######## pattern_seq_detector ########
<file path="src/rtl/pattern_seq_detector.sv">
// Programmable multi-symbol sequence detector on an enable-qualified stream.
// Per-bit don't-care mask, optional overlapping matches, saturating match counter.
module pattern_seq_detector #(
    parameter int WIDTH = 4,
    parameter int DEPTH = 3,
    parameter int CNT_W = 8,
    parameter logic [WIDTH*DEPTH-1:0] RESET_PATTERN = {DEPTH{4'b1000}},
    parameter logic [WIDTH*DEPTH-1:0] RESET_MASK = '1
) (
    input  logic                   clk,
    input  logic                   reset_n,
    input  logic                   clear,
    input  logic                   enable,
    input  logic [WIDTH-1:0]       data_in,
    input  logic                   cfg_we,
    input  logic [WIDTH*DEPTH-1:0] cfg_pattern,
    input  logic [WIDTH*DEPTH-1:0] cfg_mask,
    input  logic                   overlap_en,
    output logic                   match_pulse,
    output logic [CNT_W-1:0]       match_count,
    output logic                   count_sat
);

    localparam int FW = $clog2(DEPTH + 1);
    localparam logic [FW-1:0] FULL = FW'(DEPTH);

    logic [WIDTH*DEPTH-1:0]     history;
    logic [WIDTH*DEPTH-1:0]     pattern;
    logic [WIDTH*DEPTH-1:0]     mask;
    logic [FW-1:0]              fill;
    logic [WIDTH*(DEPTH+1)-1:0] cand_ext;
    logic [WIDTH*DEPTH-1:0]     cand;
    logic [CNT_W-1:0]           cnt_inc;
    logic                       hit;

    // Shifting through a widened vector keeps DEPTH=1 legal (oldest slice falls off the top).
    always_comb begin
        cand_ext = {history, data_in};
        cand     = cand_ext[WIDTH*DEPTH-1:0];
        cnt_inc  = match_count + CNT_W'(1);
        hit      = enable && ((int'(fill) + 1) >= DEPTH) && (((cand ^ pattern) & mask) == '0);
    end

    always_ff @(posedge clk or negedge reset_n) begin
        if (!reset_n) begin
            history     <= '0;
            fill        <= '0;
            pattern     <= RESET_PATTERN;
            mask        <= RESET_MASK;
            match_pulse <= 1'b0;
            match_count <= '0;
            count_sat   <= 1'b0;
        end else begin
            match_pulse <= 1'b0;
            if (clear) begin
                history     <= '0;
                fill        <= '0;
                match_count <= '0;
                count_sat   <= 1'b0;
            end else if (cfg_we) begin
                pattern <= cfg_pattern;
                mask    <= cfg_mask;
                fill    <= '0;
            end else if (enable) begin
                history <= cand;
                if (hit && !overlap_en) begin
                    fill <= '0;
                end else if (fill != FULL) begin
                    fill <= fill + 1'b1;
                end
                if (hit) begin
                    match_pulse <= 1'b1;
                    if (match_count != '1) begin
                        match_count <= cnt_inc;
                        if (cnt_inc == '1) begin
                            count_sat <= 1'b1;
                        end
                    end
                end
            end
        end
    end

endmodule

</file>
<file path="config.mk">
export PLATFORM = sky130hd
export DESIGN_NAME = pattern_seq_detector
export DESIGN_NICKNAME = d
export VERILOG_FILES = /design/src/rtl/pattern_seq_detector.sv
export SDC_FILE = /design/constraint.sdc
export NUM_CORES = 1
export LEC_CHECK = 0
export CORE_MARGIN = 10
export CORE_UTILIZATION = 55
export DETAILED_ROUTE_END_ITERATION = 12
export GPL_ROUTABILITY_DRIVEN = 0
export HOLD_SLACK_MARGIN = 0.05
export PLACE_DENSITY = 0.85
export SKIP_CTS_REPAIR_TIMING = 1
export SLEW_MARGIN = 25
export SYNTH_ARGS = -nofsm -noshare
export SYNTH_HDL_FRONTEND = slang
export SYNTH_SLANG_ARGS = --single-unit
</file>
<file path="constraint.sdc">
create_clock -name clk -period 3.4 [get_ports clk]
set_clock_uncertainty 0.2 [all_clocks]
set_input_delay 0.85 -clock clk [delete_from_list [all_inputs] [get_ports clk]]
set_output_delay 0.85 -clock clk [all_outputs]
set_load 0.01 [all_outputs]
</file>
######## string_led_wb_initiator ########
**config.mk**
```make
export PLATFORM = sky130hd
export DESIGN_NAME = string_led_wb_initiator
export DESIGN_NICKNAME = d
export VERILOG_FILES = /design/src/rtl/string_led_pkg.sv /design/src/rtl/string_led_wb_initiator.sv
export SDC_FILE = /design/constraint.sdc
export NUM_CORES = 1
export LEC_CHECK = 0
export ABC_AREA = 1
export CAP_MARGIN = 5
export CORE_ASPECT_RATIO = 1.4
export CORE_UTILIZATION = 41
export DETAILED_ROUTE_END_ITERATION = 8
export PLACE_DENSITY = 0.83
export SYNTH_ARGS = -nofsm -noshare
export SYNTH_HDL_FRONTEND = slang
export SYNTH_SLANG_ARGS = --single-unit
```
**constraint.sdc**
```tcl
create_clock -name clk -period 3.95 [get_ports clk]
set_clock_uncertainty 0.1 [all_clocks]
set_input_delay 0.79 -clock clk [delete_from_list [all_inputs] [get_ports clk]]
set_output_delay 0.79 -clock clk [all_outputs]
set_load 0.05 [all_outputs]
```
**src/rtl/string_led_pkg.sv**
```systemverilog
// string_led_pkg: shared state encoding and register map for the string LED Wishbone slice.
package string_led_pkg;
  typedef enum logic [1:0] {
    IDLE = 2'd0,
    BUS  = 2'd1,
    RESP = 2'd2
  } wbi_state_e;
  localparam logic [31:0] REG_CONFIG      = 32'h0000_0000;
  localparam logic [31:0] REG_GONSO       = 32'h0000_0004;
  localparam logic [31:0] REG_GONSO_PLUS  = 32'h0000_0008;
  localparam logic [31:0] REG_GONSO_COLOR = 32'h0000_000C;
  localparam int          BUF_WINDOW_BIT  = 12;
endpackage

```
**src/rtl/string_led_wb_initiator.sv**
```systemverilog
// string_led_wb_initiator: single-transfer Wishbone classic master with valid/ready command and response.
// Define STRING_LED_WBI_TIMEOUT_EN to abort transfers that see no ack within TIMEOUT cycles.
module string_led_wb_initiator
  import string_led_pkg::*;
#(
  parameter int TSIZE   = 8,
  parameter int TIMEOUT = 200
) (
  input  logic        clk,
  input  logic        rst,
  input  logic        cmd_valid,
  output logic        cmd_ready,
  input  logic        cmd_we,
  input  logic [31:0] cmd_adr,
  input  logic [31:0] cmd_dat,
  input  logic [3:0]  cmd_sel,
  output logic        rsp_valid,
  input  logic        rsp_ready,
  output logic [31:0] rsp_dat,
  output logic        rsp_err,
  output logic        busy,
  output logic        wbs_cyc_o,
  output logic        wbs_stb_o,
  output logic        wbs_we_o,
  output logic [31:0] wbs_adr_o,
  output logic [31:0] wbs_dat_o,
  output logic [3:0]  wbs_sel_o,
  input  logic [31:0] wbs_dat_i,
  input  logic        wbs_ack_i
);
  wbi_state_e  state_q, state_d;
  logic        cyc_q, cyc_d;
  logic        we_q, we_d;
  logic [31:0] adr_q, adr_d;
  logic [31:0] dat_q, dat_d;
  logic [3:0]  sel_q, sel_d;
  logic        rv_q, rv_d;
  logic [31:0] rdat_q, rdat_d;
`ifdef STRING_LED_WBI_TIMEOUT_EN
  logic             err_q, err_d;
  logic [TSIZE-1:0] cnt_q, cnt_d;
`endif
  always_comb begin
    state_d = state_q;
    cyc_d   = cyc_q;
    we_d    = we_q;
    adr_d   = adr_q;
    dat_d   = dat_q;
    sel_d   = sel_q;
    rv_d    = rv_q;
    rdat_d  = rdat_q;
`ifdef STRING_LED_WBI_TIMEOUT_EN
    err_d   = err_q;
    cnt_d   = cnt_q;
`endif
    case (state_q)
      IDLE: if (cmd_valid) begin
        state_d = BUS;
        cyc_d   = 1'b1;
        we_d    = cmd_we;
        adr_d   = cmd_adr & ~32'h3;
        dat_d   = cmd_dat;
        sel_d   = cmd_sel;
`ifdef STRING_LED_WBI_TIMEOUT_EN
        cnt_d   = '0;
`endif
      end
      BUS: if (wbs_ack_i) begin
        // Drop cyc/stb on the ack edge so a one-cycle-late responder cannot see a second strobe.
        state_d = RESP;
        cyc_d   = 1'b0;
        rv_d    = 1'b1;
        rdat_d  = we_q ? 32'h0 : wbs_dat_i;
`ifdef STRING_LED_WBI_TIMEOUT_EN
        err_d   = 1'b0;
      end else if (cnt_q == TSIZE'(TIMEOUT - 1)) begin
        state_d = RESP;
        cyc_d   = 1'b0;
        rv_d    = 1'b1;
        rdat_d  = 32'h0;
        err_d   = 1'b1;
      end else begin
        cnt_d   = cnt_q + 1'b1;
`endif
      end
      RESP: if (rsp_ready) begin
        state_d = IDLE;
        rv_d    = 1'b0;
      end
      default: state_d = IDLE;
    endcase
  end
  always_ff @(posedge clk or posedge rst) begin
    if (rst) begin
      state_q <= IDLE;
      cyc_q   <= 1'b0;
      we_q    <= 1'b0;
      adr_q   <= '0;
      dat_q   <= '0;
      sel_q   <= '0;
      rv_q    <= 1'b0;
      rdat_q  <= '0;
`ifdef STRING_LED_WBI_TIMEOUT_EN
      err_q   <= 1'b0;
      cnt_q   <= '0;
`endif
    end else begin
      state_q <= state_d;
      cyc_q   <= cyc_d;
      we_q    <= we_d;
      adr_q   <= adr_d;
      dat_q   <= dat_d;
      sel_q   <= sel_d;
      rv_q    <= rv_d;
      rdat_q  <= rdat_d;
`ifdef STRING_LED_WBI_TIMEOUT_EN
      err_q   <= err_d;
      cnt_q   <= cnt_d;
`endif
    end
  end
  assign cmd_ready = state_q == IDLE;
  assign busy      = state_q != IDLE;
  assign wbs_cyc_o = cyc_q;
  assign wbs_stb_o = cyc_q;
  assign wbs_we_o  = we_q;
  assign wbs_adr_o = adr_q;
  assign wbs_dat_o = dat_q;
  assign wbs_sel_o = sel_q;
  assign rsp_valid = rv_q;
  assign rsp_dat   = rdat_q;
`ifdef STRING_LED_WBI_TIMEOUT_EN
  assign rsp_err   = err_q;
`else
  assign rsp_err   = 1'b0;
`endif
endmodule

```
######## pkt_rr_arbiter ########
## config.mk

```make
export PLATFORM = sky130hd
export DESIGN_NAME = pkt_rr_arbiter
export DESIGN_NICKNAME = d
export VERILOG_FILES = /design/src/rtl/pkt_arb_pkg.sv /design/src/rtl/pkt_arb_rr_sel.sv /design/src/rtl/pkt_rr_arbiter.sv
export SDC_FILE = /design/constraint.sdc
export NUM_CORES = 1
export LEC_CHECK = 0
export ABC_AREA = 1
export CORE_MARGIN = 8
export CORE_UTILIZATION = 41
export DETAILED_ROUTE_END_ITERATION = 7
export PLACE_DENSITY = 0.77
export SETUP_SLACK_MARGIN = 0.1
export SYNTH_ARGS = -nofsm -noshare
export SYNTH_HDL_FRONTEND = slang
export SYNTH_HIERARCHICAL = 1
export SYNTH_SLANG_ARGS = --single-unit
export TNS_END_PERCENT = 50
```

## constraint.sdc

```tcl
create_clock -name clk -period 2.2 [get_ports clk]
set_input_delay 0.44 -clock clk [delete_from_list [all_inputs] [get_ports clk]]
set_output_delay 0.44 -clock clk [all_outputs]
set_load 0.005 [all_outputs]
```

## src/rtl/pkt_arb_pkg.sv

```systemverilog
// Shared types and helpers for the packet round-robin arbiter.
// Optional watchdog: PKT_ARB_WDOG_EN.
package pkt_arb_pkg;

  typedef enum logic [2:0] {
    ST_IDLE = 3'b001,
    ST_BUSY = 3'b010,
    ST_WDOG = 3'b100
  } state_e;

  localparam int PKT_ARB_DW = 8;
  localparam int PTR_W      = 3;

  // Explicit wrap so non-power-of-2 port counts rotate correctly
  function automatic logic [PTR_W-1:0] rr_inc(
    input logic [PTR_W-1:0] v,
    input logic [PTR_W-1:0] last
  );
    return (v == last) ? '0 : v + PTR_W'(1);
  endfunction

endpackage

```

## src/rtl/pkt_arb_rr_sel.sv

```systemverilog
// Combinational round-robin pick: first request after ptr_i,
// wrapping, returned as one-hot grant and binary index.
module pkt_arb_rr_sel
  import pkt_arb_pkg::*;
#(
  parameter int NUM_PORTS = 4,
  parameter int IW        = $clog2(NUM_PORTS)
) (
  input  logic [NUM_PORTS-1:0] req_i,
  input  logic [IW-1:0]        ptr_i,
  output logic                 any_o,
  output logic [NUM_PORTS-1:0] gnt_o,
  output logic [IW-1:0]        idx_o
);

  logic [IW-1:0] cand;

  always_comb begin
    any_o = 1'b0;
    gnt_o = '0;
    idx_o = '0;
    cand  = ptr_i;
    for (int i = 0; i < NUM_PORTS; i++) begin
      cand = IW'(rr_inc(PTR_W'(cand),
                        PTR_W'(NUM_PORTS - 1)));
      if (!any_o && req_i[cand]) begin
        any_o       = 1'b1;
        gnt_o[cand] = 1'b1;
        idx_o       = cand;
      end
    end
  end

endmodule

```

## src/rtl/pkt_rr_arbiter.sv

```systemverilog
// Packet-granular round-robin merge of NUM_PORTS byte streams.
// Define PKT_ARB_WDOG_EN to terminate stalled packets after WDOG_CYC.
module pkt_rr_arbiter
  import pkt_arb_pkg::*;
#(
  parameter int NUM_PORTS = 4,
  parameter int DW        = PKT_ARB_DW,
  parameter int WDOG_CYC  = 255
) (
  input  logic                    clk,
  input  logic                    rst_n,
  input  logic [NUM_PORTS*DW-1:0] din,
  input  logic [NUM_PORTS-1:0]    din_vld,
  input  logic [NUM_PORTS-1:0]    din_sop,
  input  logic [NUM_PORTS-1:0]    din_eop,
  output logic [NUM_PORTS-1:0]    din_rdy,
  output logic [DW-1:0]           dout,
  output logic                    dout_vld,
  output logic                    dout_sop,
  output logic                    dout_eop,
  output logic [NUM_PORTS-1:0]    grant,
  output logic                    err_proto,
  output logic                    wdog_err
);

  localparam int IW = $clog2(NUM_PORTS);

  state_e               state_q, state_d;
  logic [NUM_PORTS-1:0] grant_q, grant_d;
  logic [IW-1:0]        idx_q, idx_d;
  logic [IW-1:0]        ptr_q, ptr_d;
  logic                 first_q, first_d;
  logic [DW-1:0]        dout_q, dout_d;
  logic                 vld_q, vld_d;
  logic                 sop_q, sop_d;
  logic                 eop_q, eop_d;
  logic                 err_q, err_d;
  logic                 wdog_q, wdog_d;
  logic [NUM_PORTS-1:0] rdy_c;

  logic [NUM_PORTS-1:0] req, stray;
  logic                 any;
  logic [NUM_PORTS-1:0] sel_gnt;
  logic [IW-1:0]        sel_idx;

  logic [DW-1:0]        sel_d;
  logic                 sel_vld, sel_sop, sel_eop;

  assign req   = din_vld & din_sop;
  assign stray = din_vld & ~din_sop;

  pkt_arb_rr_sel #(
    .NUM_PORTS (NUM_PORTS),
    .IW        (IW)
  ) u_sel (
    .req_i (req),
    .ptr_i (ptr_q),
    .any_o (any),
    .gnt_o (sel_gnt),
    .idx_o (sel_idx)
  );

  // One-hot AND-OR mux of the granted port
  always_comb begin
    sel_d = '0;
    for (int p = 0; p < NUM_PORTS; p++) begin
      if (grant_q[p]) sel_d = sel_d | din[p*DW +: DW];
    end
  end

  assign sel_vld = |(din_vld & grant_q);
  assign sel_sop = |(din_sop & grant_q);
  assign sel_eop = |(din_eop & grant_q);

`ifdef PKT_ARB_WDOG_EN
  localparam int WCW = $clog2(WDOG_CYC);
  localparam logic [WCW-1:0] WC_LAST = WCW'(WDOG_CYC - 1);

  logic [WCW-1:0] wcnt_q, wcnt_d;
`endif

  always_comb begin
    state_d = state_q;
    grant_d = grant_q;
    idx_d   = idx_q;
    ptr_d   = ptr_q;
    first_d = first_q;
    rdy_c   = '0;
    dout_d  = '0;
    vld_d   = 1'b0;
    sop_d   = 1'b0;
    eop_d   = 1'b0;
    err_d   = 1'b0;
    wdog_d  = 1'b0;
`ifdef PKT_ARB_WDOG_EN
    wcnt_d  = wcnt_q;
`endif
    case (state_q)
      ST_IDLE: begin
        rdy_c = stray;
        err_d = |stray;
        if (any) begin
          state_d = ST_BUSY;
          grant_d = sel_gnt;
          idx_d   = sel_idx;
          first_d = 1'b1;
`ifdef PKT_ARB_WDOG_EN
          wcnt_d  = '0;
`endif
        end
      end
      ST_BUSY: begin
        rdy_c = grant_q;
        if (sel_vld) begin
          dout_d  = sel_d;
          vld_d   = 1'b1;
          sop_d   = sel_sop & first_q;
          eop_d   = sel_eop;
          err_d   = sel_sop & ~first_q;
          first_d = 1'b0;
`ifdef PKT_ARB_WDOG_EN
          wcnt_d  = '0;
`endif
          if (sel_eop) begin
            state_d = ST_IDLE;
            grant_d = '0;
            ptr_d   = idx_q;
          end
        end
`ifdef PKT_ARB_WDOG_EN
        else if (wcnt_q == WC_LAST) begin
          state_d = ST_WDOG;
        end else begin
          wcnt_d = wcnt_q + WCW'(1);
        end
`endif
      end
`ifdef PKT_ARB_WDOG_EN
      ST_WDOG: begin
        vld_d   = 1'b1;
        eop_d   = 1'b1;
        wdog_d  = 1'b1;
        state_d = ST_IDLE;
        grant_d = '0;
        ptr_d   = idx_q;
      end
`endif
      default: begin
        state_d = ST_IDLE;
        grant_d = '0;
      end
    endcase
  end

  always_ff @(posedge clk or negedge rst_n) begin
    if (!rst_n) begin
      state_q <= ST_IDLE;
      grant_q <= '0;
      idx_q   <= '0;
      ptr_q   <= IW'(NUM_PORTS - 1);
      first_q <= 1'b0;
      dout_q  <= '0;
      vld_q   <= 1'b0;
      sop_q   <= 1'b0;
      eop_q   <= 1'b0;
      err_q   <= 1'b0;
      wdog_q  <= 1'b0;
    end else begin
      state_q <= state_d;
      grant_q <= grant_d;
      idx_q   <= idx_d;
      ptr_q   <= ptr_d;
      first_q <= first_d;
      dout_q  <= dout_d;
      vld_q   <= vld_d;
      sop_q   <= sop_d;
      eop_q   <= eop_d;
      err_q   <= err_d;
      wdog_q  <= wdog_d;
    end
  end

`ifdef PKT_ARB_WDOG_EN
  always_ff @(posedge clk or negedge rst_n) begin
    if (!rst_n) wcnt_q <= '0;
    else        wcnt_q <= wcnt_d;
  end
  assign wdog_err = wdog_q;
`else
  assign wdog_err = 1'b0;
`endif

  // Ready is held low while reset is asserted
  assign din_rdy   = rdy_c & {NUM_PORTS{rst_n}};
  assign dout      = dout_q;
  assign dout_vld  = vld_q;
  assign dout_sop  = sop_q;
  assign dout_eop  = eop_q;
  assign grant     = grant_q;
  assign err_proto = err_q;

endmodule

```

######## zeroriscy_d_line_reader ########
==> config.mk <==
export PLATFORM = sky130hd
export DESIGN_NAME = zeroriscy_d_line_reader
export DESIGN_NICKNAME = d
export VERILOG_FILES = /design/src/rtl/zeroriscy_d_pkg.sv /design/src/rtl/zeroriscy_d_word_sel.sv /design/src/rtl/zeroriscy_d_line_reader.sv
export SDC_FILE = /design/constraint.sdc
export NUM_CORES = 1
export LEC_CHECK = 0
export CAP_MARGIN = 20
export CELL_PAD_IN_SITES_DETAIL_PLACEMENT = 1
export CELL_PAD_IN_SITES_GLOBAL_PLACEMENT = 1
export CORE_MARGIN = 10
export CORE_UTILIZATION = 30
export CTS_CLUSTER_SIZE = 14
export DETAILED_ROUTE_END_ITERATION = 16
export PLACE_DENSITY_LB_ADDON = 0.08
export SLEW_MARGIN = 20
export SYNTH_ARGS = -nofsm -noshare
export SYNTH_HDL_FRONTEND = slang
export SYNTH_SLANG_ARGS = --single-unit
==> constraint.sdc <==
create_clock -name i_clk -period 10.6 [get_ports i_clk]
set_clock_uncertainty 0.15 [all_clocks]
set_input_delay 2.12 -clock i_clk [delete_from_list [all_inputs] [get_ports i_clk]]
set_output_delay 2.12 -clock i_clk [all_outputs]
set_load 0.03 [all_outputs]
==> src/rtl/zeroriscy_d_pkg.sv <==
// Shared types and helpers for the zero-riscy data-SRAM line reader.
// Bank k of a line lives at bits [32*(7-k)+31 : 32*(7-k)].
package zeroriscy_d_pkg;

  localparam int LINE_WORDS = 8;
  localparam int WORD_W     = 32;
  localparam int LINE_W     = LINE_WORDS * WORD_W;
  localparam int ADDR_W     = 12;
  localparam int IDX_W      = 3;

  typedef enum logic [1:0] {
    ST_IDLE,
    ST_RD,
    ST_CAP,
    ST_SEND
  } state_e;

  function automatic logic [WORD_W-1:0] word_slice(input logic [LINE_W-1:0] i_line,
                                                   input logic [IDX_W-1:0]  i_k);
    return i_line[WORD_W*(LINE_WORDS-1-int'(i_k)) +: WORD_W];
  endfunction

endpackage

==> src/rtl/zeroriscy_d_word_sel.sv <==
// Holds one captured SRAM line and presents it as a registered word stream,
// tracking bank index, words sent and the last-word flag.
module zeroriscy_d_word_sel
  import zeroriscy_d_pkg::*;
(
  input  logic              i_clk,
  input  logic              i_reset,
  input  logic              i_load,
  input  logic [LINE_W-1:0] i_line,
  input  logic [IDX_W-1:0]  i_start,
  input  logic              i_advance,
  output logic [WORD_W-1:0] o_data,
  output logic [IDX_W-1:0]  o_idx,
  output logic              o_last
);

  logic [LINE_W-1:0] r_buf;
  logic [WORD_W-1:0] r_data;
  logic [IDX_W-1:0]  r_idx;
  logic [IDX_W-1:0]  r_count;
  logic              r_last;
  logic [IDX_W-1:0]  w_next_idx;

  assign w_next_idx = r_idx + 3'd1;

  // NOTE: the line buffer is pure data storage with no reset; it is always
  // written by a capture before any word is marked valid.
  always_ff @(posedge i_clk) begin
    if (i_load) begin
      r_buf <= i_line;
    end
  end

  // NOTE: sequential state uses non-blocking assignments so every register
  // samples pre-edge values regardless of statement order.
  always_ff @(posedge i_clk) begin
    if (i_reset) begin
      r_data  <= '0;
      r_idx   <= '0;
      r_count <= '0;
      r_last  <= 1'b0;
    end else if (i_load) begin
      r_data  <= word_slice(i_line, i_start);
      r_idx   <= i_start;
      r_count <= '0;
      r_last  <= 1'b0;
    end else if (i_advance) begin
      r_data  <= word_slice(r_buf, w_next_idx);
      r_idx   <= w_next_idx;
      r_count <= r_count + 3'd1;
      r_last  <= (r_count == 3'd6);
    end
  end

  assign o_data = r_data;
  assign o_idx  = r_idx;
  assign o_last = r_last;

endmodule

==> src/rtl/zeroriscy_d_line_reader.sv <==
// Reads one 256-bit data-SRAM line and streams it as eight 32-bit words.
// Define ZERORISCY_D_LINE_CWF_EN for critical-word-first ordering from req_word.
module zeroriscy_d_line_reader
  import zeroriscy_d_pkg::*;
(
  input  logic              i_clk,
  input  logic              i_reset,
  input  logic              i_req_valid,
  output logic              o_req_ready,
  input  logic [ADDR_W-1:0] i_req_line,
  input  logic [IDX_W-1:0]  i_req_word,
  output logic [ADDR_W-1:0] o_sram_addr,
  output logic [7:0]        o_sram_cs,
  output logic              o_sram_we,
  output logic [3:0]        o_sram_be,
  output logic [31:0]       o_sram_din,
  input  logic [LINE_W-1:0] i_sram_dout,
  output logic              o_out_valid,
  input  logic              i_out_ready,
  output logic [WORD_W-1:0] o_out_data,
  output logic [IDX_W-1:0]  o_out_idx,
  output logic              o_out_last,
  output logic              o_busy
);

  state_e            r_state;
  state_e            w_next_state;
  logic [ADDR_W-1:0] r_line;
  logic [IDX_W-1:0]  r_start;
  logic [IDX_W-1:0]  w_start;
  logic              w_accept;
  logic              w_advance;
  logic              w_load;

`ifdef ZERORISCY_D_LINE_CWF_EN
  assign w_start = i_req_word;
`else
  logic w_unused_req_word;
  assign w_unused_req_word = ^i_req_word;
  assign w_start           = '0;
`endif

  assign w_accept  = i_req_valid && o_req_ready;
  assign w_advance = o_out_valid && i_out_ready;
  assign w_load    = (r_state == ST_CAP);

  always_ff @(posedge i_clk) begin
    if (i_reset) begin
      r_state <= ST_IDLE;
      r_line  <= '0;
      r_start <= '0;
    end else begin
      r_state <= w_next_state;
      if (w_accept) begin
        r_line  <= i_req_line;
        r_start <= w_start;
      end
    end
  end

  // NOTE: every output of this block gets a default first so no path through
  // the case statement can leave a signal unassigned and infer a latch.
  always_comb begin
    w_next_state = r_state;
    o_req_ready  = 1'b0;
    o_out_valid  = 1'b0;
    o_sram_cs    = 8'h00;
    case (r_state)
      ST_IDLE: begin
        o_req_ready = 1'b1;
        if (i_req_valid) w_next_state = ST_RD;
      end
      ST_RD: begin
        o_sram_cs    = 8'hFF;
        w_next_state = ST_CAP;
      end
      ST_CAP: begin
        w_next_state = ST_SEND;
      end
      ST_SEND: begin
        o_out_valid = 1'b1;
        if (i_out_ready && o_out_last) w_next_state = ST_IDLE;
      end
      default: w_next_state = ST_IDLE;
    endcase
  end

  // Read-only consumer of the wide port: write side held inactive.
  assign o_sram_addr = r_line;
  assign o_sram_we   = 1'b0;
  assign o_sram_be   = 4'h0;
  assign o_sram_din  = '0;
  assign o_busy      = (r_state != ST_IDLE);

  zeroriscy_d_word_sel u_word_sel (
    .i_clk     (i_clk),
    .i_reset   (i_reset),
    .i_load    (w_load),
    .i_line    (i_sram_dout),
    .i_start   (r_start),
    .i_advance (w_advance),
    .o_data    (o_out_data),
    .o_idx     (o_out_idx),
    .o_last    (o_out_last)
  );

endmodule

==> string_led_wb_initiator/placement_by_type.png <==
The bar under the picture is 20 um long. Fill, decap, tap and diode cells in gray.
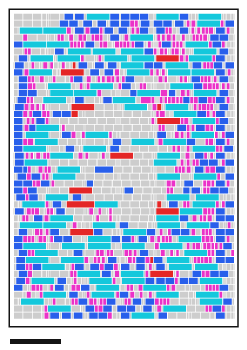
class	color	cells	share of their area
other buffers and delay cells	blue	214	32%
flops	cyan	103	39%
combinational and other logic	magenta	381	24%
clock drivers and dummy loads	red	15	4.3%
share of cell area taken by flip-flops and latches: 38.3%
core box area: 0.0103 mm^2
num rows: 44
total non-filler cell area in the finished layout: 0.00674 mm^2
share of the core filled with cells: 65.1%

==> tab_implementation.tex, string_led_wb_initiator <==
% Generated from flow reports
\begin{tabular}{lr}
\hline
Metric & Value \\
\hline
\multicolumn{2}{l}{\textbf{Run status}} \\
\quad Run status & finished clean \\
\multicolumn{2}{l}{\textbf{Synthesis}} \\
\quad Mux frac, synth & 0\% \\
\quad Adder Area Share & 0\% \\
\multicolumn{2}{l}{\textbf{Drt}} \\
\quad Final routed DRC violation total & 0 \\
\quad Via count & 4085 \\
\multicolumn{2}{l}{\textbf{Worst setup path}} \\
\quad Internal reg-to-reg setup slack & 1320 ps \\
\quad CP Cell Sequence & nor2\_4, clkdlybuf4s50\_1 \\
\multicolumn{2}{l}{\textbf{Clock network}} \\
\quad Insertion delay to the later sink of the worst-skew pair & 340 ps \\
\quad CTS buffer count & 9 \\
\multicolumn{2}{l}{\textbf{Hold path}} \\
\quad Hold path startpoint & wbs\_dat\_o[1] \\
\quad Class of the tightest hold or removal check & flop to flop \\
\quad Cells on Worst Hold Path & 2 \\
\multicolumn{2}{l}{\textbf{GRT}} \\
\quad Met3 Track Usage GR & 5.96\% \\
\quad Met1 Usage GRT & 24.9\% \\
\multicolumn{2}{l}{\textbf{Pwr}} \\
\quad Proportion of total power due to net switching & 51.3\% \\
\multicolumn{2}{l}{\textbf{Final timing}} \\
\quad Number of hold-slack violations in the final timing report & 0 \\
\multicolumn{2}{l}{\textbf{Final layout}} \\
\quad Share of post-route cells with drive strength above 1 & 3.51\% \\
\quad Most numerous logic cell after layout & clkdlybuf4s50\_1 \\
\multicolumn{2}{l}{\textbf{Flow run}} \\
\quad Max-cap viol count & 0 \\
\hline
\end{tabular}
-- string_led_wb_initiator: synthesized netlist by cell type (all sizes together) --
master,n,area (um^2)
nand2,206,776
dfrtp,103,2580
nand3,100,500
inv,36,135
nor2,34,138
buf,25,136
clkbuf,15,56.3
conb,1,3.75
nand3b,1,7.51
o21ai,1,5.00
-- string_led_wb_initiator: cell type report --
type / count / area [um^2]
Timing Repair Buffer: 214 / 2130
Tap cell: 138 / 173
Inverter: 36 / 138
Sequential cell: 103 / 2580
Clock buffer: 11 / 233
Multi-Input combinational cell: 345 / 1440
Clock inverter: 4 / 47.5
Fill cell: 865 / 3610
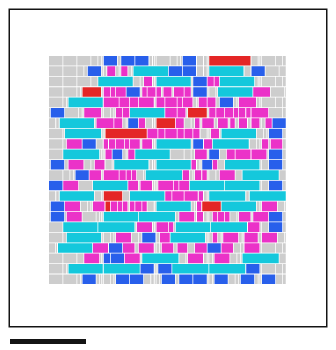
(pattern_seq_detector/placement_by_type.png)
The bar under the picture is 20 um long. Fill, decap, tap and diode cells in gray.
class	color	cells	share of their area
clock drivers and dummy loads	red	8	4.9%
combinational and other logic	magenta	135	36%
other buffers and delay cells	blue	48	17%
flops	cyan	44	42%

==> pattern_seq_detector/clocks.png <==
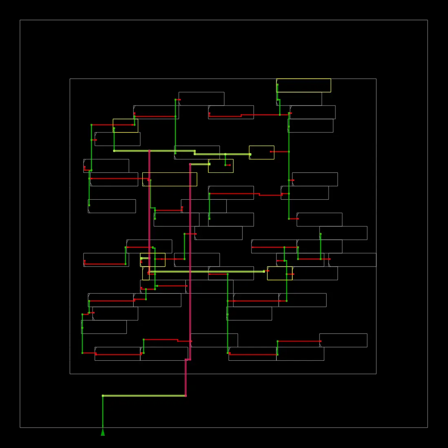
sinks on the clock net: 44
Clk. pwr: 0.000465 W
insertion delay to the later sink of the worst-skew pair: 300 ps
Clock Buffer Count: 6

==> tab_implementation.tex, pattern_seq_detector <==
% Generated from flow reports
\begin{tabular}{lr}
\hline
Metric & Value \\
\hline
\multicolumn{2}{l}{\textbf{Synthesis}} \\
\quad Share of synthesized registers carrying an async set or reset & 100\% \\
\quad Largest area contributor in the synthesized netlist & dfrtp\_1 \\
\quad Count of unique library cells instantiated by Yosys & 31 \\
\quad Area fraction in compound gates after synthesis & 8.87\% \\
\quad Most used standard cell by instance count after synthesis & dfrtp\_1 \\
\quad Post-synth regs & 44 \\
\multicolumn{2}{l}{\textbf{Drt}} \\
\quad Via count & 1553 \\
\quad Drt via density & 5.49 \\
\multicolumn{2}{l}{\textbf{Final layout}} \\
\quad Area-dominant class & sequential cells \\
\quad Inverter count of the layout excluding clock inverters & 4 \\
\quad Share of the core filled with cells & 74.0\% \\
\quad Combinational fraction of the cell area & 34.9\% \\
\quad Count of sequential standard cells & 44 \\
\multicolumn{2}{l}{\textbf{GRT}} \\
\quad First-pass GRT wire length & 7580 um \\
\multicolumn{2}{l}{\textbf{Pwr}} \\
\quad Power of the sequential group & 0.000618 W \\
\quad PD cells & 457 mW/mm\^{}2 \\
\quad Comb group & 0.000173 W \\
\multicolumn{2}{l}{\textbf{Die}} \\
\quad Floorplan core density & 58.0\% \\
\quad Count of inserted tapcells & 48 \\
\multicolumn{2}{l}{\textbf{Worst setup path}} \\
\quad CP delay by family, top & simple AND/OR/NAND/NOR gates \\
\quad Buf/Inv on CP & 1 \\
\multicolumn{2}{l}{\textbf{Place}} \\
\quad Area after DPL & 0.00262 mm\^{}2 \\
\quad Dpl hpwl & 3210 um \\
\multicolumn{2}{l}{\textbf{Run status}} \\
\quad Run status & finished clean \\
\multicolumn{2}{l}{\textbf{Final timing}} \\
\quad Final period demand of the worst path & 2910 ps \\
\hline
\end{tabular}
==> pattern_seq_detector: metal layers <==
metal	share of wire, %	wire, um	up-vias	GRT usage, %
met4	1.6	72	0	5.52
met2	48	2130	31	21.6
met5	0	0	-	0
li1	-	-	760	-
met3	5.7	254	5	4.75
met1	45	1990	757	18.4
==> pattern_seq_detector: flip-flops by register name, indices dropped and copies added, names as in the netlist <==
signal,cells
history,8
count_sat,1
pattern,12
fill,2
mask,12
match_pulse,1
match_count,8
==> zeroriscy_d_line_reader/logic_types.png <==
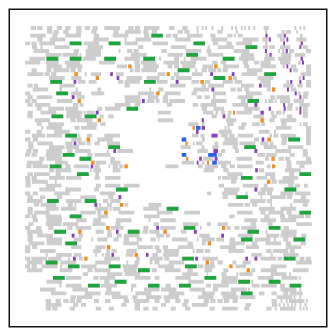
family	color	cells
NAND gates	purple	67
XOR/XNOR gates	blue	5
NOR gates	orange	37
multiplexers	green	64

==> zeroriscy_d_line_reader/placement_by_type.png <==
The bar under the picture is 50 um long. Fill, decap, tap and diode cells in gray.
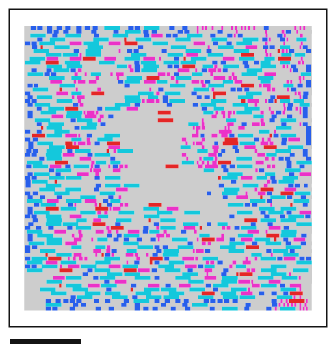
class	color	cells	share of their area
flops	cyan	309	53%
other buffers and delay cells	blue	338	20%
clock drivers and dummy loads	red	68	7.1%
combinational and other logic	magenta	341	20%

==> tab_implementation.tex, zeroriscy_d_line_reader <==
% Generated from flow reports
\begin{tabular}{lr}
\hline
Metric & Value \\
\hline
\multicolumn{2}{l}{\textbf{Pwr}} \\
\quad Proportion of total power due to net switching & 28.4\% \\
\quad Power group with the largest share & registers \\
\multicolumn{2}{l}{\textbf{Die}} \\
\quad Die boundary height & 224 um \\
\quad Die Size & 0.0500 mm\^{}2 \\
\multicolumn{2}{l}{\textbf{Final layout}} \\
\quad Share of final layout cell area taken by clock buffers and inverters & 6.87\% \\
\quad Diode insertion count for antenna repair & 4 \\
\quad Reg with most FFs & u\_word\_sel.r\_buf \\
\quad Share of cell area taken by flip-flops and latches & 50.7\% \\
\multicolumn{2}{l}{\textbf{GRT}} \\
\quad Number of global-route vias before repair & 8208 \\
\multicolumn{2}{l}{\textbf{Synthesis}} \\
\quad Top logic family & multiplexers \\
\quad Mux frac, synth & 11.6\% \\
\quad Cell count in the Yosys report & 702 \\
\quad Chip Area, Yosys & 0.0124 mm\^{}2 \\
\quad Register share after synthesis & 70.4\% \\
\quad Main area contributors after synthesis & edfxtp\_1 (62\%), mux4\_2 (12\%), dfxtp\_1 (8.5\%) \\
\quad Adder Area Share & 0.705\% \\
\multicolumn{2}{l}{\textbf{Drt}} \\
\quad Drt via density & 4.58 \\
\multicolumn{2}{l}{\textbf{Place}} \\
\quad Total instance count after detailed placement & 1520 \\
\multicolumn{2}{l}{\textbf{Hold path}} \\
\quad Cells on Worst Hold Path & 2 \\
\multicolumn{2}{l}{\textbf{Clock network}} \\
\quad Clock tree root driver cell & clkbuf\_16 \\
\quad \# hold bufs at CTS & 0 \\
\quad Setup Fix Bufs, Post-CTS & 0 \\
\multicolumn{2}{l}{\textbf{Final timing}} \\
\quad Final-layout setup total negative slack & 0 ps \\
\multicolumn{2}{l}{\textbf{Worst setup path}} \\
\quad Critical path start-end classification & flop to output port \\
\quad Crit path launch type & flop \\
\quad Internal reg-to-reg setup slack & 6570 ps \\
\quad Number of stages on the worst setup path & 1 \\
\quad Critical-path maximum fanout & 36 \\
\multicolumn{2}{l}{\textbf{Run status}} \\
\quad Run status & finished clean \\
\hline
\end{tabular}
zeroriscy_d_line_reader: per-layer routing:
layer	part of all wire [%]	wire length [um]
met1	41	15200
met2	49	18300
met3	7.9	2930
met4	1.7	625
met5	0.25	92
zeroriscy_d_line_reader: tightest hold or removal path: cells and delay by family, from the launching register on:
kind / cells / cell delay [ps]
compound gates: 1 / 50
flops: 1 / 300
simple gates: 1 / 50
==> pkt_rr_arbiter/logic_types.png <==
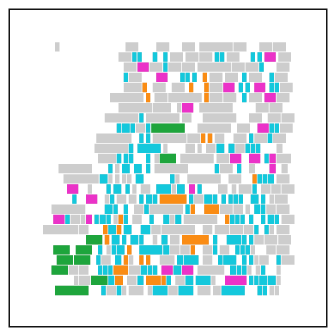
family	color	cells
adder and majority cells	green	10
inverting AOI/OAI gates	magenta	20
NOR gates	orange	27
NAND gates	cyan	158
most numerous logic cell after layout: nand2_1
combinational fraction of the cell area: 40.7%
final standard cell count with taps included and fillers excluded: 442

==> tab_implementation.tex, pkt_rr_arbiter <==
% Generated from flow reports
\begin{tabular}{lr}
\hline
Metric & Value \\
\hline
\multicolumn{2}{l}{\textbf{Run status}} \\
\quad Run status & finished clean \\
\multicolumn{2}{l}{\textbf{Worst setup path}} \\
\quad Library cell contributing the largest single delay on the critical path & dfstp\_2 \\
\quad Worst reg2reg endpoint & grant[1] \\
\multicolumn{2}{l}{\textbf{Synthesis}} \\
\quad Cell count in the Yosys report & 286 \\
\quad Gate count of the mapped netlist & 286 \\
\quad Post-synth regs & 23 \\
\multicolumn{2}{l}{\textbf{Final layout}} \\
\quad Most frequent logic cells in the routed design & nand2\_1 (111), clkdlybuf4s50\_1 (61), buf\_4 (37), inv\_1 (31), nor2\_1 (21) \\
\quad Count of sequential standard cells & 23 \\
\quad Relative area change from synthesis to final layout & 58.3\% \\
\quad Share of the core filled with cells & 66.1\% \\
\multicolumn{2}{l}{\textbf{Place}} \\
\quad Final weighted congestion in routability-driven placement & 0.809 \\
\multicolumn{2}{l}{\textbf{GRT}} \\
\quad Number of antenna violations at the first check in global routing & 0 \\
\quad Met3 Track Usage GR & 3.12\% \\
\multicolumn{2}{l}{\textbf{Drt}} \\
\quad Detail Route met3 WL & 504 um \\
\quad M1 WL & 2860 um \\
\quad WL met2 & 2860 um \\
\quad Drt via density & 5.00 \\
\multicolumn{2}{l}{\textbf{Clock network}} \\
\quad Clock transition at the registers of the reported paths & 80 ps \\
\multicolumn{2}{l}{\textbf{Final timing}} \\
\quad Slew Viols, Final & 0 \\
\quad Final period demand of the worst path & 2160 ps \\
\quad Total of endpoints with negative setup slack in the final report & 0 \\
\multicolumn{2}{l}{\textbf{Pwr}} \\
\quad Net Switching & 0.00177 W \\
\quad Internal power of the cells & 0.00192 W \\
\multicolumn{2}{l}{\textbf{Flow run}} \\
\quad Count of tool warnings & 37 \\
\hline
\end{tabular}
## pkt_rr_arbiter: metrics by stage
| stage | power (W) | area, um^2 | instances | worst slack (ps) | hold WS [ps] |
|---|---|---|---|---|---|
| final | 0.00369 | 3060 | 442 | 43.2 | 486 |
| after global routing | 0.00399 | 3060 | 442 | -102 | 514 |
| after CTS | 0.00354 | 3020 | 440 | 48.0 | 492 |
| after detailed placement | 0.00307 | 2890 | 431 | -137 | 481 |
| after global placement | 0.00301 | 2890 | 431 | -112 | 471 |
| after floorplan | 0.00217 | 1960 | 286 | -61.4 | 144 |

######## xosera_bus_sync ########
==> xosera_bus_sync/placement_by_type.png <==
The bar under the picture is 20 um long. Fill, decap, tap and diode cells in gray.
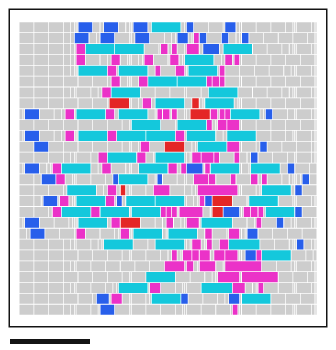

<file path="src/rtl/xosera_bus_sync.sv">
// Bus front-end: synchronizes the asynchronous 8-bit host bus into the pixel clock domain
// and turns each valid chip-select assertion into one read or write strobe with captured fields.
module xosera_bus_sync #(
  parameter int SYNC_STAGES = 2,
  parameter int DATA_DELAY  = 1
) (
  input  logic       clk,
  input  logic       reset_n_i,
  input  logic       bus_cs_n_i,
  input  logic       bus_rd_nwr_i,
  input  logic       bus_bytesel_i,
  input  logic [3:0] bus_reg_num_i,
  input  logic [7:0] bus_data_i,
  output logic       bus_write_strobe_o,
  output logic       bus_read_strobe_o,
  output logic [3:0] bus_reg_num_o,
  output logic       bus_bytesel_o,
  output logic [7:0] bus_data_o,
  output logic       bus_abort_o
);

  typedef enum logic [1:0] {IDLE, DELAY, WAIT_REL} state_t;

  localparam bit         NO_DELAY   = (DATA_DELAY == 0);
  localparam logic [2:0] DELAY_INIT = 3'((DATA_DELAY > 0) ? (DATA_DELAY - 1) : 0);

  logic [SYNC_STAGES-1:0] r_csSync;
  logic [SYNC_STAGES-1:0] r_rdSync;
  logic [SYNC_STAGES-1:0] r_byteSync;
  logic [3:0]             r_regSync  [SYNC_STAGES];
  logic [7:0]             r_dataSync [SYNC_STAGES];
  logic                   r_csP;
  logic [SYNC_STAGES-1:0] r_primed;
  logic                   r_seenHigh;

  state_t     r_state;
  logic [2:0] r_count;
  logic       r_writeStrobe;
  logic       r_readStrobe;
  logic       r_abort;
  logic [3:0] r_regNum;
  logic       r_bytesel;
  logic [7:0] r_data;

  logic w_csS;
  logic w_fall;
  logic w_capture;

  // A fall only counts once select has genuinely been seen high since reset, so a pin
  // already low when reset releases cannot be mistaken for a new access.
  assign w_csS     = r_csSync[SYNC_STAGES-1];
  assign w_fall    = r_seenHigh && r_csP && !w_csS;
  assign w_capture = ((r_state == IDLE) && w_fall && NO_DELAY) ||
                     ((r_state == DELAY) && !w_csS && (r_count == 3'd0));

  always_ff @(posedge clk) begin
    if (!reset_n_i) begin
      r_csSync      <= '1;
      r_rdSync      <= '0;
      r_byteSync    <= '0;
      for (int i = 0; i < SYNC_STAGES; i++) begin
        r_regSync[i]  <= 4'd0;
        r_dataSync[i] <= 8'd0;
      end
      r_csP         <= 1'b1;
      r_primed      <= '0;
      r_seenHigh    <= 1'b0;
      r_state       <= IDLE;
      r_count       <= 3'd0;
      r_writeStrobe <= 1'b0;
      r_readStrobe  <= 1'b0;
      r_abort       <= 1'b0;
      r_regNum      <= 4'd0;
      r_bytesel     <= 1'b0;
      r_data        <= 8'd0;
    end else begin
      r_csSync   <= {r_csSync[SYNC_STAGES-2:0], bus_cs_n_i};
      r_rdSync   <= {r_rdSync[SYNC_STAGES-2:0], bus_rd_nwr_i};
      r_byteSync <= {r_byteSync[SYNC_STAGES-2:0], bus_bytesel_i};
      r_regSync[0]  <= bus_reg_num_i;
      r_dataSync[0] <= bus_data_i;
      for (int i = 1; i < SYNC_STAGES; i++) begin
        r_regSync[i]  <= r_regSync[i-1];
        r_dataSync[i] <= r_dataSync[i-1];
      end
      r_csP    <= w_csS;
      r_primed <= {r_primed[SYNC_STAGES-2:0], 1'b1};
      if (r_primed[SYNC_STAGES-1] && w_csS) begin
        r_seenHigh <= 1'b1;
      end

      r_writeStrobe <= 1'b0;
      r_readStrobe  <= 1'b0;
      r_abort       <= 1'b0;

      case (r_state)
        IDLE: begin
          if (w_fall) begin
            if (NO_DELAY) begin
              r_state <= WAIT_REL;
            end else begin
              r_count <= DELAY_INIT;
              r_state <= DELAY;
            end
          end
        end
        DELAY: begin
          if (w_csS) begin
            r_abort <= 1'b1;
            r_state <= IDLE;
          end else if (r_count == 3'd0) begin
            r_state <= WAIT_REL;
          end else begin
            r_count <= r_count - 3'd1;
          end
        end
        WAIT_REL: begin
          if (w_csS) begin
            r_state <= IDLE;
          end
        end
        default: r_state <= IDLE;
      endcase

      if (w_capture) begin
        r_regNum      <= r_regSync[SYNC_STAGES-1];
        r_bytesel     <= r_byteSync[SYNC_STAGES-1];
        r_data        <= r_dataSync[SYNC_STAGES-1];
        r_writeStrobe <= !r_rdSync[SYNC_STAGES-1];
        r_readStrobe  <= r_rdSync[SYNC_STAGES-1];
      end
    end
  end

  assign bus_write_strobe_o = r_writeStrobe;
  assign bus_read_strobe_o  = r_readStrobe;
  assign bus_reg_num_o      = r_regNum;
  assign bus_bytesel_o      = r_bytesel;
  assign bus_data_o         = r_data;
  assign bus_abort_o        = r_abort;

endmodule

</file>
<file path="config.mk">
export PLATFORM = sky130hd
export DESIGN_NAME = xosera_bus_sync
export DESIGN_NICKNAME = d
export VERILOG_FILES = /design/src/rtl/xosera_bus_sync.sv
export SDC_FILE = /design/constraint.sdc
export NUM_CORES = 1
export LEC_CHECK = 0
export CAP_MARGIN = 25
export CORE_MARGIN = 2
export CORE_UTILIZATION = 30
export DETAILED_ROUTE_END_ITERATION = 8
export GPL_TIMING_DRIVEN = 0
export SETUP_SLACK_MARGIN = 0.15
export SLEW_MARGIN = 10
export SYNTH_ARGS = -nofsm -noshare
export SYNTH_HDL_FRONTEND = slang
export SYNTH_SLANG_ARGS = --single-unit
export TNS_END_PERCENT = 50
</file>
<file path="constraint.sdc">
create_clock -name clk -period 1.44 [get_ports clk]
set_clock_uncertainty 0.15 [all_clocks]
set_input_delay 0.288 -clock clk [delete_from_list [all_inputs] [get_ports clk]]
set_output_delay 0.288 -clock clk [all_outputs]
set_load 0.02 [all_outputs]
</file>
######## frame_bar_src ########
### config.mk
export PLATFORM = sky130hd
export DESIGN_NAME = frame_bar_src
export DESIGN_NICKNAME = d
export VERILOG_FILES = /design/src/rtl/frame_bar_src.sv
export SDC_FILE = /design/constraint.sdc
export NUM_CORES = 1
export LEC_CHECK = 0
export ABC_AREA = 1
export CORE_MARGIN = 5
export CORE_UTILIZATION = 48
export CTS_CLUSTER_SIZE = 30
export DETAILED_ROUTE_END_ITERATION = 8
export HOLD_SLACK_MARGIN = 0.1
export PLACE_DENSITY = 0.86
export REMOVE_ABC_BUFFERS = 1
export SLEW_MARGIN = 20
export SYNTH_ARGS = -nofsm -noshare
export SYNTH_HDL_FRONTEND = slang
export SYNTH_SLANG_ARGS = --single-unit
### constraint.sdc
create_clock -name clk -period 4.37 [get_ports clk]
set_input_delay 0.6555 -clock clk [delete_from_list [all_inputs] [get_ports clk]]
set_output_delay 0.6555 -clock clk [all_outputs]
set_load 0.01 [all_outputs]
### src/rtl/frame_bar_src.sv
// Playfield border and horizontal bar colour source with a frame-counted flash sequencer.
// The colour output is two register stages behind the x/y/state that produced it.
module frame_bar_src #(
  parameter int          X_LEFT       = 203,
  parameter int          X_RIGHT      = 435,
  parameter int          BORDER_W     = 4,
  parameter int          BAR_Y        = 181,
  parameter int          BAR_H        = 2,
  parameter logic [11:0] BORDER_RGB   = 12'hFFF,
  parameter logic [11:0] BAR_RGB      = 12'hF00,
  parameter logic [11:0] FLASH_RGB    = 12'hFFF,
  parameter int          FLASH_PERIOD = 8,
  parameter int          FLASH_COUNT  = 3
) (
  input  logic        clk,
  input  logic        reset,
  input  logic [10:0] x,
  input  logic [10:0] y,
  input  logic        bar_en,
  input  logic        flash_start,
  output logic        busy,
  output logic        done,
  output logic [11:0] bar_rgb
);

  localparam logic [10:0] BL_LO    = 11'(X_LEFT);
  localparam logic [10:0] BL_HI    = 11'(X_LEFT + BORDER_W - 1);
  localparam logic [10:0] BR_LO    = 11'(X_RIGHT - BORDER_W + 1);
  localparam logic [10:0] BR_HI    = 11'(X_RIGHT);
  localparam logic [10:0] BAR_X_LO = 11'(X_LEFT + BORDER_W);
  localparam logic [10:0] BAR_X_HI = 11'(X_RIGHT - BORDER_W);
  localparam logic [10:0] BAR_Y_LO = 11'(BAR_Y);
  localparam logic [10:0] BAR_Y_HI = 11'(BAR_Y + BAR_H - 1);

  localparam int PW = $clog2(FLASH_PERIOD) + 1;
  localparam int CW = $clog2(FLASH_COUNT) + 1;
  localparam logic [PW-1:0] PHASE_LAST = PW'(FLASH_PERIOD - 1);
  localparam logic [CW-1:0] ON_LAST    = CW'(FLASH_COUNT);

  typedef enum logic [1:0] {
    ST_IDLE  = 2'd0,
    ST_ON    = 2'd1,
    ST_OFF   = 2'd2
  } state_t;

  state_t          state_q, state_d;
  logic [PW-1:0]   phase_q, phase_d;
  logic [CW-1:0]   on_cnt_q, on_cnt_d;
  logic            busy_q, busy_d;
  logic            done_q, done_d;
  logic            prev_origin_q, prev_origin_d;
  logic [11:0]     stage1_q, stage1_d;
  logic [11:0]     stage2_q, stage2_d;

  logic            origin;
  logic            frame_tick;
  logic            in_border;
  logic            in_bar;

  // A held origin coordinate produces a single tick on its first cycle.
  always_comb begin
    origin        = (x == 11'd0) && (y == 11'd0);
    frame_tick    = origin && !prev_origin_q;
    prev_origin_d = origin;
  end

  always_comb begin
    state_d  = state_q;
    phase_d  = phase_q;
    on_cnt_d = on_cnt_q;
    done_d   = 1'b0;
    case (state_q)
      ST_IDLE: begin
        if (flash_start) begin
          state_d  = ST_ON;
          phase_d  = '0;
          on_cnt_d = '0;
        end
      end
      ST_ON: begin
        if (frame_tick) begin
          if (phase_q == PHASE_LAST) begin
            phase_d  = '0;
            on_cnt_d = on_cnt_q + CW'(1);
            state_d  = ST_OFF;
          end else begin
            phase_d = phase_q + PW'(1);
          end
        end
      end
      ST_OFF: begin
        if (frame_tick) begin
          if (phase_q == PHASE_LAST) begin
            phase_d = '0;
            if (on_cnt_q < ON_LAST) begin
              state_d = ST_ON;
            end else begin
              state_d = ST_IDLE;
              done_d  = 1'b1;
            end
          end else begin
            phase_d = phase_q + PW'(1);
          end
        end
      end
      default: begin
        state_d = ST_IDLE;
      end
    endcase
    busy_d = (state_d != ST_IDLE);
  end

  // Border and bar regions are disjoint, so border takes precedence without conflict.
  always_comb begin
    in_border = ((x >= BL_LO) && (x <= BL_HI)) || ((x >= BR_LO) && (x <= BR_HI));
    in_bar    = (x >= BAR_X_LO) && (x <= BAR_X_HI) && (y >= BAR_Y_LO) && (y <= BAR_Y_HI);
    stage1_d  = 12'h000;
    if (in_border) begin
      stage1_d = BORDER_RGB;
    end else if (in_bar) begin
      case (state_q)
        ST_ON:   stage1_d = FLASH_RGB;
        ST_OFF:  stage1_d = 12'h000;
        default: stage1_d = bar_en ? BAR_RGB : 12'h000;
      endcase
    end
    stage2_d = stage1_q;
  end

  always_ff @(posedge clk) begin
    if (reset) begin
      state_q       <= ST_IDLE;
      phase_q       <= '0;
      on_cnt_q      <= '0;
      busy_q        <= 1'b0;
      done_q        <= 1'b0;
      prev_origin_q <= 1'b0;
      stage1_q      <= 12'h000;
      stage2_q      <= 12'h000;
    end else begin
      state_q       <= state_d;
      phase_q       <= phase_d;
      on_cnt_q      <= on_cnt_d;
      busy_q        <= busy_d;
      done_q        <= done_d;
      prev_origin_q <= prev_origin_d;
      stage1_q      <= stage1_d;
      stage2_q      <= stage2_d;
    end
  end

  assign busy    = busy_q;
  assign done    = done_q;
  assign bar_rgb = stage2_q;

endmodule

######## ru_multipass_scheduler ########
--- config.mk ---
export PLATFORM = sky130hd
export DESIGN_NAME = ru_multipass_scheduler
export DESIGN_NICKNAME = d
export VERILOG_FILES = /design/src/rtl/ru_sched_pkg.sv /design/src/rtl/ru_operand_mux.sv /design/src/rtl/ru_multipass_scheduler.sv
export SDC_FILE = /design/constraint.sdc
export NUM_CORES = 1
export LEC_CHECK = 0
export CORE_AREA = 2 2 263 265
export DETAILED_ROUTE_END_ITERATION = 10
export DIE_AREA = 0 0 265 267
export GPL_ROUTABILITY_DRIVEN = 0
export PLACE_DENSITY = 0.54
export SKIP_LAST_GASP = 1
export SLEW_MARGIN = 15
export SYNTH_ARGS = -nofsm -noshare
export SYNTH_HDL_FRONTEND = slang
export SYNTH_SLANG_ARGS = --single-unit
--- constraint.sdc ---
create_clock -name clk -period 2.55 [get_ports clk]
set_input_delay 0.51 -clock clk [delete_from_list [all_inputs] [get_ports clk]]
set_output_delay 0.51 -clock clk [all_outputs]
set_load 0.03 [all_outputs]
--- src/rtl/ru_sched_pkg.sv ---
// ---------------------------------------------------------------------------
// ru_sched_pkg
// Shared types and constants for the multipass recompute scheduler.
//   sched_state_e  : scheduler FSM states
//   DEF_*          : default array / RU configuration (4x4, INNER=4, 2 RUs)
//   IDX_W          : width of a PE count for the default array (0..ROWS*COLS)
//   ROW_W, COL_W   : row / column index widths for the default array
//   max3()         : largest of three ints, used to size the shared counter
// ---------------------------------------------------------------------------
package ru_sched_pkg;

  typedef enum logic [2:0] {
    ST_IDLE   = 3'd0,
    ST_SCAN   = 3'd1,
    ST_LOAD   = 3'd2,
    ST_STREAM = 3'd3,
    ST_DRAIN  = 3'd4,
    ST_WB     = 3'd5,
    ST_DONE   = 3'd6
  } sched_state_e;

  localparam int DEF_ROWS         = 4;
  localparam int DEF_COLS         = 4;
  localparam int DEF_INNER        = 4;
  localparam int DEF_WORD_SIZE    = 16;
  localparam int DEF_NUM_RU       = 2;
  localparam int DEF_DRAIN_CYCLES = 2;

  localparam int IDX_W = $clog2(DEF_ROWS * DEF_COLS + 1);
  localparam int ROW_W = $clog2(DEF_ROWS);
  localparam int COL_W = $clog2(DEF_COLS);

  function automatic int max3(input int a, input int b, input int c);
    int m;
    m = a;
    if (b > m) m = b;
    else m = m;
    if (c > m) m = c;
    else m = m;
    return m;
  endfunction

endpackage

--- src/rtl/ru_operand_mux.sv ---
// ---------------------------------------------------------------------------
// ru_operand_mux
// Operand selector for one recompute unit. For the PE (row_i, col_i) and the
// current inner index k_i it picks top(k, col) and left(row, k) out of the
// flattened operand matrices. Both operands are forced to zero when en_i=0.
//   en_i          : slot is filled and streaming
//   k_i           : inner index
//   row_i, col_i  : PE assigned to this RU
//   top_matrix_i  : elem(k,c) at [(k*COLS+c)*WORD_SIZE +: WORD_SIZE]
//   left_matrix_i : elem(r,k) at [(r*INNER+k)*WORD_SIZE +: WORD_SIZE]
//   top_o, left_o : selected operands
// ---------------------------------------------------------------------------
module ru_operand_mux import ru_sched_pkg::*; #(
  parameter int ROWS      = DEF_ROWS,
  parameter int COLS      = DEF_COLS,
  parameter int INNER     = DEF_INNER,
  parameter int WORD_SIZE = DEF_WORD_SIZE,
  parameter int K_W       = (INNER > 1) ? $clog2(INNER) : 1
) (
  input  logic                              en_i,
  input  logic [K_W-1:0]                    k_i,
  input  logic [$clog2(ROWS)-1:0]           row_i,
  input  logic [$clog2(COLS)-1:0]           col_i,
  input  logic [INNER*COLS*WORD_SIZE-1:0]   top_matrix_i,
  input  logic [ROWS*INNER*WORD_SIZE-1:0]   left_matrix_i,
  output logic [WORD_SIZE-1:0]              top_o,
  output logic [WORD_SIZE-1:0]              left_o
);

  // Element select; disabled slots see zero operands.
  always_comb begin
    top_o  = '0;
    left_o = '0;
    if (en_i) begin
      top_o  = top_matrix_i[(int'(k_i) * COLS + int'(col_i)) * WORD_SIZE +: WORD_SIZE];
      left_o = left_matrix_i[(int'(row_i) * INNER + int'(k_i)) * WORD_SIZE +: WORD_SIZE];
    end else begin
      top_o  = '0;
      left_o = '0;
    end
  end

endmodule

--- src/rtl/ru_multipass_scheduler.sv ---
// ---------------------------------------------------------------------------
// ru_multipass_scheduler
// Schedules recompute of faulty PEs (fault_map bit = 0) onto NUM_RU recompute
// units, in as many passes as needed. Each pass: SCAN picks up to NUM_RU
// pending PEs, LOAD clears their RUs, STREAM feeds INNER operand pairs, DRAIN
// waits out the RU pipeline, WB writes one result per filled slot. PEs that
// turn faulty mid-run trigger one extra rescan from index 0.
// Ports:
//   clk, rst (async, active-high), start (pulse, ignored while busy)
//   fault_map, top_matrix, left_matrix, ru_result      : inputs
//   ru_en, ru_clear, ru_top_inputs, ru_left_inputs      : RU drive
//   ru_row_mapping, ru_col_mapping                      : PE held by each RU
//   res_valid, res_row, res_col, res_data               : result write-back
//   busy, done, fault_count                             : run status
// ---------------------------------------------------------------------------
module ru_multipass_scheduler import ru_sched_pkg::*; #(
  parameter int ROWS         = DEF_ROWS,
  parameter int COLS         = DEF_COLS,
  parameter int INNER        = DEF_INNER,
  parameter int WORD_SIZE    = DEF_WORD_SIZE,
  parameter int NUM_RU       = DEF_NUM_RU,
  parameter int DRAIN_CYCLES = DEF_DRAIN_CYCLES
) (
  input  logic                                clk,
  input  logic                                rst,
  input  logic                                start,
  input  logic [ROWS*COLS-1:0]                fault_map,
  input  logic [INNER*COLS*WORD_SIZE-1:0]     top_matrix,
  input  logic [ROWS*INNER*WORD_SIZE-1:0]     left_matrix,
  input  logic [NUM_RU*WORD_SIZE-1:0]         ru_result,
  output logic [NUM_RU-1:0]                   ru_en,
  output logic [NUM_RU-1:0]                   ru_clear,
  output logic [NUM_RU*WORD_SIZE-1:0]         ru_top_inputs,
  output logic [NUM_RU*WORD_SIZE-1:0]         ru_left_inputs,
  output logic [NUM_RU*$clog2(ROWS)-1:0]      ru_row_mapping,
  output logic [NUM_RU*$clog2(COLS)-1:0]      ru_col_mapping,
  output logic                                res_valid,
  output logic [$clog2(ROWS)-1:0]             res_row,
  output logic [$clog2(COLS)-1:0]             res_col,
  output logic [WORD_SIZE-1:0]                res_data,
  output logic                                busy,
  output logic                                done,
  output logic [$clog2(ROWS*COLS+1)-1:0]      fault_count
);

  localparam int NPE     = ROWS * COLS;
  localparam int RW      = $clog2(ROWS);
  localparam int CW      = $clog2(COLS);
  localparam int PW      = $clog2(NPE);          // PE index
  localparam int IW      = $clog2(NPE + 1);      // PE index plus "past the end"
  localparam int SW      = $clog2(NUM_RU + 1);   // filled-slot count
  localparam int KW      = (INNER > 1) ? $clog2(INNER) : 1;
  localparam int CNT_W   = $clog2(max3(INNER, DRAIN_CYCLES, NUM_RU) + 1);

  sched_state_e                   state_q, state_d;
  logic [IW-1:0]                  scan_ptr_q, scan_ptr_d;
  logic [NPE-1:0]                 pend_q, pend_d;
  logic [NPE-1:0]                 done_mask_q, done_mask_d;
  logic                           rescan_q, rescan_d;
  logic [SW-1:0]                  nfill_q, nfill_d;
  logic [NUM_RU-1:0][PW-1:0]      slot_idx_q, slot_idx_d;
  logic [NUM_RU-1:0][RW-1:0]      row_map_q, row_map_d;
  logic [NUM_RU-1:0][CW-1:0]      col_map_q, col_map_d;
  logic [CNT_W-1:0]               cnt_q, cnt_d;   // k in STREAM, drain count, WB slot
  logic [IW-1:0]                  fcount_q, fcount_d;

  logic [PW-1:0]                  cur_idx_s;
  logic                           scan_hit_s;
  logic [SW-1:0]                  fill_next_s;
  logic                           run_s;

  // State and bookkeeping registers.
  always_ff @(posedge clk or posedge rst) begin
    if (rst) begin
      state_q     <= ST_IDLE;
      scan_ptr_q  <= '0;
      pend_q      <= '0;
      done_mask_q <= '0;
      rescan_q    <= 1'b0;
      nfill_q     <= '0;
      slot_idx_q  <= '0;
      row_map_q   <= '0;
      col_map_q   <= '0;
      cnt_q       <= '0;
      fcount_q    <= '0;
    end else begin
      state_q     <= state_d;
      scan_ptr_q  <= scan_ptr_d;
      pend_q      <= pend_d;
      done_mask_q <= done_mask_d;
      rescan_q    <= rescan_d;
      nfill_q     <= nfill_d;
      slot_idx_q  <= slot_idx_d;
      row_map_q   <= row_map_d;
      col_map_q   <= col_map_d;
      cnt_q       <= cnt_d;
      fcount_q    <= fcount_d;
    end
  end

  // Next-state logic for the FSM, scan pointer, slot table and masks.
  always_comb begin
    state_d     = state_q;
    scan_ptr_d  = scan_ptr_q;
    pend_d      = pend_q;
    done_mask_d = done_mask_q;
    rescan_d    = rescan_q;
    nfill_d     = nfill_q;
    slot_idx_d  = slot_idx_q;
    row_map_d   = row_map_q;
    col_map_d   = col_map_q;
    cnt_d       = cnt_q;
    fcount_d    = fcount_q;
    cur_idx_s   = scan_ptr_q[PW-1:0];
    scan_hit_s  = 1'b0;
    fill_next_s = nfill_q;
    run_s       = (state_q != ST_IDLE) && (state_q != ST_DONE);

    // A PE faulty now but absent from the snapshot needs a later rescan.
    if (run_s && ((~fault_map & ~pend_q) != '0)) rescan_d = 1'b1;
    else rescan_d = rescan_q;

    case (state_q)
      ST_IDLE: begin
        if (start) begin
          pend_d      = ~fault_map;
          done_mask_d = '0;
          fcount_d    = '0;
          scan_ptr_d  = '0;
          rescan_d    = 1'b0;
          nfill_d     = '0;
          state_d     = ST_SCAN;
        end else begin
          state_d = ST_IDLE;
        end
      end
      ST_SCAN: begin
        scan_hit_s = pend_q[cur_idx_s] && !done_mask_q[cur_idx_s];
        for (int i = 0; i < NUM_RU; i++) begin
          if (scan_hit_s && (nfill_q == SW'(i))) slot_idx_d[i] = cur_idx_s;
          else slot_idx_d[i] = slot_idx_q[i];
        end
        fill_next_s = nfill_q + SW'(scan_hit_s);
        nfill_d     = fill_next_s;
        scan_ptr_d  = scan_ptr_q + IW'(1);
        if ((fill_next_s == SW'(NUM_RU)) || (cur_idx_s == PW'(NPE - 1))) begin
          if (fill_next_s == '0) state_d = ST_DONE;
          else state_d = ST_LOAD;
        end else begin
          state_d = ST_SCAN;
        end
      end
      ST_LOAD: begin
        for (int i = 0; i < NUM_RU; i++) begin
          if (SW'(i) < nfill_q) begin
            row_map_d[i] = RW'(slot_idx_q[i] / COLS);
            col_map_d[i] = CW'(slot_idx_q[i] % COLS);
          end else begin
            row_map_d[i] = '0;
            col_map_d[i] = '0;
          end
        end
        cnt_d   = '0;
        state_d = ST_STREAM;
      end
      ST_STREAM: begin
        if (cnt_q == CNT_W'(INNER - 1)) begin
          cnt_d   = '0;
          state_d = (DRAIN_CYCLES == 0) ? ST_WB : ST_DRAIN;
        end else begin
          cnt_d = cnt_q + CNT_W'(1);
        end
      end
      ST_DRAIN: begin
        if (cnt_q == CNT_W'(DRAIN_CYCLES - 1)) begin
          cnt_d   = '0;
          state_d = ST_WB;
        end else begin
          cnt_d = cnt_q + CNT_W'(1);
        end
      end
      ST_WB: begin
        for (int i = 0; i < NUM_RU; i++) begin
          if (cnt_q == CNT_W'(i)) done_mask_d[slot_idx_q[i]] = 1'b1;
          else done_mask_d[slot_idx_q[i]] = done_mask_d[slot_idx_q[i]];
        end
        fcount_d = fcount_q + IW'(1);
        if ((cnt_q + CNT_W'(1)) == CNT_W'(nfill_q)) begin
          cnt_d   = '0;
          nfill_d = '0;
          if (scan_ptr_q < IW'(NPE)) begin
            state_d = ST_SCAN;
          end else if (rescan_q) begin
            // Fresh snapshot already covers every current fault, so the
            // detector's request from this same cycle is dropped.
            rescan_d   = 1'b0;
            scan_ptr_d = '0;
            pend_d     = ~fault_map;
            state_d    = ST_SCAN;
          end else begin
            state_d = ST_DONE;
          end
        end else begin
          cnt_d = cnt_q + CNT_W'(1);
        end
      end
      ST_DONE: begin
        state_d = ST_IDLE;
      end
      default: begin
        state_d = ST_IDLE;
      end
    endcase
  end

  // Output decode; res_* stay zero outside WB.
  always_comb begin
    busy           = (state_q != ST_IDLE) && (state_q != ST_DONE);
    done           = 1'b0;
    ru_en          = '0;
    ru_clear       = '0;
    res_valid      = 1'b0;
    res_row        = '0;
    res_col        = '0;
    res_data       = '0;
    ru_row_mapping = row_map_q;
    ru_col_mapping = col_map_q;
    fault_count    = fcount_q;
    case (state_q)
      ST_LOAD: begin
        for (int i = 0; i < NUM_RU; i++) ru_clear[i] = (SW'(i) < nfill_q);
      end
      ST_STREAM: begin
        for (int i = 0; i < NUM_RU; i++) ru_en[i] = (SW'(i) < nfill_q);
      end
      ST_WB: begin
        res_valid = 1'b1;
        for (int i = 0; i < NUM_RU; i++) begin
          if (cnt_q == CNT_W'(i)) begin
            res_row  = row_map_q[i];
            res_col  = col_map_q[i];
            res_data = ru_result[i*WORD_SIZE +: WORD_SIZE];
          end else begin
            res_row  = res_row;
            res_col  = res_col;
            res_data = res_data;
          end
        end
      end
      ST_DONE: begin
        done = 1'b1;
      end
      default: begin
        done = 1'b0;
      end
    endcase
  end

  for (genvar g = 0; g < NUM_RU; g++) begin : g_mux
    ru_operand_mux #(
      .ROWS      (ROWS),
      .COLS      (COLS),
      .INNER     (INNER),
      .WORD_SIZE (WORD_SIZE),
      .K_W       (KW)
    ) u_mux (
      .en_i          (ru_en[g]),
      .k_i           (cnt_q[KW-1:0]),
      .row_i         (row_map_q[g]),
      .col_i         (col_map_q[g]),
      .top_matrix_i  (top_matrix),
      .left_matrix_i (left_matrix),
      .top_o         (ru_top_inputs[g*WORD_SIZE +: WORD_SIZE]),
      .left_o        (ru_left_inputs[g*WORD_SIZE +: WORD_SIZE])
    );
  end

endmodule

==> frame_bar_src/placement_by_type.png <==
The bar under the picture is 20 um long. Fill, decap, tap and diode cells in gray.
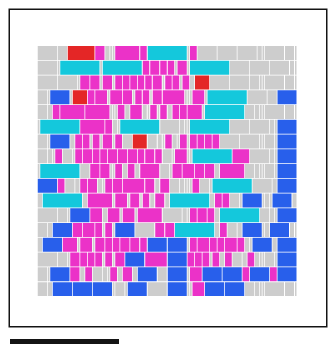
class	color	cells	share of their area
clock drivers and dummy loads	red	4	2.5%
combinational and other logic	magenta	141	49%
other buffers and delay cells	blue	39	27%
flops	cyan	16	22%

==> tab_implementation.tex, frame_bar_src <==
% Generated from flow reports
\begin{tabular}{lr}
\hline
Metric & Value \\
\hline
\multicolumn{2}{l}{\textbf{Synthesis}} \\
\quad Mux frac, synth & 0\% \\
\quad Post-synth top area share & 28.7\% \\
\quad Area fraction in compound gates after synthesis & 10.6\% \\
\quad Cell count in the Yosys report & 168 \\
\quad Count of unique library cells instantiated by Yosys & 25 \\
\multicolumn{2}{l}{\textbf{Final timing}} \\
\quad Slew margin rel. & 72.1\% \\
\quad Min Hold Slack & 412 ps \\
\multicolumn{2}{l}{\textbf{Clock network}} \\
\quad Sinks on the clock net & 16 \\
\quad Setup Fix Bufs, Post-CTS & 0 \\
\multicolumn{2}{l}{\textbf{Worst setup path}} \\
\quad Library cell contributing the largest single delay on the critical path & clkdlybuf4s50\_1 \\
\multicolumn{2}{l}{\textbf{Final layout}} \\
\quad Bufs w/o clock & 39 \\
\quad Fill cells & 198 \\
\quad Buffering overhead & 26.0\% \\
\multicolumn{2}{l}{\textbf{Pwr}} \\
\quad Net Switching & 0.0000900 W \\
\quad Part of the total power dissipated in combinational logic & 22.7\% \\
\quad Peak ir drop on the vdd network & 0.000210 V \\
\multicolumn{2}{l}{\textbf{Drt}} \\
\quad Drt via density & 5.09 \\
\multicolumn{2}{l}{\textbf{Place}} \\
\quad Placement Setup Slack & 2070 ps \\
\multicolumn{2}{l}{\textbf{Run status}} \\
\quad Run status & finished clean \\
\multicolumn{2}{l}{\textbf{Die}} \\
\quad Die Size & 0.00339 mm\^{}2 \\
\hline
\end{tabular}
[frame_bar_src: placed cells by master, fill, tap and decap left out, drive strengths merged, types with 4 or more instances in the layout]
| cell | n |
|---|---|
| a21oi | 15 |
| clkbuf | 4 |
| clkdlybuf4s50 | 39 |
| dfxtp | 16 |
| ha | 7 |
| inv | 21 |
| nand2 | 31 |
| nand3 | 12 |
| nand4 | 7 |
| nor2 | 31 |
| nor3 | 5 |
| o21ai | 5 |
[frame_bar_src: flip-flops by register name, summed over array words and instances (netlist names)]
register	count
busy	1
on_cnt_q	3
state_q	2
phase_q	4
bar_rgb	2
prev_origin_q	1
stage1_q	2
done	1
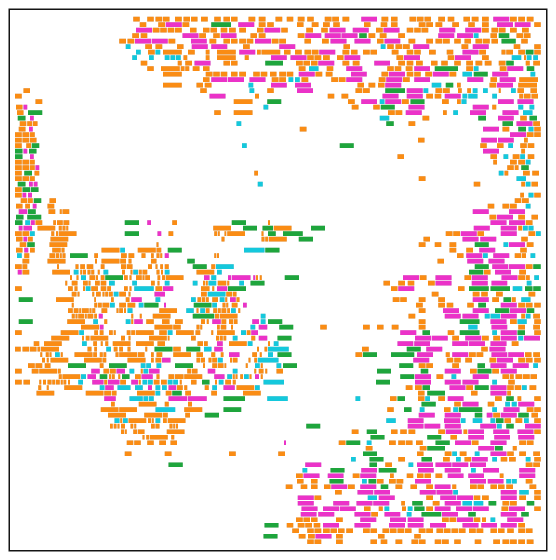
(ru_multipass_scheduler/sizes.png)
size	color	cells	share
_3 and _4 cells	cyan	192	11%
_0 and _1 cells	orange	1027	61%
_2 cells	magenta	309	18%
_6 and larger	green	143	8.6%

==> tab_implementation.tex, ru_multipass_scheduler <==
% Generated from flow reports
\begin{tabular}{lr}
\hline
Metric & Value \\
\hline
\multicolumn{2}{l}{\textbf{Run status}} \\
\quad Run status & complete, but fails checks \\
\quad Failing checks & setup timing \\
\multicolumn{2}{l}{\textbf{Die}} \\
\quad Die Size & 0.0708 mm\^{}2 \\
\quad Floorplan core density & 16.3\% \\
\multicolumn{2}{l}{\textbf{Final layout}} \\
\quad Relative area change from synthesis to final layout & 94.3\% \\
\quad Share of final layout cell area taken by clock buffers and inverters & 1.49\% \\
\quad Final standard cell count with taps included and fillers excluded & 2583 \\
\quad Total area of multi-input combinational cells & 0.00905 mm\^{}2 \\
\multicolumn{2}{l}{\textbf{Place}} \\
\quad Total instance count after detailed placement & 2464 \\
\multicolumn{2}{l}{\textbf{Final timing}} \\
\quad Final-layout setup total negative slack & -37260 ps \\
\quad Final period demand of the worst path & 3120 ps \\
\quad Total of endpoints with negative setup slack in the final report & 86 \\
\quad Setup WS post-layout & -566 ps \\
\multicolumn{2}{l}{\textbf{Synthesis}} \\
\quad Top cells by instance count after synthesis & mux4\_2 (223), nor2b\_1 (75), dfrtp\_1 (67) \\
\quad Cell count in the Yosys report & 892 \\
\quad Post-Synthesis Cell Area & 0.0111 mm\^{}2 \\
\quad Post-synth regs & 67 \\
\quad Flip-flop cell with the highest count after synthesis & dfrtp\_1 \\
\multicolumn{2}{l}{\textbf{Worst setup path}} \\
\quad Critical Path Source & cnt\_q[0] \\
\quad Internal reg-to-reg setup slack & -40 ps \\
\multicolumn{2}{l}{\textbf{Pwr}} \\
\quad Power of the sequential group & 0.00196 W \\
\quad Power share of the clock group & 8.8\% \\
\multicolumn{2}{l}{\textbf{Clock network}} \\
\quad Clock transition at the registers of the reported paths & 60 ps \\
\quad Number of levels the H-tree was split into & 3 \\
\multicolumn{2}{l}{\textbf{Drt}} \\
\quad Final routed DRC violation total & 0 \\
\multicolumn{2}{l}{\textbf{GRT}} \\
\quad Number of antenna violations at the first check in global routing & 66 \\
\hline
\end{tabular}
ru_multipass_scheduler: routing by layer:
layer	global-route usage, %	vias to the layer above
li1	-	5365
met1	24.4	6482
met2	29.6	809
met3	10.6	137
met4	5.30	52
met5	0	-
ru_multipass_scheduler: critical path, stage by stage, from the launching register on:
cell,delay [ps]
dfrtp_4,500
buf_12,160
buf_12,140
buf_12,140
mux4_2,470
mux4_2,540
nor2b_4,160
buf_6,130
==> xosera_bus_sync/logic_types.png <==
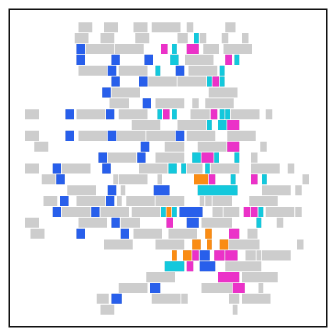
family	color	cells
AND and OR gates	blue	36
NOR gates	orange	8
inverting AOI/OAI gates	magenta	21
NAND gates	cyan	28

About xosera_bus_sync/placement_by_type.png:
class	color	cells	share of their area
combinational and other logic	magenta	99	30%
clock drivers and dummy loads	red	8	3.9%
flops	cyan	55	51%
other buffers and delay cells	blue	42	15%
share of the core filled with cells: 41.1%
core box area: 0.00547 mm^2
total non-filler cell area in the finished layout: 0.00225 mm^2

==> tab_implementation.tex, xosera_bus_sync <==
% Generated from flow reports
\begin{tabular}{lr}
\hline
Metric & Value \\
\hline
\multicolumn{2}{l}{\textbf{Final layout}} \\
\quad Share of post-route cells with drive strength above 1 & 26.5\% \\
\quad Seq. cell area & 0.00110 mm\^{}2 \\
\multicolumn{2}{l}{\textbf{Synthesis}} \\
\quad Share of synthesized registers carrying an async set or reset & 0\% \\
\quad Ys Warns & 0 \\
\quad Area fraction in compound gates after synthesis & 7.17\% \\
\quad Top logic family & simple AND/OR/NAND/NOR gates \\
\quad Gate count of the mapped netlist & 160 \\
\quad Mux frac, synth & 0\% \\
\quad Flip-flop cell with the highest count after synthesis & dfxtp\_1 \\
\multicolumn{2}{l}{\textbf{Final timing}} \\
\quad Setup WS post-layout & -72.3 ps \\
\quad Total of endpoints with negative setup slack in the final report & 13 \\
\quad Post-route fraction of the period consumed by the critical path & 105\% \\
\quad Final period demand of the worst path & 1510 ps \\
\quad Number of hold-slack violations in the final timing report & 0 \\
\multicolumn{2}{l}{\textbf{Drt}} \\
\quad DRT iter0 DRCs & 57 \\
\quad Avg WL per Cell & 10.2 um \\
\quad WL met2 & 1210 um \\
\multicolumn{2}{l}{\textbf{Place}} \\
\quad Total instance count after detailed placement & 264 \\
\multicolumn{2}{l}{\textbf{Run status}} \\
\quad Failing checks & setup timing \\
\quad Run status & complete, but fails checks \\
\multicolumn{2}{l}{\textbf{Worst setup path}} \\
\quad Critical-path maximum fanout & 6 \\
\quad CP Capture Point & bus\_data\_o[0] \\
\multicolumn{2}{l}{\textbf{GRT}} \\
\quad Global routing usage summed across all routing layers & 9.91\% \\
\quad Pin count of the biggest net entering global routing & 17 \\
\quad Grt met2 use & 13.2\% \\
\quad First-pass GRT wire length & 4630 um \\
\multicolumn{2}{l}{\textbf{Hold path}} \\
\quad Hold path startpoint & r\_csSync[0] \\
\multicolumn{2}{l}{\textbf{Clock network}} \\
\quad Number of levels the H-tree was split into & 2 \\
\quad Setup Fix Bufs, Post-CTS & 2 \\
\multicolumn{2}{l}{\textbf{Pwr}} \\
\quad Power after layout & 0.00256 W \\
\hline
\end{tabular}
xosera_bus_sync: stage by stage:
step | worst slack (ps) | util (%) | TNS (ps)
after detailed placement | -497 | 39.4 | -16060
after global routing | -146 | 41.1 | -1730
final | -72.3 | 41.1 | -633
after global placement | -477 | 39.4 | -15690
after CTS | -54.2 | 40.1 | -523
after floorplan | 11.1 | - | 0
xosera_bus_sync: registers in the layout, indices dropped and copies added (netlist names), 2 cells and up:
signal	flops
r_csSync	2
r_state	2
r_byteSync	2
r_dataSync	16
r_primed	2
r_regSync	8
r_rdSync	2
bus_reg_num_o	4
bus_data_o	8
r_count	3

==> layout pictures side by side <==
M2 wires.
image #1
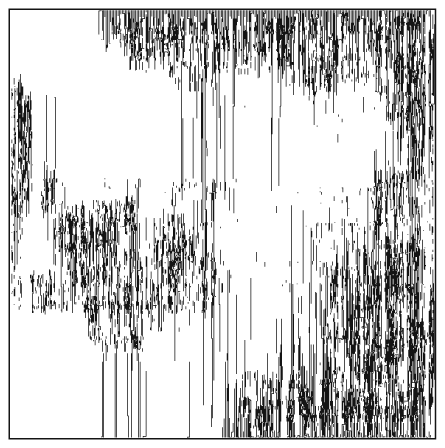
image #2
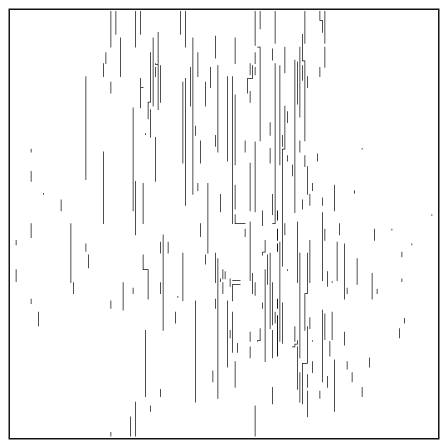
image #3
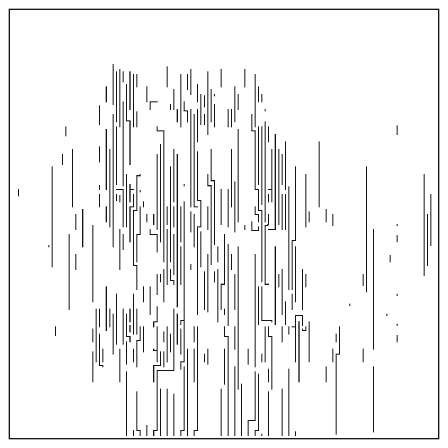
xosera_bus_sync -> image #2
ru_multipass_scheduler -> image #1
frame_bar_src -> image #3


######## v2_queue_arb_flat ########
==> v2_queue_arb_flat/layer_met2.png <==
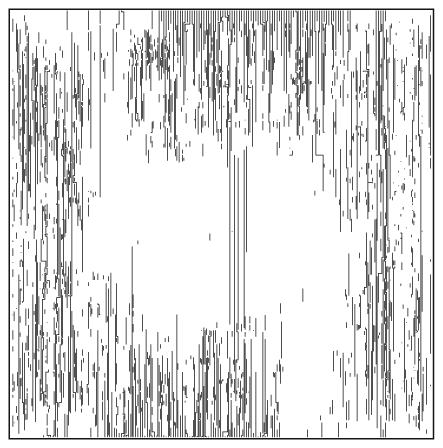

### src/rtl/v2_queue_arb_pkg.sv
// v2_queue_arb_pkg
//   Shared types for the queue arbiter: queue operation encoding, the
//   arbiter FSM state type and a helper that sizes requester index fields.
package v2_queue_arb_pkg;

  typedef enum logic [1:0] {
    ENQ_BACK  = 2'b00,
    ENQ_FRONT = 2'b01,
    DEQ_BACK  = 2'b10,
    DEQ_FRONT = 2'b11
  } op_e;

  typedef enum logic [1:0] {
    IDLE  = 2'b00,
    ISSUE = 2'b01,
    CHECK = 2'b10,
    RESP  = 2'b11
  } state_e;

  // Width of a requester index; never below one bit.
  function automatic int unsigned ptr_width(input int unsigned n);
    return (n > 1) ? $clog2(n) : 1;
  endfunction

  // Dequeue ops carry data back from the queue.
  function automatic logic is_deq(input op_e op);
    return op[1];
  endfunction

endpackage

### src/rtl/v2_queue_arb_if.sv
// v2_queue_arb_if
//   Bundles the per-requester request/response handshakes and the queue-side
//   op/completion signals of v2_queue_arb.
//   Requester side (arrays [p_num_reqs]):
//     req_val/req_op/req_data in, req_rdy out, resp_val/resp_data/resp_err
//     out, resp_rdy in.
//   Queue side: enq/deq front/back req pulses and enq data out, cpl and deq
//     data in.
//   Modports: master = arbiter view, slave = requesters + queue view.
interface v2_queue_arb_if #(
  parameter int unsigned p_num_reqs = 4,
  parameter int unsigned p_bitwidth = 32
);

  logic                  req_val   [p_num_reqs];
  logic                  req_rdy   [p_num_reqs];
  logic [1:0]            req_op    [p_num_reqs];
  logic [p_bitwidth-1:0] req_data  [p_num_reqs];

  logic                  resp_val  [p_num_reqs];
  logic                  resp_rdy  [p_num_reqs];
  logic [p_bitwidth-1:0] resp_data [p_num_reqs];
  logic                  resp_err  [p_num_reqs];

  logic                  enq_back_req;
  logic                  enq_front_req;
  logic                  deq_back_req;
  logic                  deq_front_req;
  logic [p_bitwidth-1:0] enq_back_data;
  logic [p_bitwidth-1:0] enq_front_data;
  logic                  enq_back_cpl;
  logic                  enq_front_cpl;
  logic                  deq_back_cpl;
  logic                  deq_front_cpl;
  logic [p_bitwidth-1:0] deq_back_data;
  logic [p_bitwidth-1:0] deq_front_data;

  modport master (
    input  req_val, req_op, req_data, resp_rdy,
    output req_rdy, resp_val, resp_data, resp_err,
    output enq_back_req, enq_front_req, deq_back_req, deq_front_req,
    output enq_back_data, enq_front_data,
    input  enq_back_cpl, enq_front_cpl, deq_back_cpl, deq_front_cpl,
    input  deq_back_data, deq_front_data
  );

  modport slave (
    output req_val, req_op, req_data, resp_rdy,
    input  req_rdy, resp_val, resp_data, resp_err,
    input  enq_back_req, enq_front_req, deq_back_req, deq_front_req,
    input  enq_back_data, enq_front_data,
    output enq_back_cpl, enq_front_cpl, deq_back_cpl, deq_front_cpl,
    output deq_back_data, deq_front_data
  );

endinterface

### src/rtl/v2_rr_arbiter.sv
// v2_rr_arbiter
//   Combinational rotating-priority encoder. Grants the first set bit of
//   i_req at or after i_ptr, wrapping to index 0.
//   Ports:
//     i_req  [p_num_reqs]  request vector
//     i_ptr  [p_ptr_w]     highest-priority index
//     o_gnt  [p_num_reqs]  one-hot grant (all zero when no request)
//     o_idx  [p_ptr_w]     index of the granted requester
//     o_any               some request is granted
module v2_rr_arbiter
  import v2_queue_arb_pkg::*;
#(
  parameter int unsigned p_num_reqs = 4,
  parameter int unsigned p_ptr_w    = ptr_width(p_num_reqs)
) (
  input  logic [p_num_reqs-1:0] i_req,
  input  logic [p_ptr_w-1:0]    i_ptr,
  output logic [p_num_reqs-1:0] o_gnt,
  output logic [p_ptr_w-1:0]    o_idx,
  output logic                  o_any
);

  // Two passes instead of a modulo walk: indices >= ptr first, then the
  // wrapped indices below ptr.
  always_comb begin
    o_gnt = '0;
    o_idx = '0;
    o_any = 1'b0;
    for (int unsigned i = 0; i < p_num_reqs; i++) begin
      if (!o_any && (i >= 32'(i_ptr)) && i_req[i]) begin
        o_any    = 1'b1;
        o_gnt[i] = 1'b1;
        o_idx    = p_ptr_w'(i);
      end
    end
    for (int unsigned i = 0; i < p_num_reqs; i++) begin
      if (!o_any && (i < 32'(i_ptr)) && i_req[i]) begin
        o_any    = 1'b1;
        o_gnt[i] = 1'b1;
        o_idx    = p_ptr_w'(i);
      end
    end
  end

endmodule

### src/rtl/v2_queue_arb.sv
// v2_queue_arb
//   Arbitrates p_num_reqs requesters onto a single double-ended queue. One
//   operation in flight: grant (IDLE) -> one-cycle op pulse (ISSUE) ->
//   completion sample (CHECK) -> response held until taken (RESP).
//   Ports:
//     clk  clock
//     rst  synchronous active-high reset; also gates req_rdy, resp_val and
//          the queue req pulses low combinationally
//     bus  v2_queue_arb_if.master (requester handshakes + queue side)
//   Build option:
//     V2_QUEUE_ARB_RETRY_EN  retry a failed op up to p_max_retries times
//                            before reporting resp_err.
module v2_queue_arb
  import v2_queue_arb_pkg::*;
#(
  parameter int unsigned p_num_reqs    = 4,
  parameter int unsigned p_bitwidth    = 32,
  parameter int unsigned p_max_retries = 3
) (
  input  logic           clk,
  input  logic           rst,
  v2_queue_arb_if.master bus
);

  localparam int unsigned PW = ptr_width(p_num_reqs);

  state_e                r_state;
  state_e                w_next;
  logic [PW-1:0]         r_ptr;
  logic [PW-1:0]         r_owner;
  op_e                   r_op;
  logic [p_bitwidth-1:0] r_data;
  logic [p_bitwidth-1:0] r_resp_data;
  logic                  r_resp_err;

  logic [p_num_reqs-1:0] w_req_vec;
  logic [p_num_reqs-1:0] w_gnt;
  logic [PW-1:0]         w_idx;
  logic                  w_any;
  logic                  w_cpl;
  logic [p_bitwidth-1:0] w_deq_data;
  logic                  w_retry;
  logic                  w_issue;
  logic                  w_taken;

`ifdef V2_QUEUE_ARB_RETRY_EN
  localparam int unsigned RW = (p_max_retries > 0) ? $clog2(p_max_retries + 1) : 1;
  localparam logic [RW-1:0] MAX_RETRY = RW'(p_max_retries);
  logic [RW-1:0] r_retry;
`endif

  always_comb begin
    for (int unsigned i = 0; i < p_num_reqs; i++) begin
      w_req_vec[i] = bus.req_val[i];
    end
  end

  v2_rr_arbiter #(
    .p_num_reqs (p_num_reqs),
    .p_ptr_w    (PW)
  ) u_arb (
    .i_req (w_req_vec),
    .i_ptr (r_ptr),
    .o_gnt (w_gnt),
    .o_idx (w_idx),
    .o_any (w_any)
  );

  // Completion and return data for the latched op only; other cpl lines
  // are don't-care.
  always_comb begin
    w_cpl      = 1'b0;
    w_deq_data = '0;
    case (r_op)
      ENQ_BACK:  w_cpl = bus.enq_back_cpl;
      ENQ_FRONT: w_cpl = bus.enq_front_cpl;
      DEQ_BACK:  begin
        w_cpl      = bus.deq_back_cpl;
        w_deq_data = bus.deq_back_data;
      end
      DEQ_FRONT: begin
        w_cpl      = bus.deq_front_cpl;
        w_deq_data = bus.deq_front_data;
      end
      default: ;
    endcase
  end

`ifdef V2_QUEUE_ARB_RETRY_EN
  always_comb w_retry = !w_cpl && (r_retry < MAX_RETRY);
`else
  always_comb w_retry = 1'b0;
`endif

  always_comb w_taken = bus.resp_rdy[r_owner];

  always_ff @(posedge clk) begin
    if (rst) r_state <= IDLE;
    else     r_state <= w_next;
  end

  always_comb begin
    w_next = r_state;
    case (r_state)
      IDLE:    if (w_any) w_next = ISSUE;
      ISSUE:   w_next = CHECK;
      CHECK:   w_next = w_retry ? ISSUE : RESP;
      RESP:    if (w_taken) w_next = IDLE;
      default: w_next = IDLE;
    endcase
  end

  always_ff @(posedge clk) begin
    if (rst) begin
      r_ptr       <= '0;
      r_owner     <= '0;
      r_op        <= ENQ_BACK;
      r_data      <= '0;
      r_resp_data <= '0;
      r_resp_err  <= 1'b0;
`ifdef V2_QUEUE_ARB_RETRY_EN
      r_retry     <= '0;
`endif
    end else begin
      case (r_state)
        IDLE: begin
          if (w_any) begin
            r_owner <= w_idx;
            r_op    <= op_e'(bus.req_op[w_idx]);
            r_data  <= bus.req_data[w_idx];
`ifdef V2_QUEUE_ARB_RETRY_EN
            r_retry <= '0;
`endif
          end
        end
        CHECK: begin
          if (w_cpl) begin
            r_resp_data <= is_deq(r_op) ? w_deq_data : '0;
            r_resp_err  <= 1'b0;
          end else if (w_retry) begin
`ifdef V2_QUEUE_ARB_RETRY_EN
            r_retry <= r_retry + 1'b1;
`endif
          end else begin
            r_resp_data <= '0;
            r_resp_err  <= 1'b1;
          end
        end
        RESP: begin
          if (w_taken) begin
            r_ptr <= (32'(r_owner) == p_num_reqs - 1) ? '0 : r_owner + 1'b1;
          end
        end
        default: ;
      endcase
    end
  end

  always_comb begin
    w_issue            = !rst && (r_state == ISSUE);
    bus.enq_back_req   = w_issue && (r_op == ENQ_BACK);
    bus.enq_front_req  = w_issue && (r_op == ENQ_FRONT);
    bus.deq_back_req   = w_issue && (r_op == DEQ_BACK);
    bus.deq_front_req  = w_issue && (r_op == DEQ_FRONT);
    bus.enq_back_data  = r_data;
    bus.enq_front_data = r_data;
  end

  always_comb begin
    for (int unsigned i = 0; i < p_num_reqs; i++) begin
      bus.req_rdy[i]   = !rst && (r_state == IDLE) && w_gnt[i];
      bus.resp_val[i]  = !rst && (r_state == RESP) && (r_owner == PW'(i));
      bus.resp_data[i] = (r_owner == PW'(i)) ? r_resp_data : '0;
      bus.resp_err[i]  = (r_owner == PW'(i)) && r_resp_err;
    end
  end

endmodule

### src/flat_wrapper.sv
// flat-port wrapper written by rule: the top's interface ports become plain ports
module v2_queue_arb_flat import v2_queue_arb_pkg::*;
#(
  parameter int unsigned p_num_reqs    = 4,
  parameter int unsigned p_bitwidth    = 32,
  parameter int unsigned p_max_retries = 3
)
  (clk, rst, bus_req_val, bus_req_op, bus_req_data, bus_resp_rdy, bus_req_rdy, bus_resp_val, bus_resp_data, bus_resp_err, bus_enq_back_req, bus_enq_front_req, bus_deq_back_req, bus_deq_front_req, bus_enq_back_data, bus_enq_front_data, bus_enq_back_cpl, bus_enq_front_cpl, bus_deq_back_cpl, bus_deq_front_cpl, bus_deq_back_data, bus_deq_front_data);
  v2_queue_arb_if #(.p_num_reqs(p_num_reqs), .p_bitwidth(p_bitwidth)) bus_i ();
  input  logic clk;
  input  logic rst;
  input wire logic [$bits(bus_i.req_val)-1:0] bus_req_val;
  input wire logic [$bits(bus_i.req_op)-1:0] bus_req_op;
  input wire logic [$bits(bus_i.req_data)-1:0] bus_req_data;
  input wire logic [$bits(bus_i.resp_rdy)-1:0] bus_resp_rdy;
  output wire logic [$bits(bus_i.req_rdy)-1:0] bus_req_rdy;
  output wire logic [$bits(bus_i.resp_val)-1:0] bus_resp_val;
  output wire logic [$bits(bus_i.resp_data)-1:0] bus_resp_data;
  output wire logic [$bits(bus_i.resp_err)-1:0] bus_resp_err;
  output wire logic [$bits(bus_i.enq_back_req)-1:0] bus_enq_back_req;
  output wire logic [$bits(bus_i.enq_front_req)-1:0] bus_enq_front_req;
  output wire logic [$bits(bus_i.deq_back_req)-1:0] bus_deq_back_req;
  output wire logic [$bits(bus_i.deq_front_req)-1:0] bus_deq_front_req;
  output wire logic [$bits(bus_i.enq_back_data)-1:0] bus_enq_back_data;
  output wire logic [$bits(bus_i.enq_front_data)-1:0] bus_enq_front_data;
  input wire logic [$bits(bus_i.enq_back_cpl)-1:0] bus_enq_back_cpl;
  input wire logic [$bits(bus_i.enq_front_cpl)-1:0] bus_enq_front_cpl;
  input wire logic [$bits(bus_i.deq_back_cpl)-1:0] bus_deq_back_cpl;
  input wire logic [$bits(bus_i.deq_front_cpl)-1:0] bus_deq_front_cpl;
  input wire logic [$bits(bus_i.deq_back_data)-1:0] bus_deq_back_data;
  input wire logic [$bits(bus_i.deq_front_data)-1:0] bus_deq_front_data;
  assign bus_i.req_val = {>>{bus_req_val}};
  assign bus_i.req_op = {>>{bus_req_op}};
  assign bus_i.req_data = {>>{bus_req_data}};
  assign bus_i.resp_rdy = {>>{bus_resp_rdy}};
  assign bus_req_rdy = {>>{bus_i.req_rdy}};
  assign bus_resp_val = {>>{bus_i.resp_val}};
  assign bus_resp_data = {>>{bus_i.resp_data}};
  assign bus_resp_err = {>>{bus_i.resp_err}};
  assign bus_enq_back_req = bus_i.enq_back_req;
  assign bus_enq_front_req = bus_i.enq_front_req;
  assign bus_deq_back_req = bus_i.deq_back_req;
  assign bus_deq_front_req = bus_i.deq_front_req;
  assign bus_enq_back_data = bus_i.enq_back_data;
  assign bus_enq_front_data = bus_i.enq_front_data;
  assign bus_i.enq_back_cpl = bus_enq_back_cpl;
  assign bus_i.enq_front_cpl = bus_enq_front_cpl;
  assign bus_i.deq_back_cpl = bus_deq_back_cpl;
  assign bus_i.deq_front_cpl = bus_deq_front_cpl;
  assign bus_i.deq_back_data = bus_deq_back_data;
  assign bus_i.deq_front_data = bus_deq_front_data;
  v2_queue_arb #(.p_num_reqs(p_num_reqs), .p_bitwidth(p_bitwidth), .p_max_retries(p_max_retries)) u_core (.clk(clk), .rst(rst), .bus(bus_i));
endmodule
### config.mk
export PLATFORM = sky130hd
export DESIGN_NAME = v2_queue_arb_flat
export DESIGN_NICKNAME = d
export VERILOG_FILES = /design/src/rtl/v2_queue_arb_pkg.sv /design/src/rtl/v2_queue_arb_if.sv /design/src/rtl/v2_rr_arbiter.sv /design/src/rtl/v2_queue_arb.sv /design/src/flat_wrapper.sv
export SDC_FILE = /design/constraint.sdc
export NUM_CORES = 1
export LEC_CHECK = 0
export ABC_CLOCK_PERIOD_IN_PS = 3900
export CAP_MARGIN = 10
export CORE_AREA = 2 2 163 165
export CTS_CLUSTER_SIZE = 20
export DETAILED_ROUTE_END_ITERATION = 10
export DIE_AREA = 0 0 165 167
export PLACE_DENSITY = 0.59
export SLEW_MARGIN = 0
export SYNTH_ARGS = -nofsm -noshare
export SYNTH_HDL_FRONTEND = slang
export SYNTH_SLANG_ARGS = --single-unit
### constraint.sdc
create_clock -name clk -period 3.9 [get_ports clk]
set_input_delay 0.78 -clock clk [delete_from_list [all_inputs] [get_ports clk]]
set_output_delay 0.78 -clock clk [all_outputs]
set_load 0.005 [all_outputs]
######## alu_arbiter ########
==> config.mk <==
export PLATFORM = sky130hd
export DESIGN_NAME = alu_arbiter
export DESIGN_NICKNAME = d
export VERILOG_FILES = /design/src/rtl/alu_arbiter_pkg.sv /design/src/rtl/alu_arbiter_alu.sv /design/src/rtl/alu_arbiter.sv
export SDC_FILE = /design/constraint.sdc
export NUM_CORES = 1
export LEC_CHECK = 0
export CORE_ASPECT_RATIO = 2
export CORE_MARGIN = 1
export CORE_UTILIZATION = 48
export CTS_BUF_LIST = sky130_fd_sc_hd__clkbuf_4
export CTS_CLUSTER_DIAMETER = 120
export CTS_CLUSTER_SIZE = 12
export DETAILED_ROUTE_END_ITERATION = 6
export PLACE_DENSITY = 0.86
export SYNTH_ARGS = -nofsm -noshare
export SYNTH_HDL_FRONTEND = slang
export SYNTH_SLANG_ARGS = --single-unit
==> constraint.sdc <==
create_clock -name clk -period 5.1 [get_ports clk]
set_input_delay 0.51 -clock clk [delete_from_list [all_inputs] [get_ports clk]]
set_output_delay 0.51 -clock clk [all_outputs]
set_load 0.02 [all_outputs]
==> src/rtl/alu_arbiter_pkg.sv <==
// Shared types and encodings for the two-requester ALU arbiter.
// Holds the FSM states, the opcode unit-select field encodings and the per-unit operation codes.
package alu_arbiter_pkg;

   typedef enum logic [1:0] {
      IDLE = 2'd0,
      EXEC = 2'd1,
      RESP = 2'd2
   } state_t;

   localparam logic [1:0] UNIT_ARITH = 2'b00;
   localparam logic [1:0] UNIT_LOGIC = 2'b01;
   localparam logic [1:0] UNIT_SHIFT = 2'b10;
   localparam logic [1:0] UNIT_RSVD  = 2'b11;

   localparam int NUM_REQ = 2;

   // Operation field (opcode[2:0]) encodings, interpreted per unit
   localparam logic [2:0] OP_ADD  = 3'd0;
   localparam logic [2:0] OP_SUB  = 3'd1;
   localparam logic [2:0] OP_MUL  = 3'd2;
   localparam logic [2:0] OP_INC  = 3'd3;

   localparam logic [2:0] OP_AND  = 3'd0;
   localparam logic [2:0] OP_OR   = 3'd1;
   localparam logic [2:0] OP_XOR  = 3'd2;
   localparam logic [2:0] OP_NOT  = 3'd3;
   localparam logic [2:0] OP_NAND = 3'd4;
   localparam logic [2:0] OP_NOR  = 3'd5;
   localparam logic [2:0] OP_XNOR = 3'd6;

   localparam logic [2:0] OP_SLL  = 3'd0;
   localparam logic [2:0] OP_SRL  = 3'd1;
   localparam logic [2:0] OP_SRA  = 3'd2;
   localparam logic [2:0] OP_ROL  = 3'd3;
   localparam logic [2:0] OP_ROR  = 3'd4;

endpackage

==> src/rtl/alu_arbiter_alu.sv <==
// Combinational parameterized ALU: arithmetic, logic and shift units selected by opcode[4:3].
// Only the arithmetic unit produces a carry or a product; the reserved unit flags an error.
module alu
   import alu_arbiter_pkg::*;
#(
   parameter int DATA_WIDTH = 8,
   parameter int SHIFT_BITS = $clog2(DATA_WIDTH)
) (
   input  logic [DATA_WIDTH-1:0]   a,
   input  logic [DATA_WIDTH-1:0]   b,
   input  logic [4:0]              opcode,
   input  logic [SHIFT_BITS-1:0]   shamt,
   output logic [DATA_WIDTH-1:0]   result,
   output logic                    carry,
   output logic [2*DATA_WIDTH-1:0] mult,
   output logic                    err
);

   localparam int W = DATA_WIDTH;

   logic [W:0]              sum_add;
   logic [W:0]              sum_sub;
   logic [W:0]              sum_inc;
   logic [2*W-1:0]          prod;
   logic signed [W-1:0]     a_s;
   logic signed [W-1:0]     sra;
   logic [2*W-1:0]          rot_l;
   logic [2*W-1:0]          rot_r;

   assign sum_add = {1'b0, a} + {1'b0, b};
   assign sum_sub = {1'b0, a} + {1'b0, ~b} + {{W{1'b0}}, 1'b1};
   assign sum_inc = {1'b0, a} + {{W{1'b0}}, 1'b1};
   assign prod    = {{W{1'b0}}, a} * {{W{1'b0}}, b};
   assign a_s     = a;
   assign sra     = a_s >>> shamt;
   assign rot_l   = {a, a} << shamt;
   assign rot_r   = {a, a} >> shamt;

   always_comb begin
      result = '0;
      carry  = 1'b0;
      mult   = '0;
      err    = 1'b0;
      case (opcode[4:3])
         UNIT_ARITH: begin
            mult = prod;
            case (opcode[2:0])
               OP_ADD:  {carry, result} = sum_add;
               OP_SUB:  {carry, result} = sum_sub;
               OP_MUL:  begin
                  result = prod[W-1:0];
                  carry  = |prod[2*W-1:W];
               end
               OP_INC:  {carry, result} = sum_inc;
               default: ;
            endcase
         end
         UNIT_LOGIC: begin
            case (opcode[2:0])
               OP_AND:  result = a & b;
               OP_OR:   result = a | b;
               OP_XOR:  result = a ^ b;
               OP_NOT:  result = ~a;
               OP_NAND: result = ~(a & b);
               OP_NOR:  result = ~(a | b);
               OP_XNOR: result = ~(a ^ b);
               default: result = a;
            endcase
         end
         UNIT_SHIFT: begin
            case (opcode[2:0])
               OP_SLL:  result = a << shamt;
               OP_SRL:  result = a >> shamt;
               OP_SRA:  result = sra;
               OP_ROL:  result = rot_l[2*W-1:W];
               OP_ROR:  result = rot_r[W-1:0];
               default: result = a;
            endcase
         end
         UNIT_RSVD: err = 1'b1;
      endcase
   end

endmodule

==> src/rtl/alu_arbiter.sv <==
// Round-robin arbiter that serializes two requesters onto one shared ALU.
// Each command goes IDLE (grant+latch) -> EXEC (compute into rsp regs) -> RESP (hold until taken).
module alu_arbiter
   import alu_arbiter_pkg::*;
#(
   parameter int DATA_WIDTH = 8,
   parameter int SHIFT_BITS = $clog2(DATA_WIDTH)
) (
   input  logic                          clk,
   input  logic                          rst_n,
   input  logic [NUM_REQ-1:0]            req_valid,
   output logic [NUM_REQ-1:0]            req_ready,
   input  logic [NUM_REQ*DATA_WIDTH-1:0] req_a,
   input  logic [NUM_REQ*DATA_WIDTH-1:0] req_b,
   input  logic [NUM_REQ*5-1:0]          req_opcode,
   input  logic [NUM_REQ*SHIFT_BITS-1:0] req_shamt,
   output logic                          rsp_valid,
   input  logic                          rsp_ready,
   output logic                          rsp_id,
   output logic [DATA_WIDTH-1:0]         rsp_result,
   output logic                          rsp_carry,
   output logic [2*DATA_WIDTH-1:0]       rsp_mult,
   output logic                          rsp_err,
   output logic                          busy
);

   localparam int W = DATA_WIDTH;

   state_t                  state;
   logic                    last_grant;
   logic                    grant_id;
   logic                    accept;
   logic                    cmd_id_p0;
   logic [W-1:0]            a_p0;
   logic [W-1:0]            b_p0;
   logic [4:0]              op_p0;
   logic [SHIFT_BITS-1:0]   sh_p0;
   logic [W-1:0]            alu_result;
   logic                    alu_carry;
   logic [2*W-1:0]          alu_mult;
   logic                    alu_err;

   // On a tie the requester not served last wins; a lone requester always wins
   always_comb begin
      grant_id  = req_valid[1];
      req_ready = '0;
      if (req_valid == 2'b11) grant_id = ~last_grant;
      if (rst_n && state == IDLE && |req_valid) req_ready = grant_id ? 2'b10 : 2'b01;
   end

   assign accept = |req_ready;
   assign busy   = (state != IDLE);

   // Command latch (stage 0): data only, so no reset
   always_ff @(posedge clk) begin
      if (accept) begin
         a_p0  <= grant_id ? req_a[2*W-1:W] : req_a[W-1:0];
         b_p0  <= grant_id ? req_b[2*W-1:W] : req_b[W-1:0];
         op_p0 <= grant_id ? req_opcode[9:5] : req_opcode[4:0];
         sh_p0 <= grant_id ? req_shamt[2*SHIFT_BITS-1:SHIFT_BITS] : req_shamt[SHIFT_BITS-1:0];
      end
   end

   alu #(
      .DATA_WIDTH (DATA_WIDTH),
      .SHIFT_BITS (SHIFT_BITS)
   ) u_alu (
      .a      (a_p0),
      .b      (b_p0),
      .opcode (op_p0),
      .shamt  (sh_p0),
      .result (alu_result),
      .carry  (alu_carry),
      .mult   (alu_mult),
      .err    (alu_err)
   );

   // Response registers (stage 1) and control FSM
   always_ff @(posedge clk or negedge rst_n) begin
      if (!rst_n) begin
         state      <= IDLE;
         last_grant <= 1'b1;
         cmd_id_p0  <= 1'b0;
         rsp_valid  <= 1'b0;
         rsp_id     <= 1'b0;
         rsp_result <= '0;
         rsp_carry  <= 1'b0;
         rsp_mult   <= '0;
         rsp_err    <= 1'b0;
      end else begin
         case (state)
            IDLE: begin
               if (accept) begin
                  last_grant <= grant_id;
                  cmd_id_p0  <= grant_id;
                  state      <= EXEC;
               end
            end
            EXEC: begin
               rsp_result <= alu_result;
               rsp_carry  <= alu_carry;
               rsp_mult   <= alu_mult;
               rsp_err    <= alu_err;
               rsp_id     <= cmd_id_p0;
               rsp_valid  <= 1'b1;
               state      <= RESP;
            end
            RESP: begin
               if (rsp_ready) begin
                  rsp_valid <= 1'b0;
                  state     <= IDLE;
               end
            end
            default: state <= IDLE;
         endcase
      end
   end

endmodule

==> v2_queue_arb_flat/logic_types.png <==
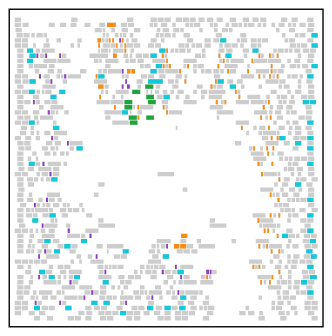
family	color	cells
NOR gates	orange	86
multiplexers	cyan	71
NAND gates	purple	41
adder and majority cells	green	9

## Picture notes: v2_queue_arb_flat/layer_met2.png
main direction	vertical
longest straight run	99.6 um
grt met2 use: 30.4%
via count: 6242
DRT Wirelength: 24000 um

==> tab_implementation.tex, v2_queue_arb_flat <==
% Generated from flow reports
\begin{tabular}{lr}
\hline
Metric & Value \\
\hline
\multicolumn{2}{l}{\textbf{Final layout}} \\
\quad Combinational fraction of the cell area & 34.9\% \\
\quad Seq. cell area & 0.00146 mm\^{}2 \\
\quad Most numerous logic cell after layout & clkdlybuf4s50\_1 \\
\multicolumn{2}{l}{\textbf{Run status}} \\
\quad Run status & finished clean \\
\multicolumn{2}{l}{\textbf{Synthesis}} \\
\quad Top logic family & simple AND/OR/NAND/NOR gates \\
\quad Adder Area Share & 2.03\% \\
\quad Share of synthesized registers carrying an async set or reset & 0\% \\
\quad Register share after synthesis & 26.4\% \\
\quad Synth Area in Simple Gates & 29.6\% \\
\quad Gate count of the mapped netlist & 717 \\
\multicolumn{2}{l}{\textbf{Hold path}} \\
\quad Hold path startpoint & u\_core.bus.enq\_back\_data[31] \\
\multicolumn{2}{l}{\textbf{Clock network}} \\
\quad Clock transition at the registers of the reported paths & 70 ps \\
\multicolumn{2}{l}{\textbf{Die}} \\
\quad Count of inserted tapcells & 335 \\
\multicolumn{2}{l}{\textbf{Worst setup path}} \\
\quad Worst reg2reg endpoint & u\_core.r\_resp\_data[0] \\
\multicolumn{2}{l}{\textbf{Drt}} \\
\quad Avg WL per Cell & 17.0 um \\
\hline
\end{tabular}
## v2_queue_arb_flat: power breakdown
group          switching, W  internal, W  leakage (nW)
Combinational      0.000640     0.000861          3.09
Sequential         0.000163     0.000890         0.596
Clock              0.000349     0.000433         0.133
Total               0.00115      0.00218          3.82
## v2_queue_arb_flat: cell usage after synthesis (all sizes together), types with 8 or more instances
cell type and instances:
dfxtp 73, nand2 39, o211ai 35, mux2i 69, a21boi 34, a21oi 41
and3 36, ha 9, and2 137, clkbuf 48, o21ai 38, nor2 77
buf 46, inv 8
==> alu_arbiter/clocks.png <==
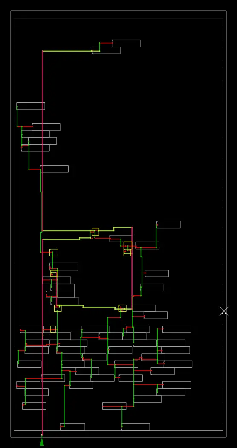
Clk. pwr: 0.000222 W
insertion delay to the later sink of the worst-skew pair: 430 ps
count of sequential standard cells: 56
CTS buffer count: 5
sinks on the clock net: 56

==> tab_implementation.tex, alu_arbiter <==
% Generated from flow reports
\begin{tabular}{lr}
\hline
Metric & Value \\
\hline
\multicolumn{2}{l}{\textbf{Synthesis}} \\
\quad Top cells by instance count after synthesis & nor2\_1 (77), inv\_1 (75), ha\_1 (61) \\
\quad Most used standard cell by instance count after synthesis & nor2\_1 \\
\quad Register share after synthesis & 23.5\% \\
\quad Chip Area, Yosys & 0.00649 mm\^{}2 \\
\multicolumn{2}{l}{\textbf{Final layout}} \\
\quad Most frequent logic cells in the routed design & clkdlybuf4s50\_1 (83), nor2\_1 (75), inv\_1 (72), ha\_1 (54), nand2\_1 (50) \\
\quad Mi-comb count & 555 \\
\quad Share of the core filled with cells & 59.7\% \\
\quad Bufs w/o clock & 122 \\
\quad Fill cells & 1062 \\
\quad Buffering overhead & 14.5\% \\
\multicolumn{2}{l}{\textbf{Run status}} \\
\quad Failing checks & DRC \\
\quad Run status & complete, but fails checks \\
\multicolumn{2}{l}{\textbf{Final timing}} \\
\quad Final period demand of the worst path & 5050 ps \\
\multicolumn{2}{l}{\textbf{GRT}} \\
\quad Most used routing layer & met2 \\
\multicolumn{2}{l}{\textbf{Die}} \\
\quad Die boundary height & 166 um \\
\multicolumn{2}{l}{\textbf{Drt}} \\
\quad Final routed DRC violation total & 2 \\
\quad Drt via density & 6.46 \\
\hline
\end{tabular}
==> alu_arbiter: path summary, 6_finish.rpt <==
path,start,end,slack (ps),depth (start not counted)
min in group clk,cmd_id_p0,rsp_id,490,2
max,b_p0[3],rsp_carry,50,16
max reg2reg,b_p0[3],rsp_carry,50,16
min,rst_n,rsp_mult[2],460,2
max in group asynchronous,rst_n,last_grant,4270,2
min reg2reg,cmd_id_p0,rsp_id,490,2
==> alu_arbiter: power breakdown <==
group	internal (W)	switching [W]	leakage (nW)
logic	0.00126	0.00177	2.75
registers	0.000605	0.000132	0.642
clock network	0.0000561	0.000166	0.0356
total	0.00192	0.00206	3.43

## Gallery

Cell classes on the final placement.
shot_01.png
The bar under the picture is 20 um long. Fill, decap, tap and diode cells in gray.
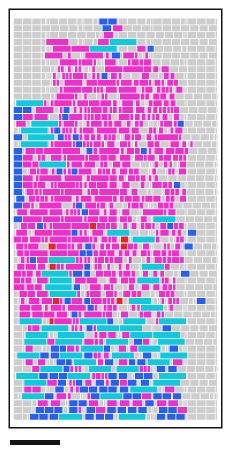
shot_02.png
The bar under the picture is 50 um long. Fill, decap, tap and diode cells in gray.
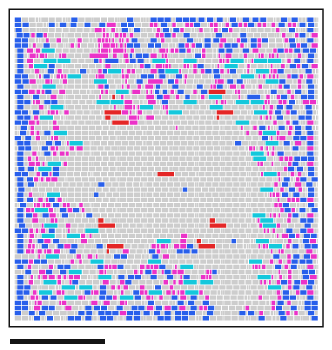
Of these, highest utilization: shot_01.png
shot_01.png is alu_arbiter.
shot_02.png is v2_queue_arb_flat.

Key to shot_02.png:
class	color	cells	share of their area
clock drivers and dummy loads	red	16	2.8%
other buffers and delay cells	blue	434	45%
flops	cyan	73	15%
combinational and other logic	magenta	550	37%


######## sha3_absorb_feeder ########
$ cat src/rtl/sha3_absorb_feeder_pkg.sv
// Shared definitions for the SHA3 absorb feeder: FSM encoding, padding bytes
// and block geometry helpers.
package sha3_absorb_feeder_pkg;

  localparam logic [2:0] ST_IDLE  = 3'd0;
  localparam logic [2:0] ST_FETCH = 3'd1;
  localparam logic [2:0] ST_PAD   = 3'd2;
  localparam logic [2:0] ST_OFFER = 3'd3;
  localparam logic [2:0] ST_FIN   = 3'd4;

  localparam logic [7:0] DOMAIN_SHA3  = 8'h06;
  localparam logic [7:0] DOMAIN_SHAKE = 8'h1F;
  localparam logic [7:0] PAD_LAST     = 8'h80;

  // Word slots per rate block.
  function automatic int calc_w(input int rate, input int digit);
    return rate / digit;
  endfunction

  // Block count; a message that exactly fills its last block gets a pad-only block.
  function automatic int calc_nb(input int msg_bits, input int rate);
    return (msg_bits / rate) + 1;
  endfunction

  // Index width that never collapses to zero bits.
  function automatic int idx_w(input int n);
    return (n > 1) ? $clog2(n) : 1;
  endfunction

endpackage

$ cat src/rtl/sha3_absorb_feeder_pad.sv
// Combinational pad10*1 stage: XORs the domain byte and the closing 0x80 into
// a final block. SHA3_FEEDER_SHAKE_EN selects the SHAKE domain byte.
module sha3_pad_unit
  import sha3_absorb_feeder_pkg::*;
#(
  parameter int RATE  = 576,
  parameter int OFF_W = 7
) (
  input  logic [RATE-1:0]  blk_i,
  input  logic [OFF_W-1:0] byte_off_i,
  input  logic             last_i,
  output logic [RATE-1:0]  blk_o
);

`ifdef SHA3_FEEDER_SHAKE_EN
  localparam logic [7:0] DOMAIN = DOMAIN_SHAKE;
`else
  localparam logic [7:0] DOMAIN = DOMAIN_SHA3;
`endif

  // Sequential XORs so a shared last byte naturally becomes DOMAIN ^ 0x80.
  always_comb begin
    blk_o = blk_i;
    if (last_i) begin
      blk_o[32'(byte_off_i) * 8 +: 8] = blk_o[32'(byte_off_i) * 8 +: 8] ^ DOMAIN;
      blk_o[RATE-8 +: 8]              = blk_o[RATE-8 +: 8] ^ PAD_LAST;
    end
  end

endmodule

$ cat src/rtl/sha3_absorb_feeder.sv
// Reads the message from the E memory, packs it into padded rate blocks and
// offers them to the Keccak core. SHA3_FEEDER_SHAKE_EN selects SHAKE padding.
module sha3_absorb_feeder
  import sha3_absorb_feeder_pkg::*;
#(
  parameter int MSG_BITS = 1152,
  parameter int DIGIT    = 32,
  parameter int RATE     = 576,
  parameter int ADDR_W   = 10
) (
  input  logic              clk,
  input  logic              rst_b,
  input  logic              start,
  output logic              busy,
  output logic              done,
  output logic              mem_rd_en,
  output logic [ADDR_W-1:0] mem_addr,
  input  logic [DIGIT-1:0]  mem_dout,
  output logic              blk_valid,
  input  logic              blk_ready,
  output logic [RATE-1:0]   blk_data,
  output logic              blk_last,
  output logic [2:0]        dbg_state
);

  // Handshake: a block transfers in any cycle where blk_valid && blk_ready;
  // blk_data/blk_last are held until then and blk_valid never drops early.

  localparam int W      = calc_w(RATE, DIGIT);
  localparam int NB     = calc_nb(MSG_BITS, RATE);
  localparam int SLOT_W = idx_w(W);
  localparam int BLK_W  = idx_w(NB);
  localparam int OFF_W  = idx_w(RATE / 8);
  localparam logic [OFF_W-1:0] BYTE_OFF = OFF_W'((MSG_BITS / 8) % (RATE / 8));

  logic [2:0]        state_q, state_d;
  logic [SLOT_W-1:0] slot_q, slot_d;
  logic [BLK_W-1:0]  blk_q, blk_d;
  logic [RATE-1:0]   block_q, block_d;
  logic              pend_q, pend_d;
  logic [SLOT_W-1:0] pend_slot_q, pend_slot_d;
  logic [DIGIT-1:0]  pend_mask_q, pend_mask_d;

  logic [31:0]       word_idx;
  logic [31:0]       word_base;
  logic              slot_has_msg;
  logic [DIGIT-1:0]  word_mask;
  logic              is_final;
  logic              in_fetch;
  logic [RATE-1:0]   merged;
  logic [RATE-1:0]   padded;

  // Global word position of the current slot and how much of it is message.
  always_comb begin
    word_idx     = 32'(blk_q) * 32'(W) + 32'(slot_q);
    word_base    = word_idx * 32'(DIGIT);
    slot_has_msg = word_base < 32'(MSG_BITS);
    for (int b = 0; b < DIGIT; b++) begin
      word_mask[b] = (word_base + 32'(b)) < 32'(MSG_BITS);
    end
  end

  assign is_final  = (blk_q == BLK_W'(NB - 1));
  assign in_fetch  = (state_q == ST_FETCH);
  assign mem_rd_en = in_fetch && slot_has_msg;
  assign mem_addr  = mem_rd_en ? word_idx[ADDR_W-1:0] : '0;

  // Read data arrives one cycle after the strobe; fold it in as it lands.
  always_comb begin
    merged = block_q;
    if (pend_q) begin
      merged[32'(pend_slot_q) * DIGIT +: DIGIT] = mem_dout & pend_mask_q;
    end
  end

  sha3_pad_unit #(
    .RATE  (RATE),
    .OFF_W (OFF_W)
  ) u_pad (
    .blk_i      (merged),
    .byte_off_i (BYTE_OFF),
    .last_i     (is_final),
    .blk_o      (padded)
  );

  always_comb begin
    state_d     = state_q;
    slot_d      = slot_q;
    blk_d       = blk_q;
    block_d     = block_q;
    pend_d      = 1'b0;
    pend_slot_d = pend_slot_q;
    pend_mask_d = pend_mask_q;
    case (state_q)
      ST_IDLE: begin
        block_d = '0;
        if (start) begin
          slot_d  = '0;
          blk_d   = '0;
          state_d = ST_FETCH;
        end
      end
      ST_FETCH: begin
        block_d     = merged;
        pend_d      = mem_rd_en;
        pend_slot_d = slot_q;
        pend_mask_d = word_mask;
        if (slot_q == SLOT_W'(W - 1)) begin
          state_d = ST_PAD;
        end else begin
          slot_d = slot_q + 1'b1;
        end
      end
      ST_PAD: begin
        block_d = padded;
        state_d = ST_OFFER;
      end
      ST_OFFER: begin
        if (blk_ready) begin
          if (is_final) begin
            state_d = ST_FIN;
          end else begin
            blk_d   = blk_q + 1'b1;
            slot_d  = '0;
            block_d = '0;
            state_d = ST_FETCH;
          end
        end
      end
      ST_FIN: begin
        state_d = ST_IDLE;
      end
      default: begin
        block_d = '0;
        state_d = ST_IDLE;
      end
    endcase
  end

  always_ff @(posedge clk or negedge rst_b) begin
    if (!rst_b) begin
      state_q     <= ST_IDLE;
      slot_q      <= '0;
      blk_q       <= '0;
      block_q     <= '0;
      pend_q      <= 1'b0;
      pend_slot_q <= '0;
      pend_mask_q <= '0;
    end else begin
      state_q     <= state_d;
      slot_q      <= slot_d;
      blk_q       <= blk_d;
      block_q     <= block_d;
      pend_q      <= pend_d;
      pend_slot_q <= pend_slot_d;
      pend_mask_q <= pend_mask_d;
    end
  end

  // All outputs decode from registers only, so blk_ready never reaches them.
  assign busy      = (state_q == ST_FETCH) || (state_q == ST_PAD) || (state_q == ST_OFFER);
  assign done      = (state_q == ST_FIN);
  assign blk_valid = (state_q == ST_OFFER);
  assign blk_last  = blk_valid && is_final;
  assign blk_data  = block_q;
  assign dbg_state = state_q;

endmodule

$ cat config.mk
export PLATFORM = sky130hd
export DESIGN_NAME = sha3_absorb_feeder
export DESIGN_NICKNAME = d
export VERILOG_FILES = /design/src/rtl/sha3_absorb_feeder_pkg.sv /design/src/rtl/sha3_absorb_feeder_pad.sv /design/src/rtl/sha3_absorb_feeder.sv
export SDC_FILE = /design/constraint.sdc
export NUM_CORES = 1
export LEC_CHECK = 0
export CORE_AREA = 2 2 243 245
export DETAILED_ROUTE_END_ITERATION = 7
export DIE_AREA = 0 0 245 247
export GPL_TIMING_DRIVEN = 0
export PLACE_DENSITY = 0.76
export SYNTH_ARGS = -nofsm -noshare
export SYNTH_HDL_FRONTEND = slang
export SYNTH_SLANG_ARGS = --single-unit
$ cat constraint.sdc
create_clock -name clk -period 3.5 [get_ports clk]
set_input_delay 0.35 -clock clk [delete_from_list [all_inputs] [get_ports clk]]
set_output_delay 0.35 -clock clk [all_outputs]
set_load 0.05 [all_outputs]
==> sha3_absorb_feeder/clocks.png <==
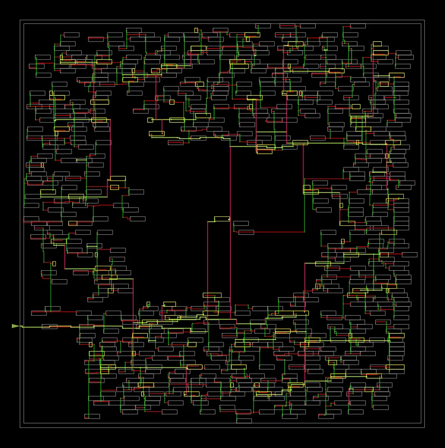
insertion delay to the later sink of the worst-skew pair: 640 ps
Worst Skew: 35.8 ps

==> sha3_absorb_feeder/placement_by_type.png <==
The bar under the picture is 50 um long. Fill, decap, tap and diode cells in gray.
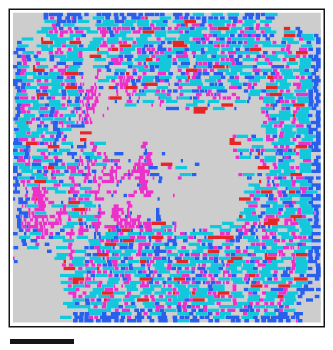
class	color	cells	share of their area
flops	cyan	594	46%
clock drivers and dummy loads	red	111	6.4%
combinational and other logic	magenta	998	24%
other buffers and delay cells	blue	819	23%

==> tab_implementation.tex <==
% Generated from flow reports
\begin{tabular}{lr}
\hline
Metric & Value \\
\hline
\multicolumn{2}{l}{\textbf{Synthesis}} \\
\quad Area fraction in compound gates after synthesis & 24.0\% \\
\quad Gate count of the mapped netlist & 1770 \\
\quad Chip Area, Yosys & 0.0230 mm\^{}2 \\
\quad Avg Synthesized Cell Area & 13.0 um\^{}2 \\
\multicolumn{2}{l}{\textbf{Clock network}} \\
\quad Sinks on the clock net & 594 \\
\multicolumn{2}{l}{\textbf{Final timing}} \\
\quad Slew Viols, Final & 9 \\
\quad Number of hold-slack violations in the final timing report & 0 \\
\quad Slew margin rel. & -2.00\% \\
\quad Unrepaired setup endpoints after global routing & false \\
\multicolumn{2}{l}{\textbf{Final layout}} \\
\quad Max FFs per register & 576 \\
\quad Clock Buffer Count & 83 \\
\quad Buffering overhead & 22.4\% \\
\multicolumn{2}{l}{\textbf{Pwr}} \\
\quad Power after layout & 0.0227 W \\
\multicolumn{2}{l}{\textbf{Worst setup path}} \\
\quad Crit path launch type & flop \\
\quad Buf/Inv on CP & 7 \\
\quad Origin of the critical flop-to-flop path & pend\_slot\_q[0] \\
\multicolumn{2}{l}{\textbf{Run status}} \\
\quad Run status & complete, but fails checks \\
\quad Failing checks & capacitance limit, slew limit \\
\multicolumn{2}{l}{\textbf{Die}} \\
\quad Count of inserted tapcells & 773 \\
\quad Floorplan die width & 245 um \\
\multicolumn{2}{l}{\textbf{GRT}} \\
\quad Number of global-route vias before repair & 19500 \\
\multicolumn{2}{l}{\textbf{Flow run}} \\
\quad Max-cap viol count & 1 \\
\multicolumn{2}{l}{\textbf{Drt}} \\
\quad Via count & 20000 \\
\multicolumn{2}{l}{\textbf{Place}} \\
\quad Area after DPL & 0.0305 mm\^{}2 \\
\hline
\end{tabular}
-- what timing repair did --
item,in CTS,in global routing
hold buffers,1,0
setup buffers,8,4
gates resized,124,121
pin swaps,7,6
setup endpoints to repair,581,562
endpoints found under the hold margin,62,0
-- power by group --
| group | internal, W | switching [W] | total [W] |
|---|---|---|---|
| clock network | 0.00391 | 0.00280 | 0.00671 |
| registers | 0.00704 | 0.000180 | 0.00722 |
| logic | 0.00175 | 0.00704 | 0.00879 |


==> screenshots <==
Sizing map.
(a)
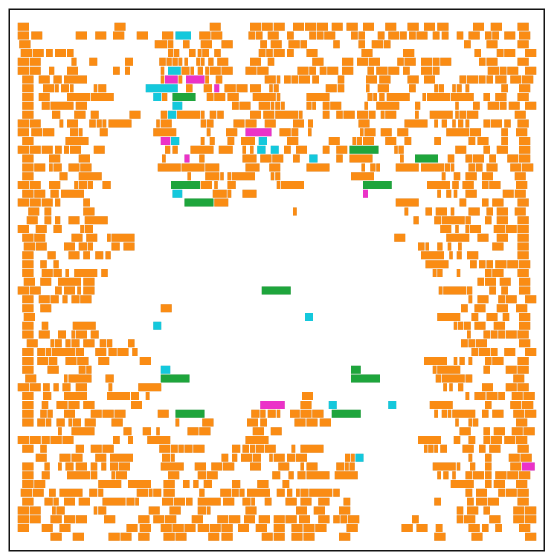
(b)
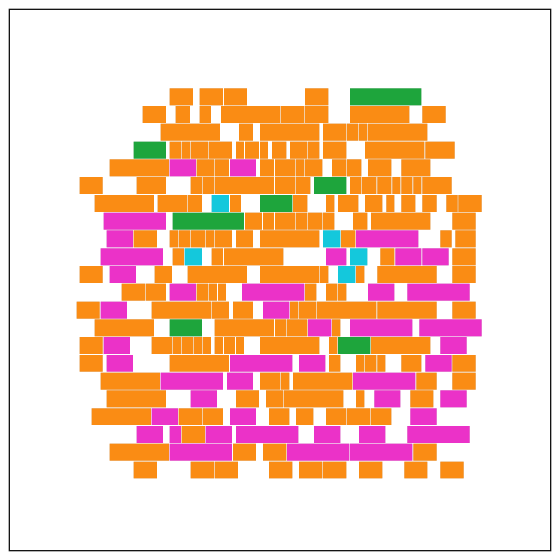
(c)
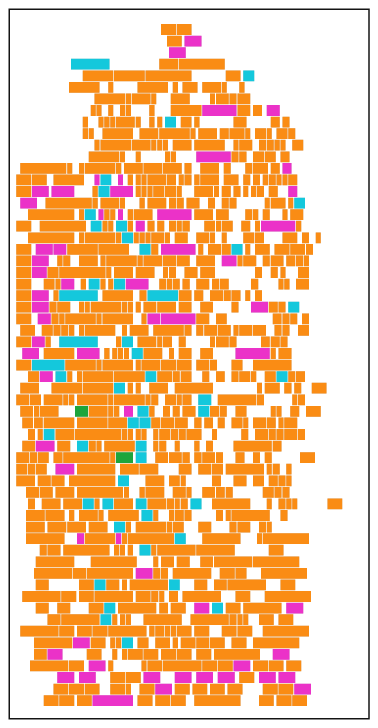
(d)
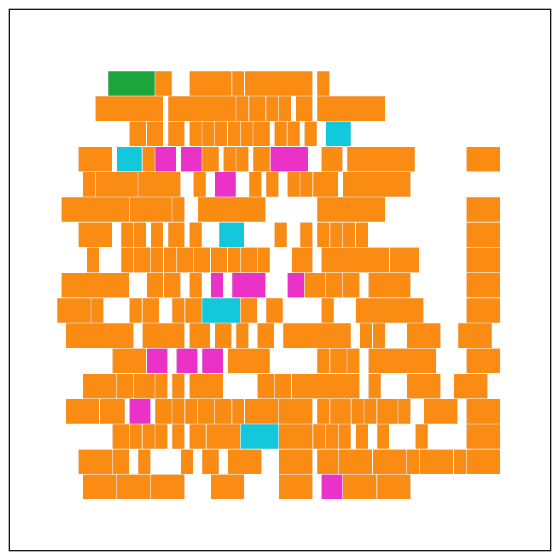
(e)
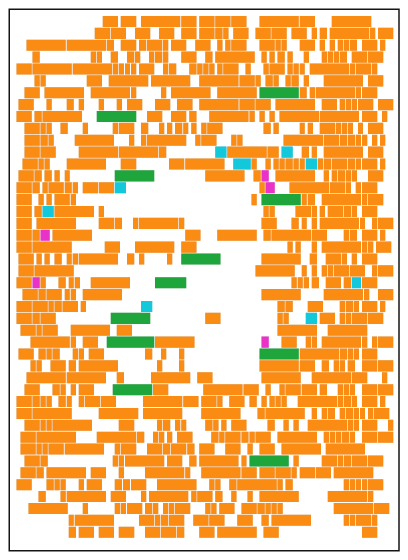
(f)
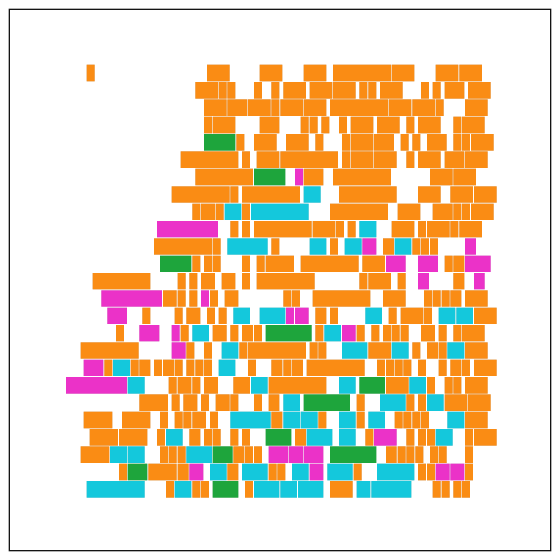
- fewest cells: (d)
- most cells: (a)
(b) is pattern_seq_detector.
(a) is v2_queue_arb_flat.
(d) is frame_bar_src.
(c) is alu_arbiter.
(f) is pkt_rr_arbiter.
(e) is string_led_wb_initiator.

Key to (c):
size	color	cells	share
_2 cells	magenta	61	7.4%
_6 and larger	green	2	0.24%
_3 and _4 cells	cyan	49	5.9%
_0 and _1 cells	orange	712	86%


==> gallery <==
Gate-type map.
panel A
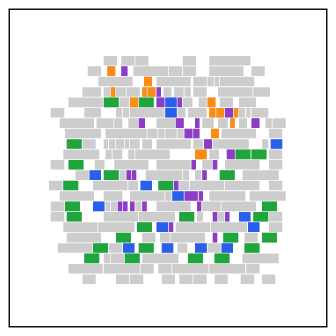
panel B
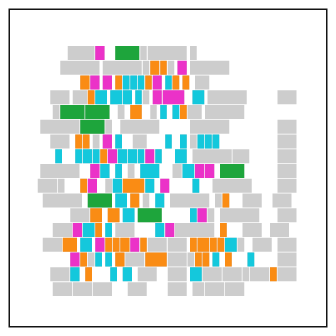
panel C
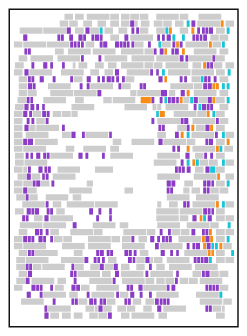
panel D
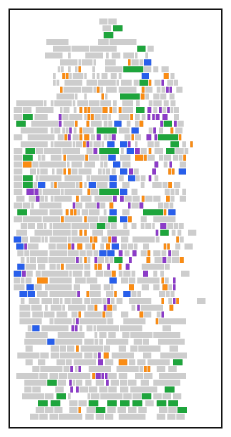
| from | picture |
|---|---|
| pattern_seq_detector | panel A |
| alu_arbiter | panel D |
| string_led_wb_initiator | panel C |
| frame_bar_src | panel B |

Power figures rest on the tool's default switching activity, not on a simulated workload.
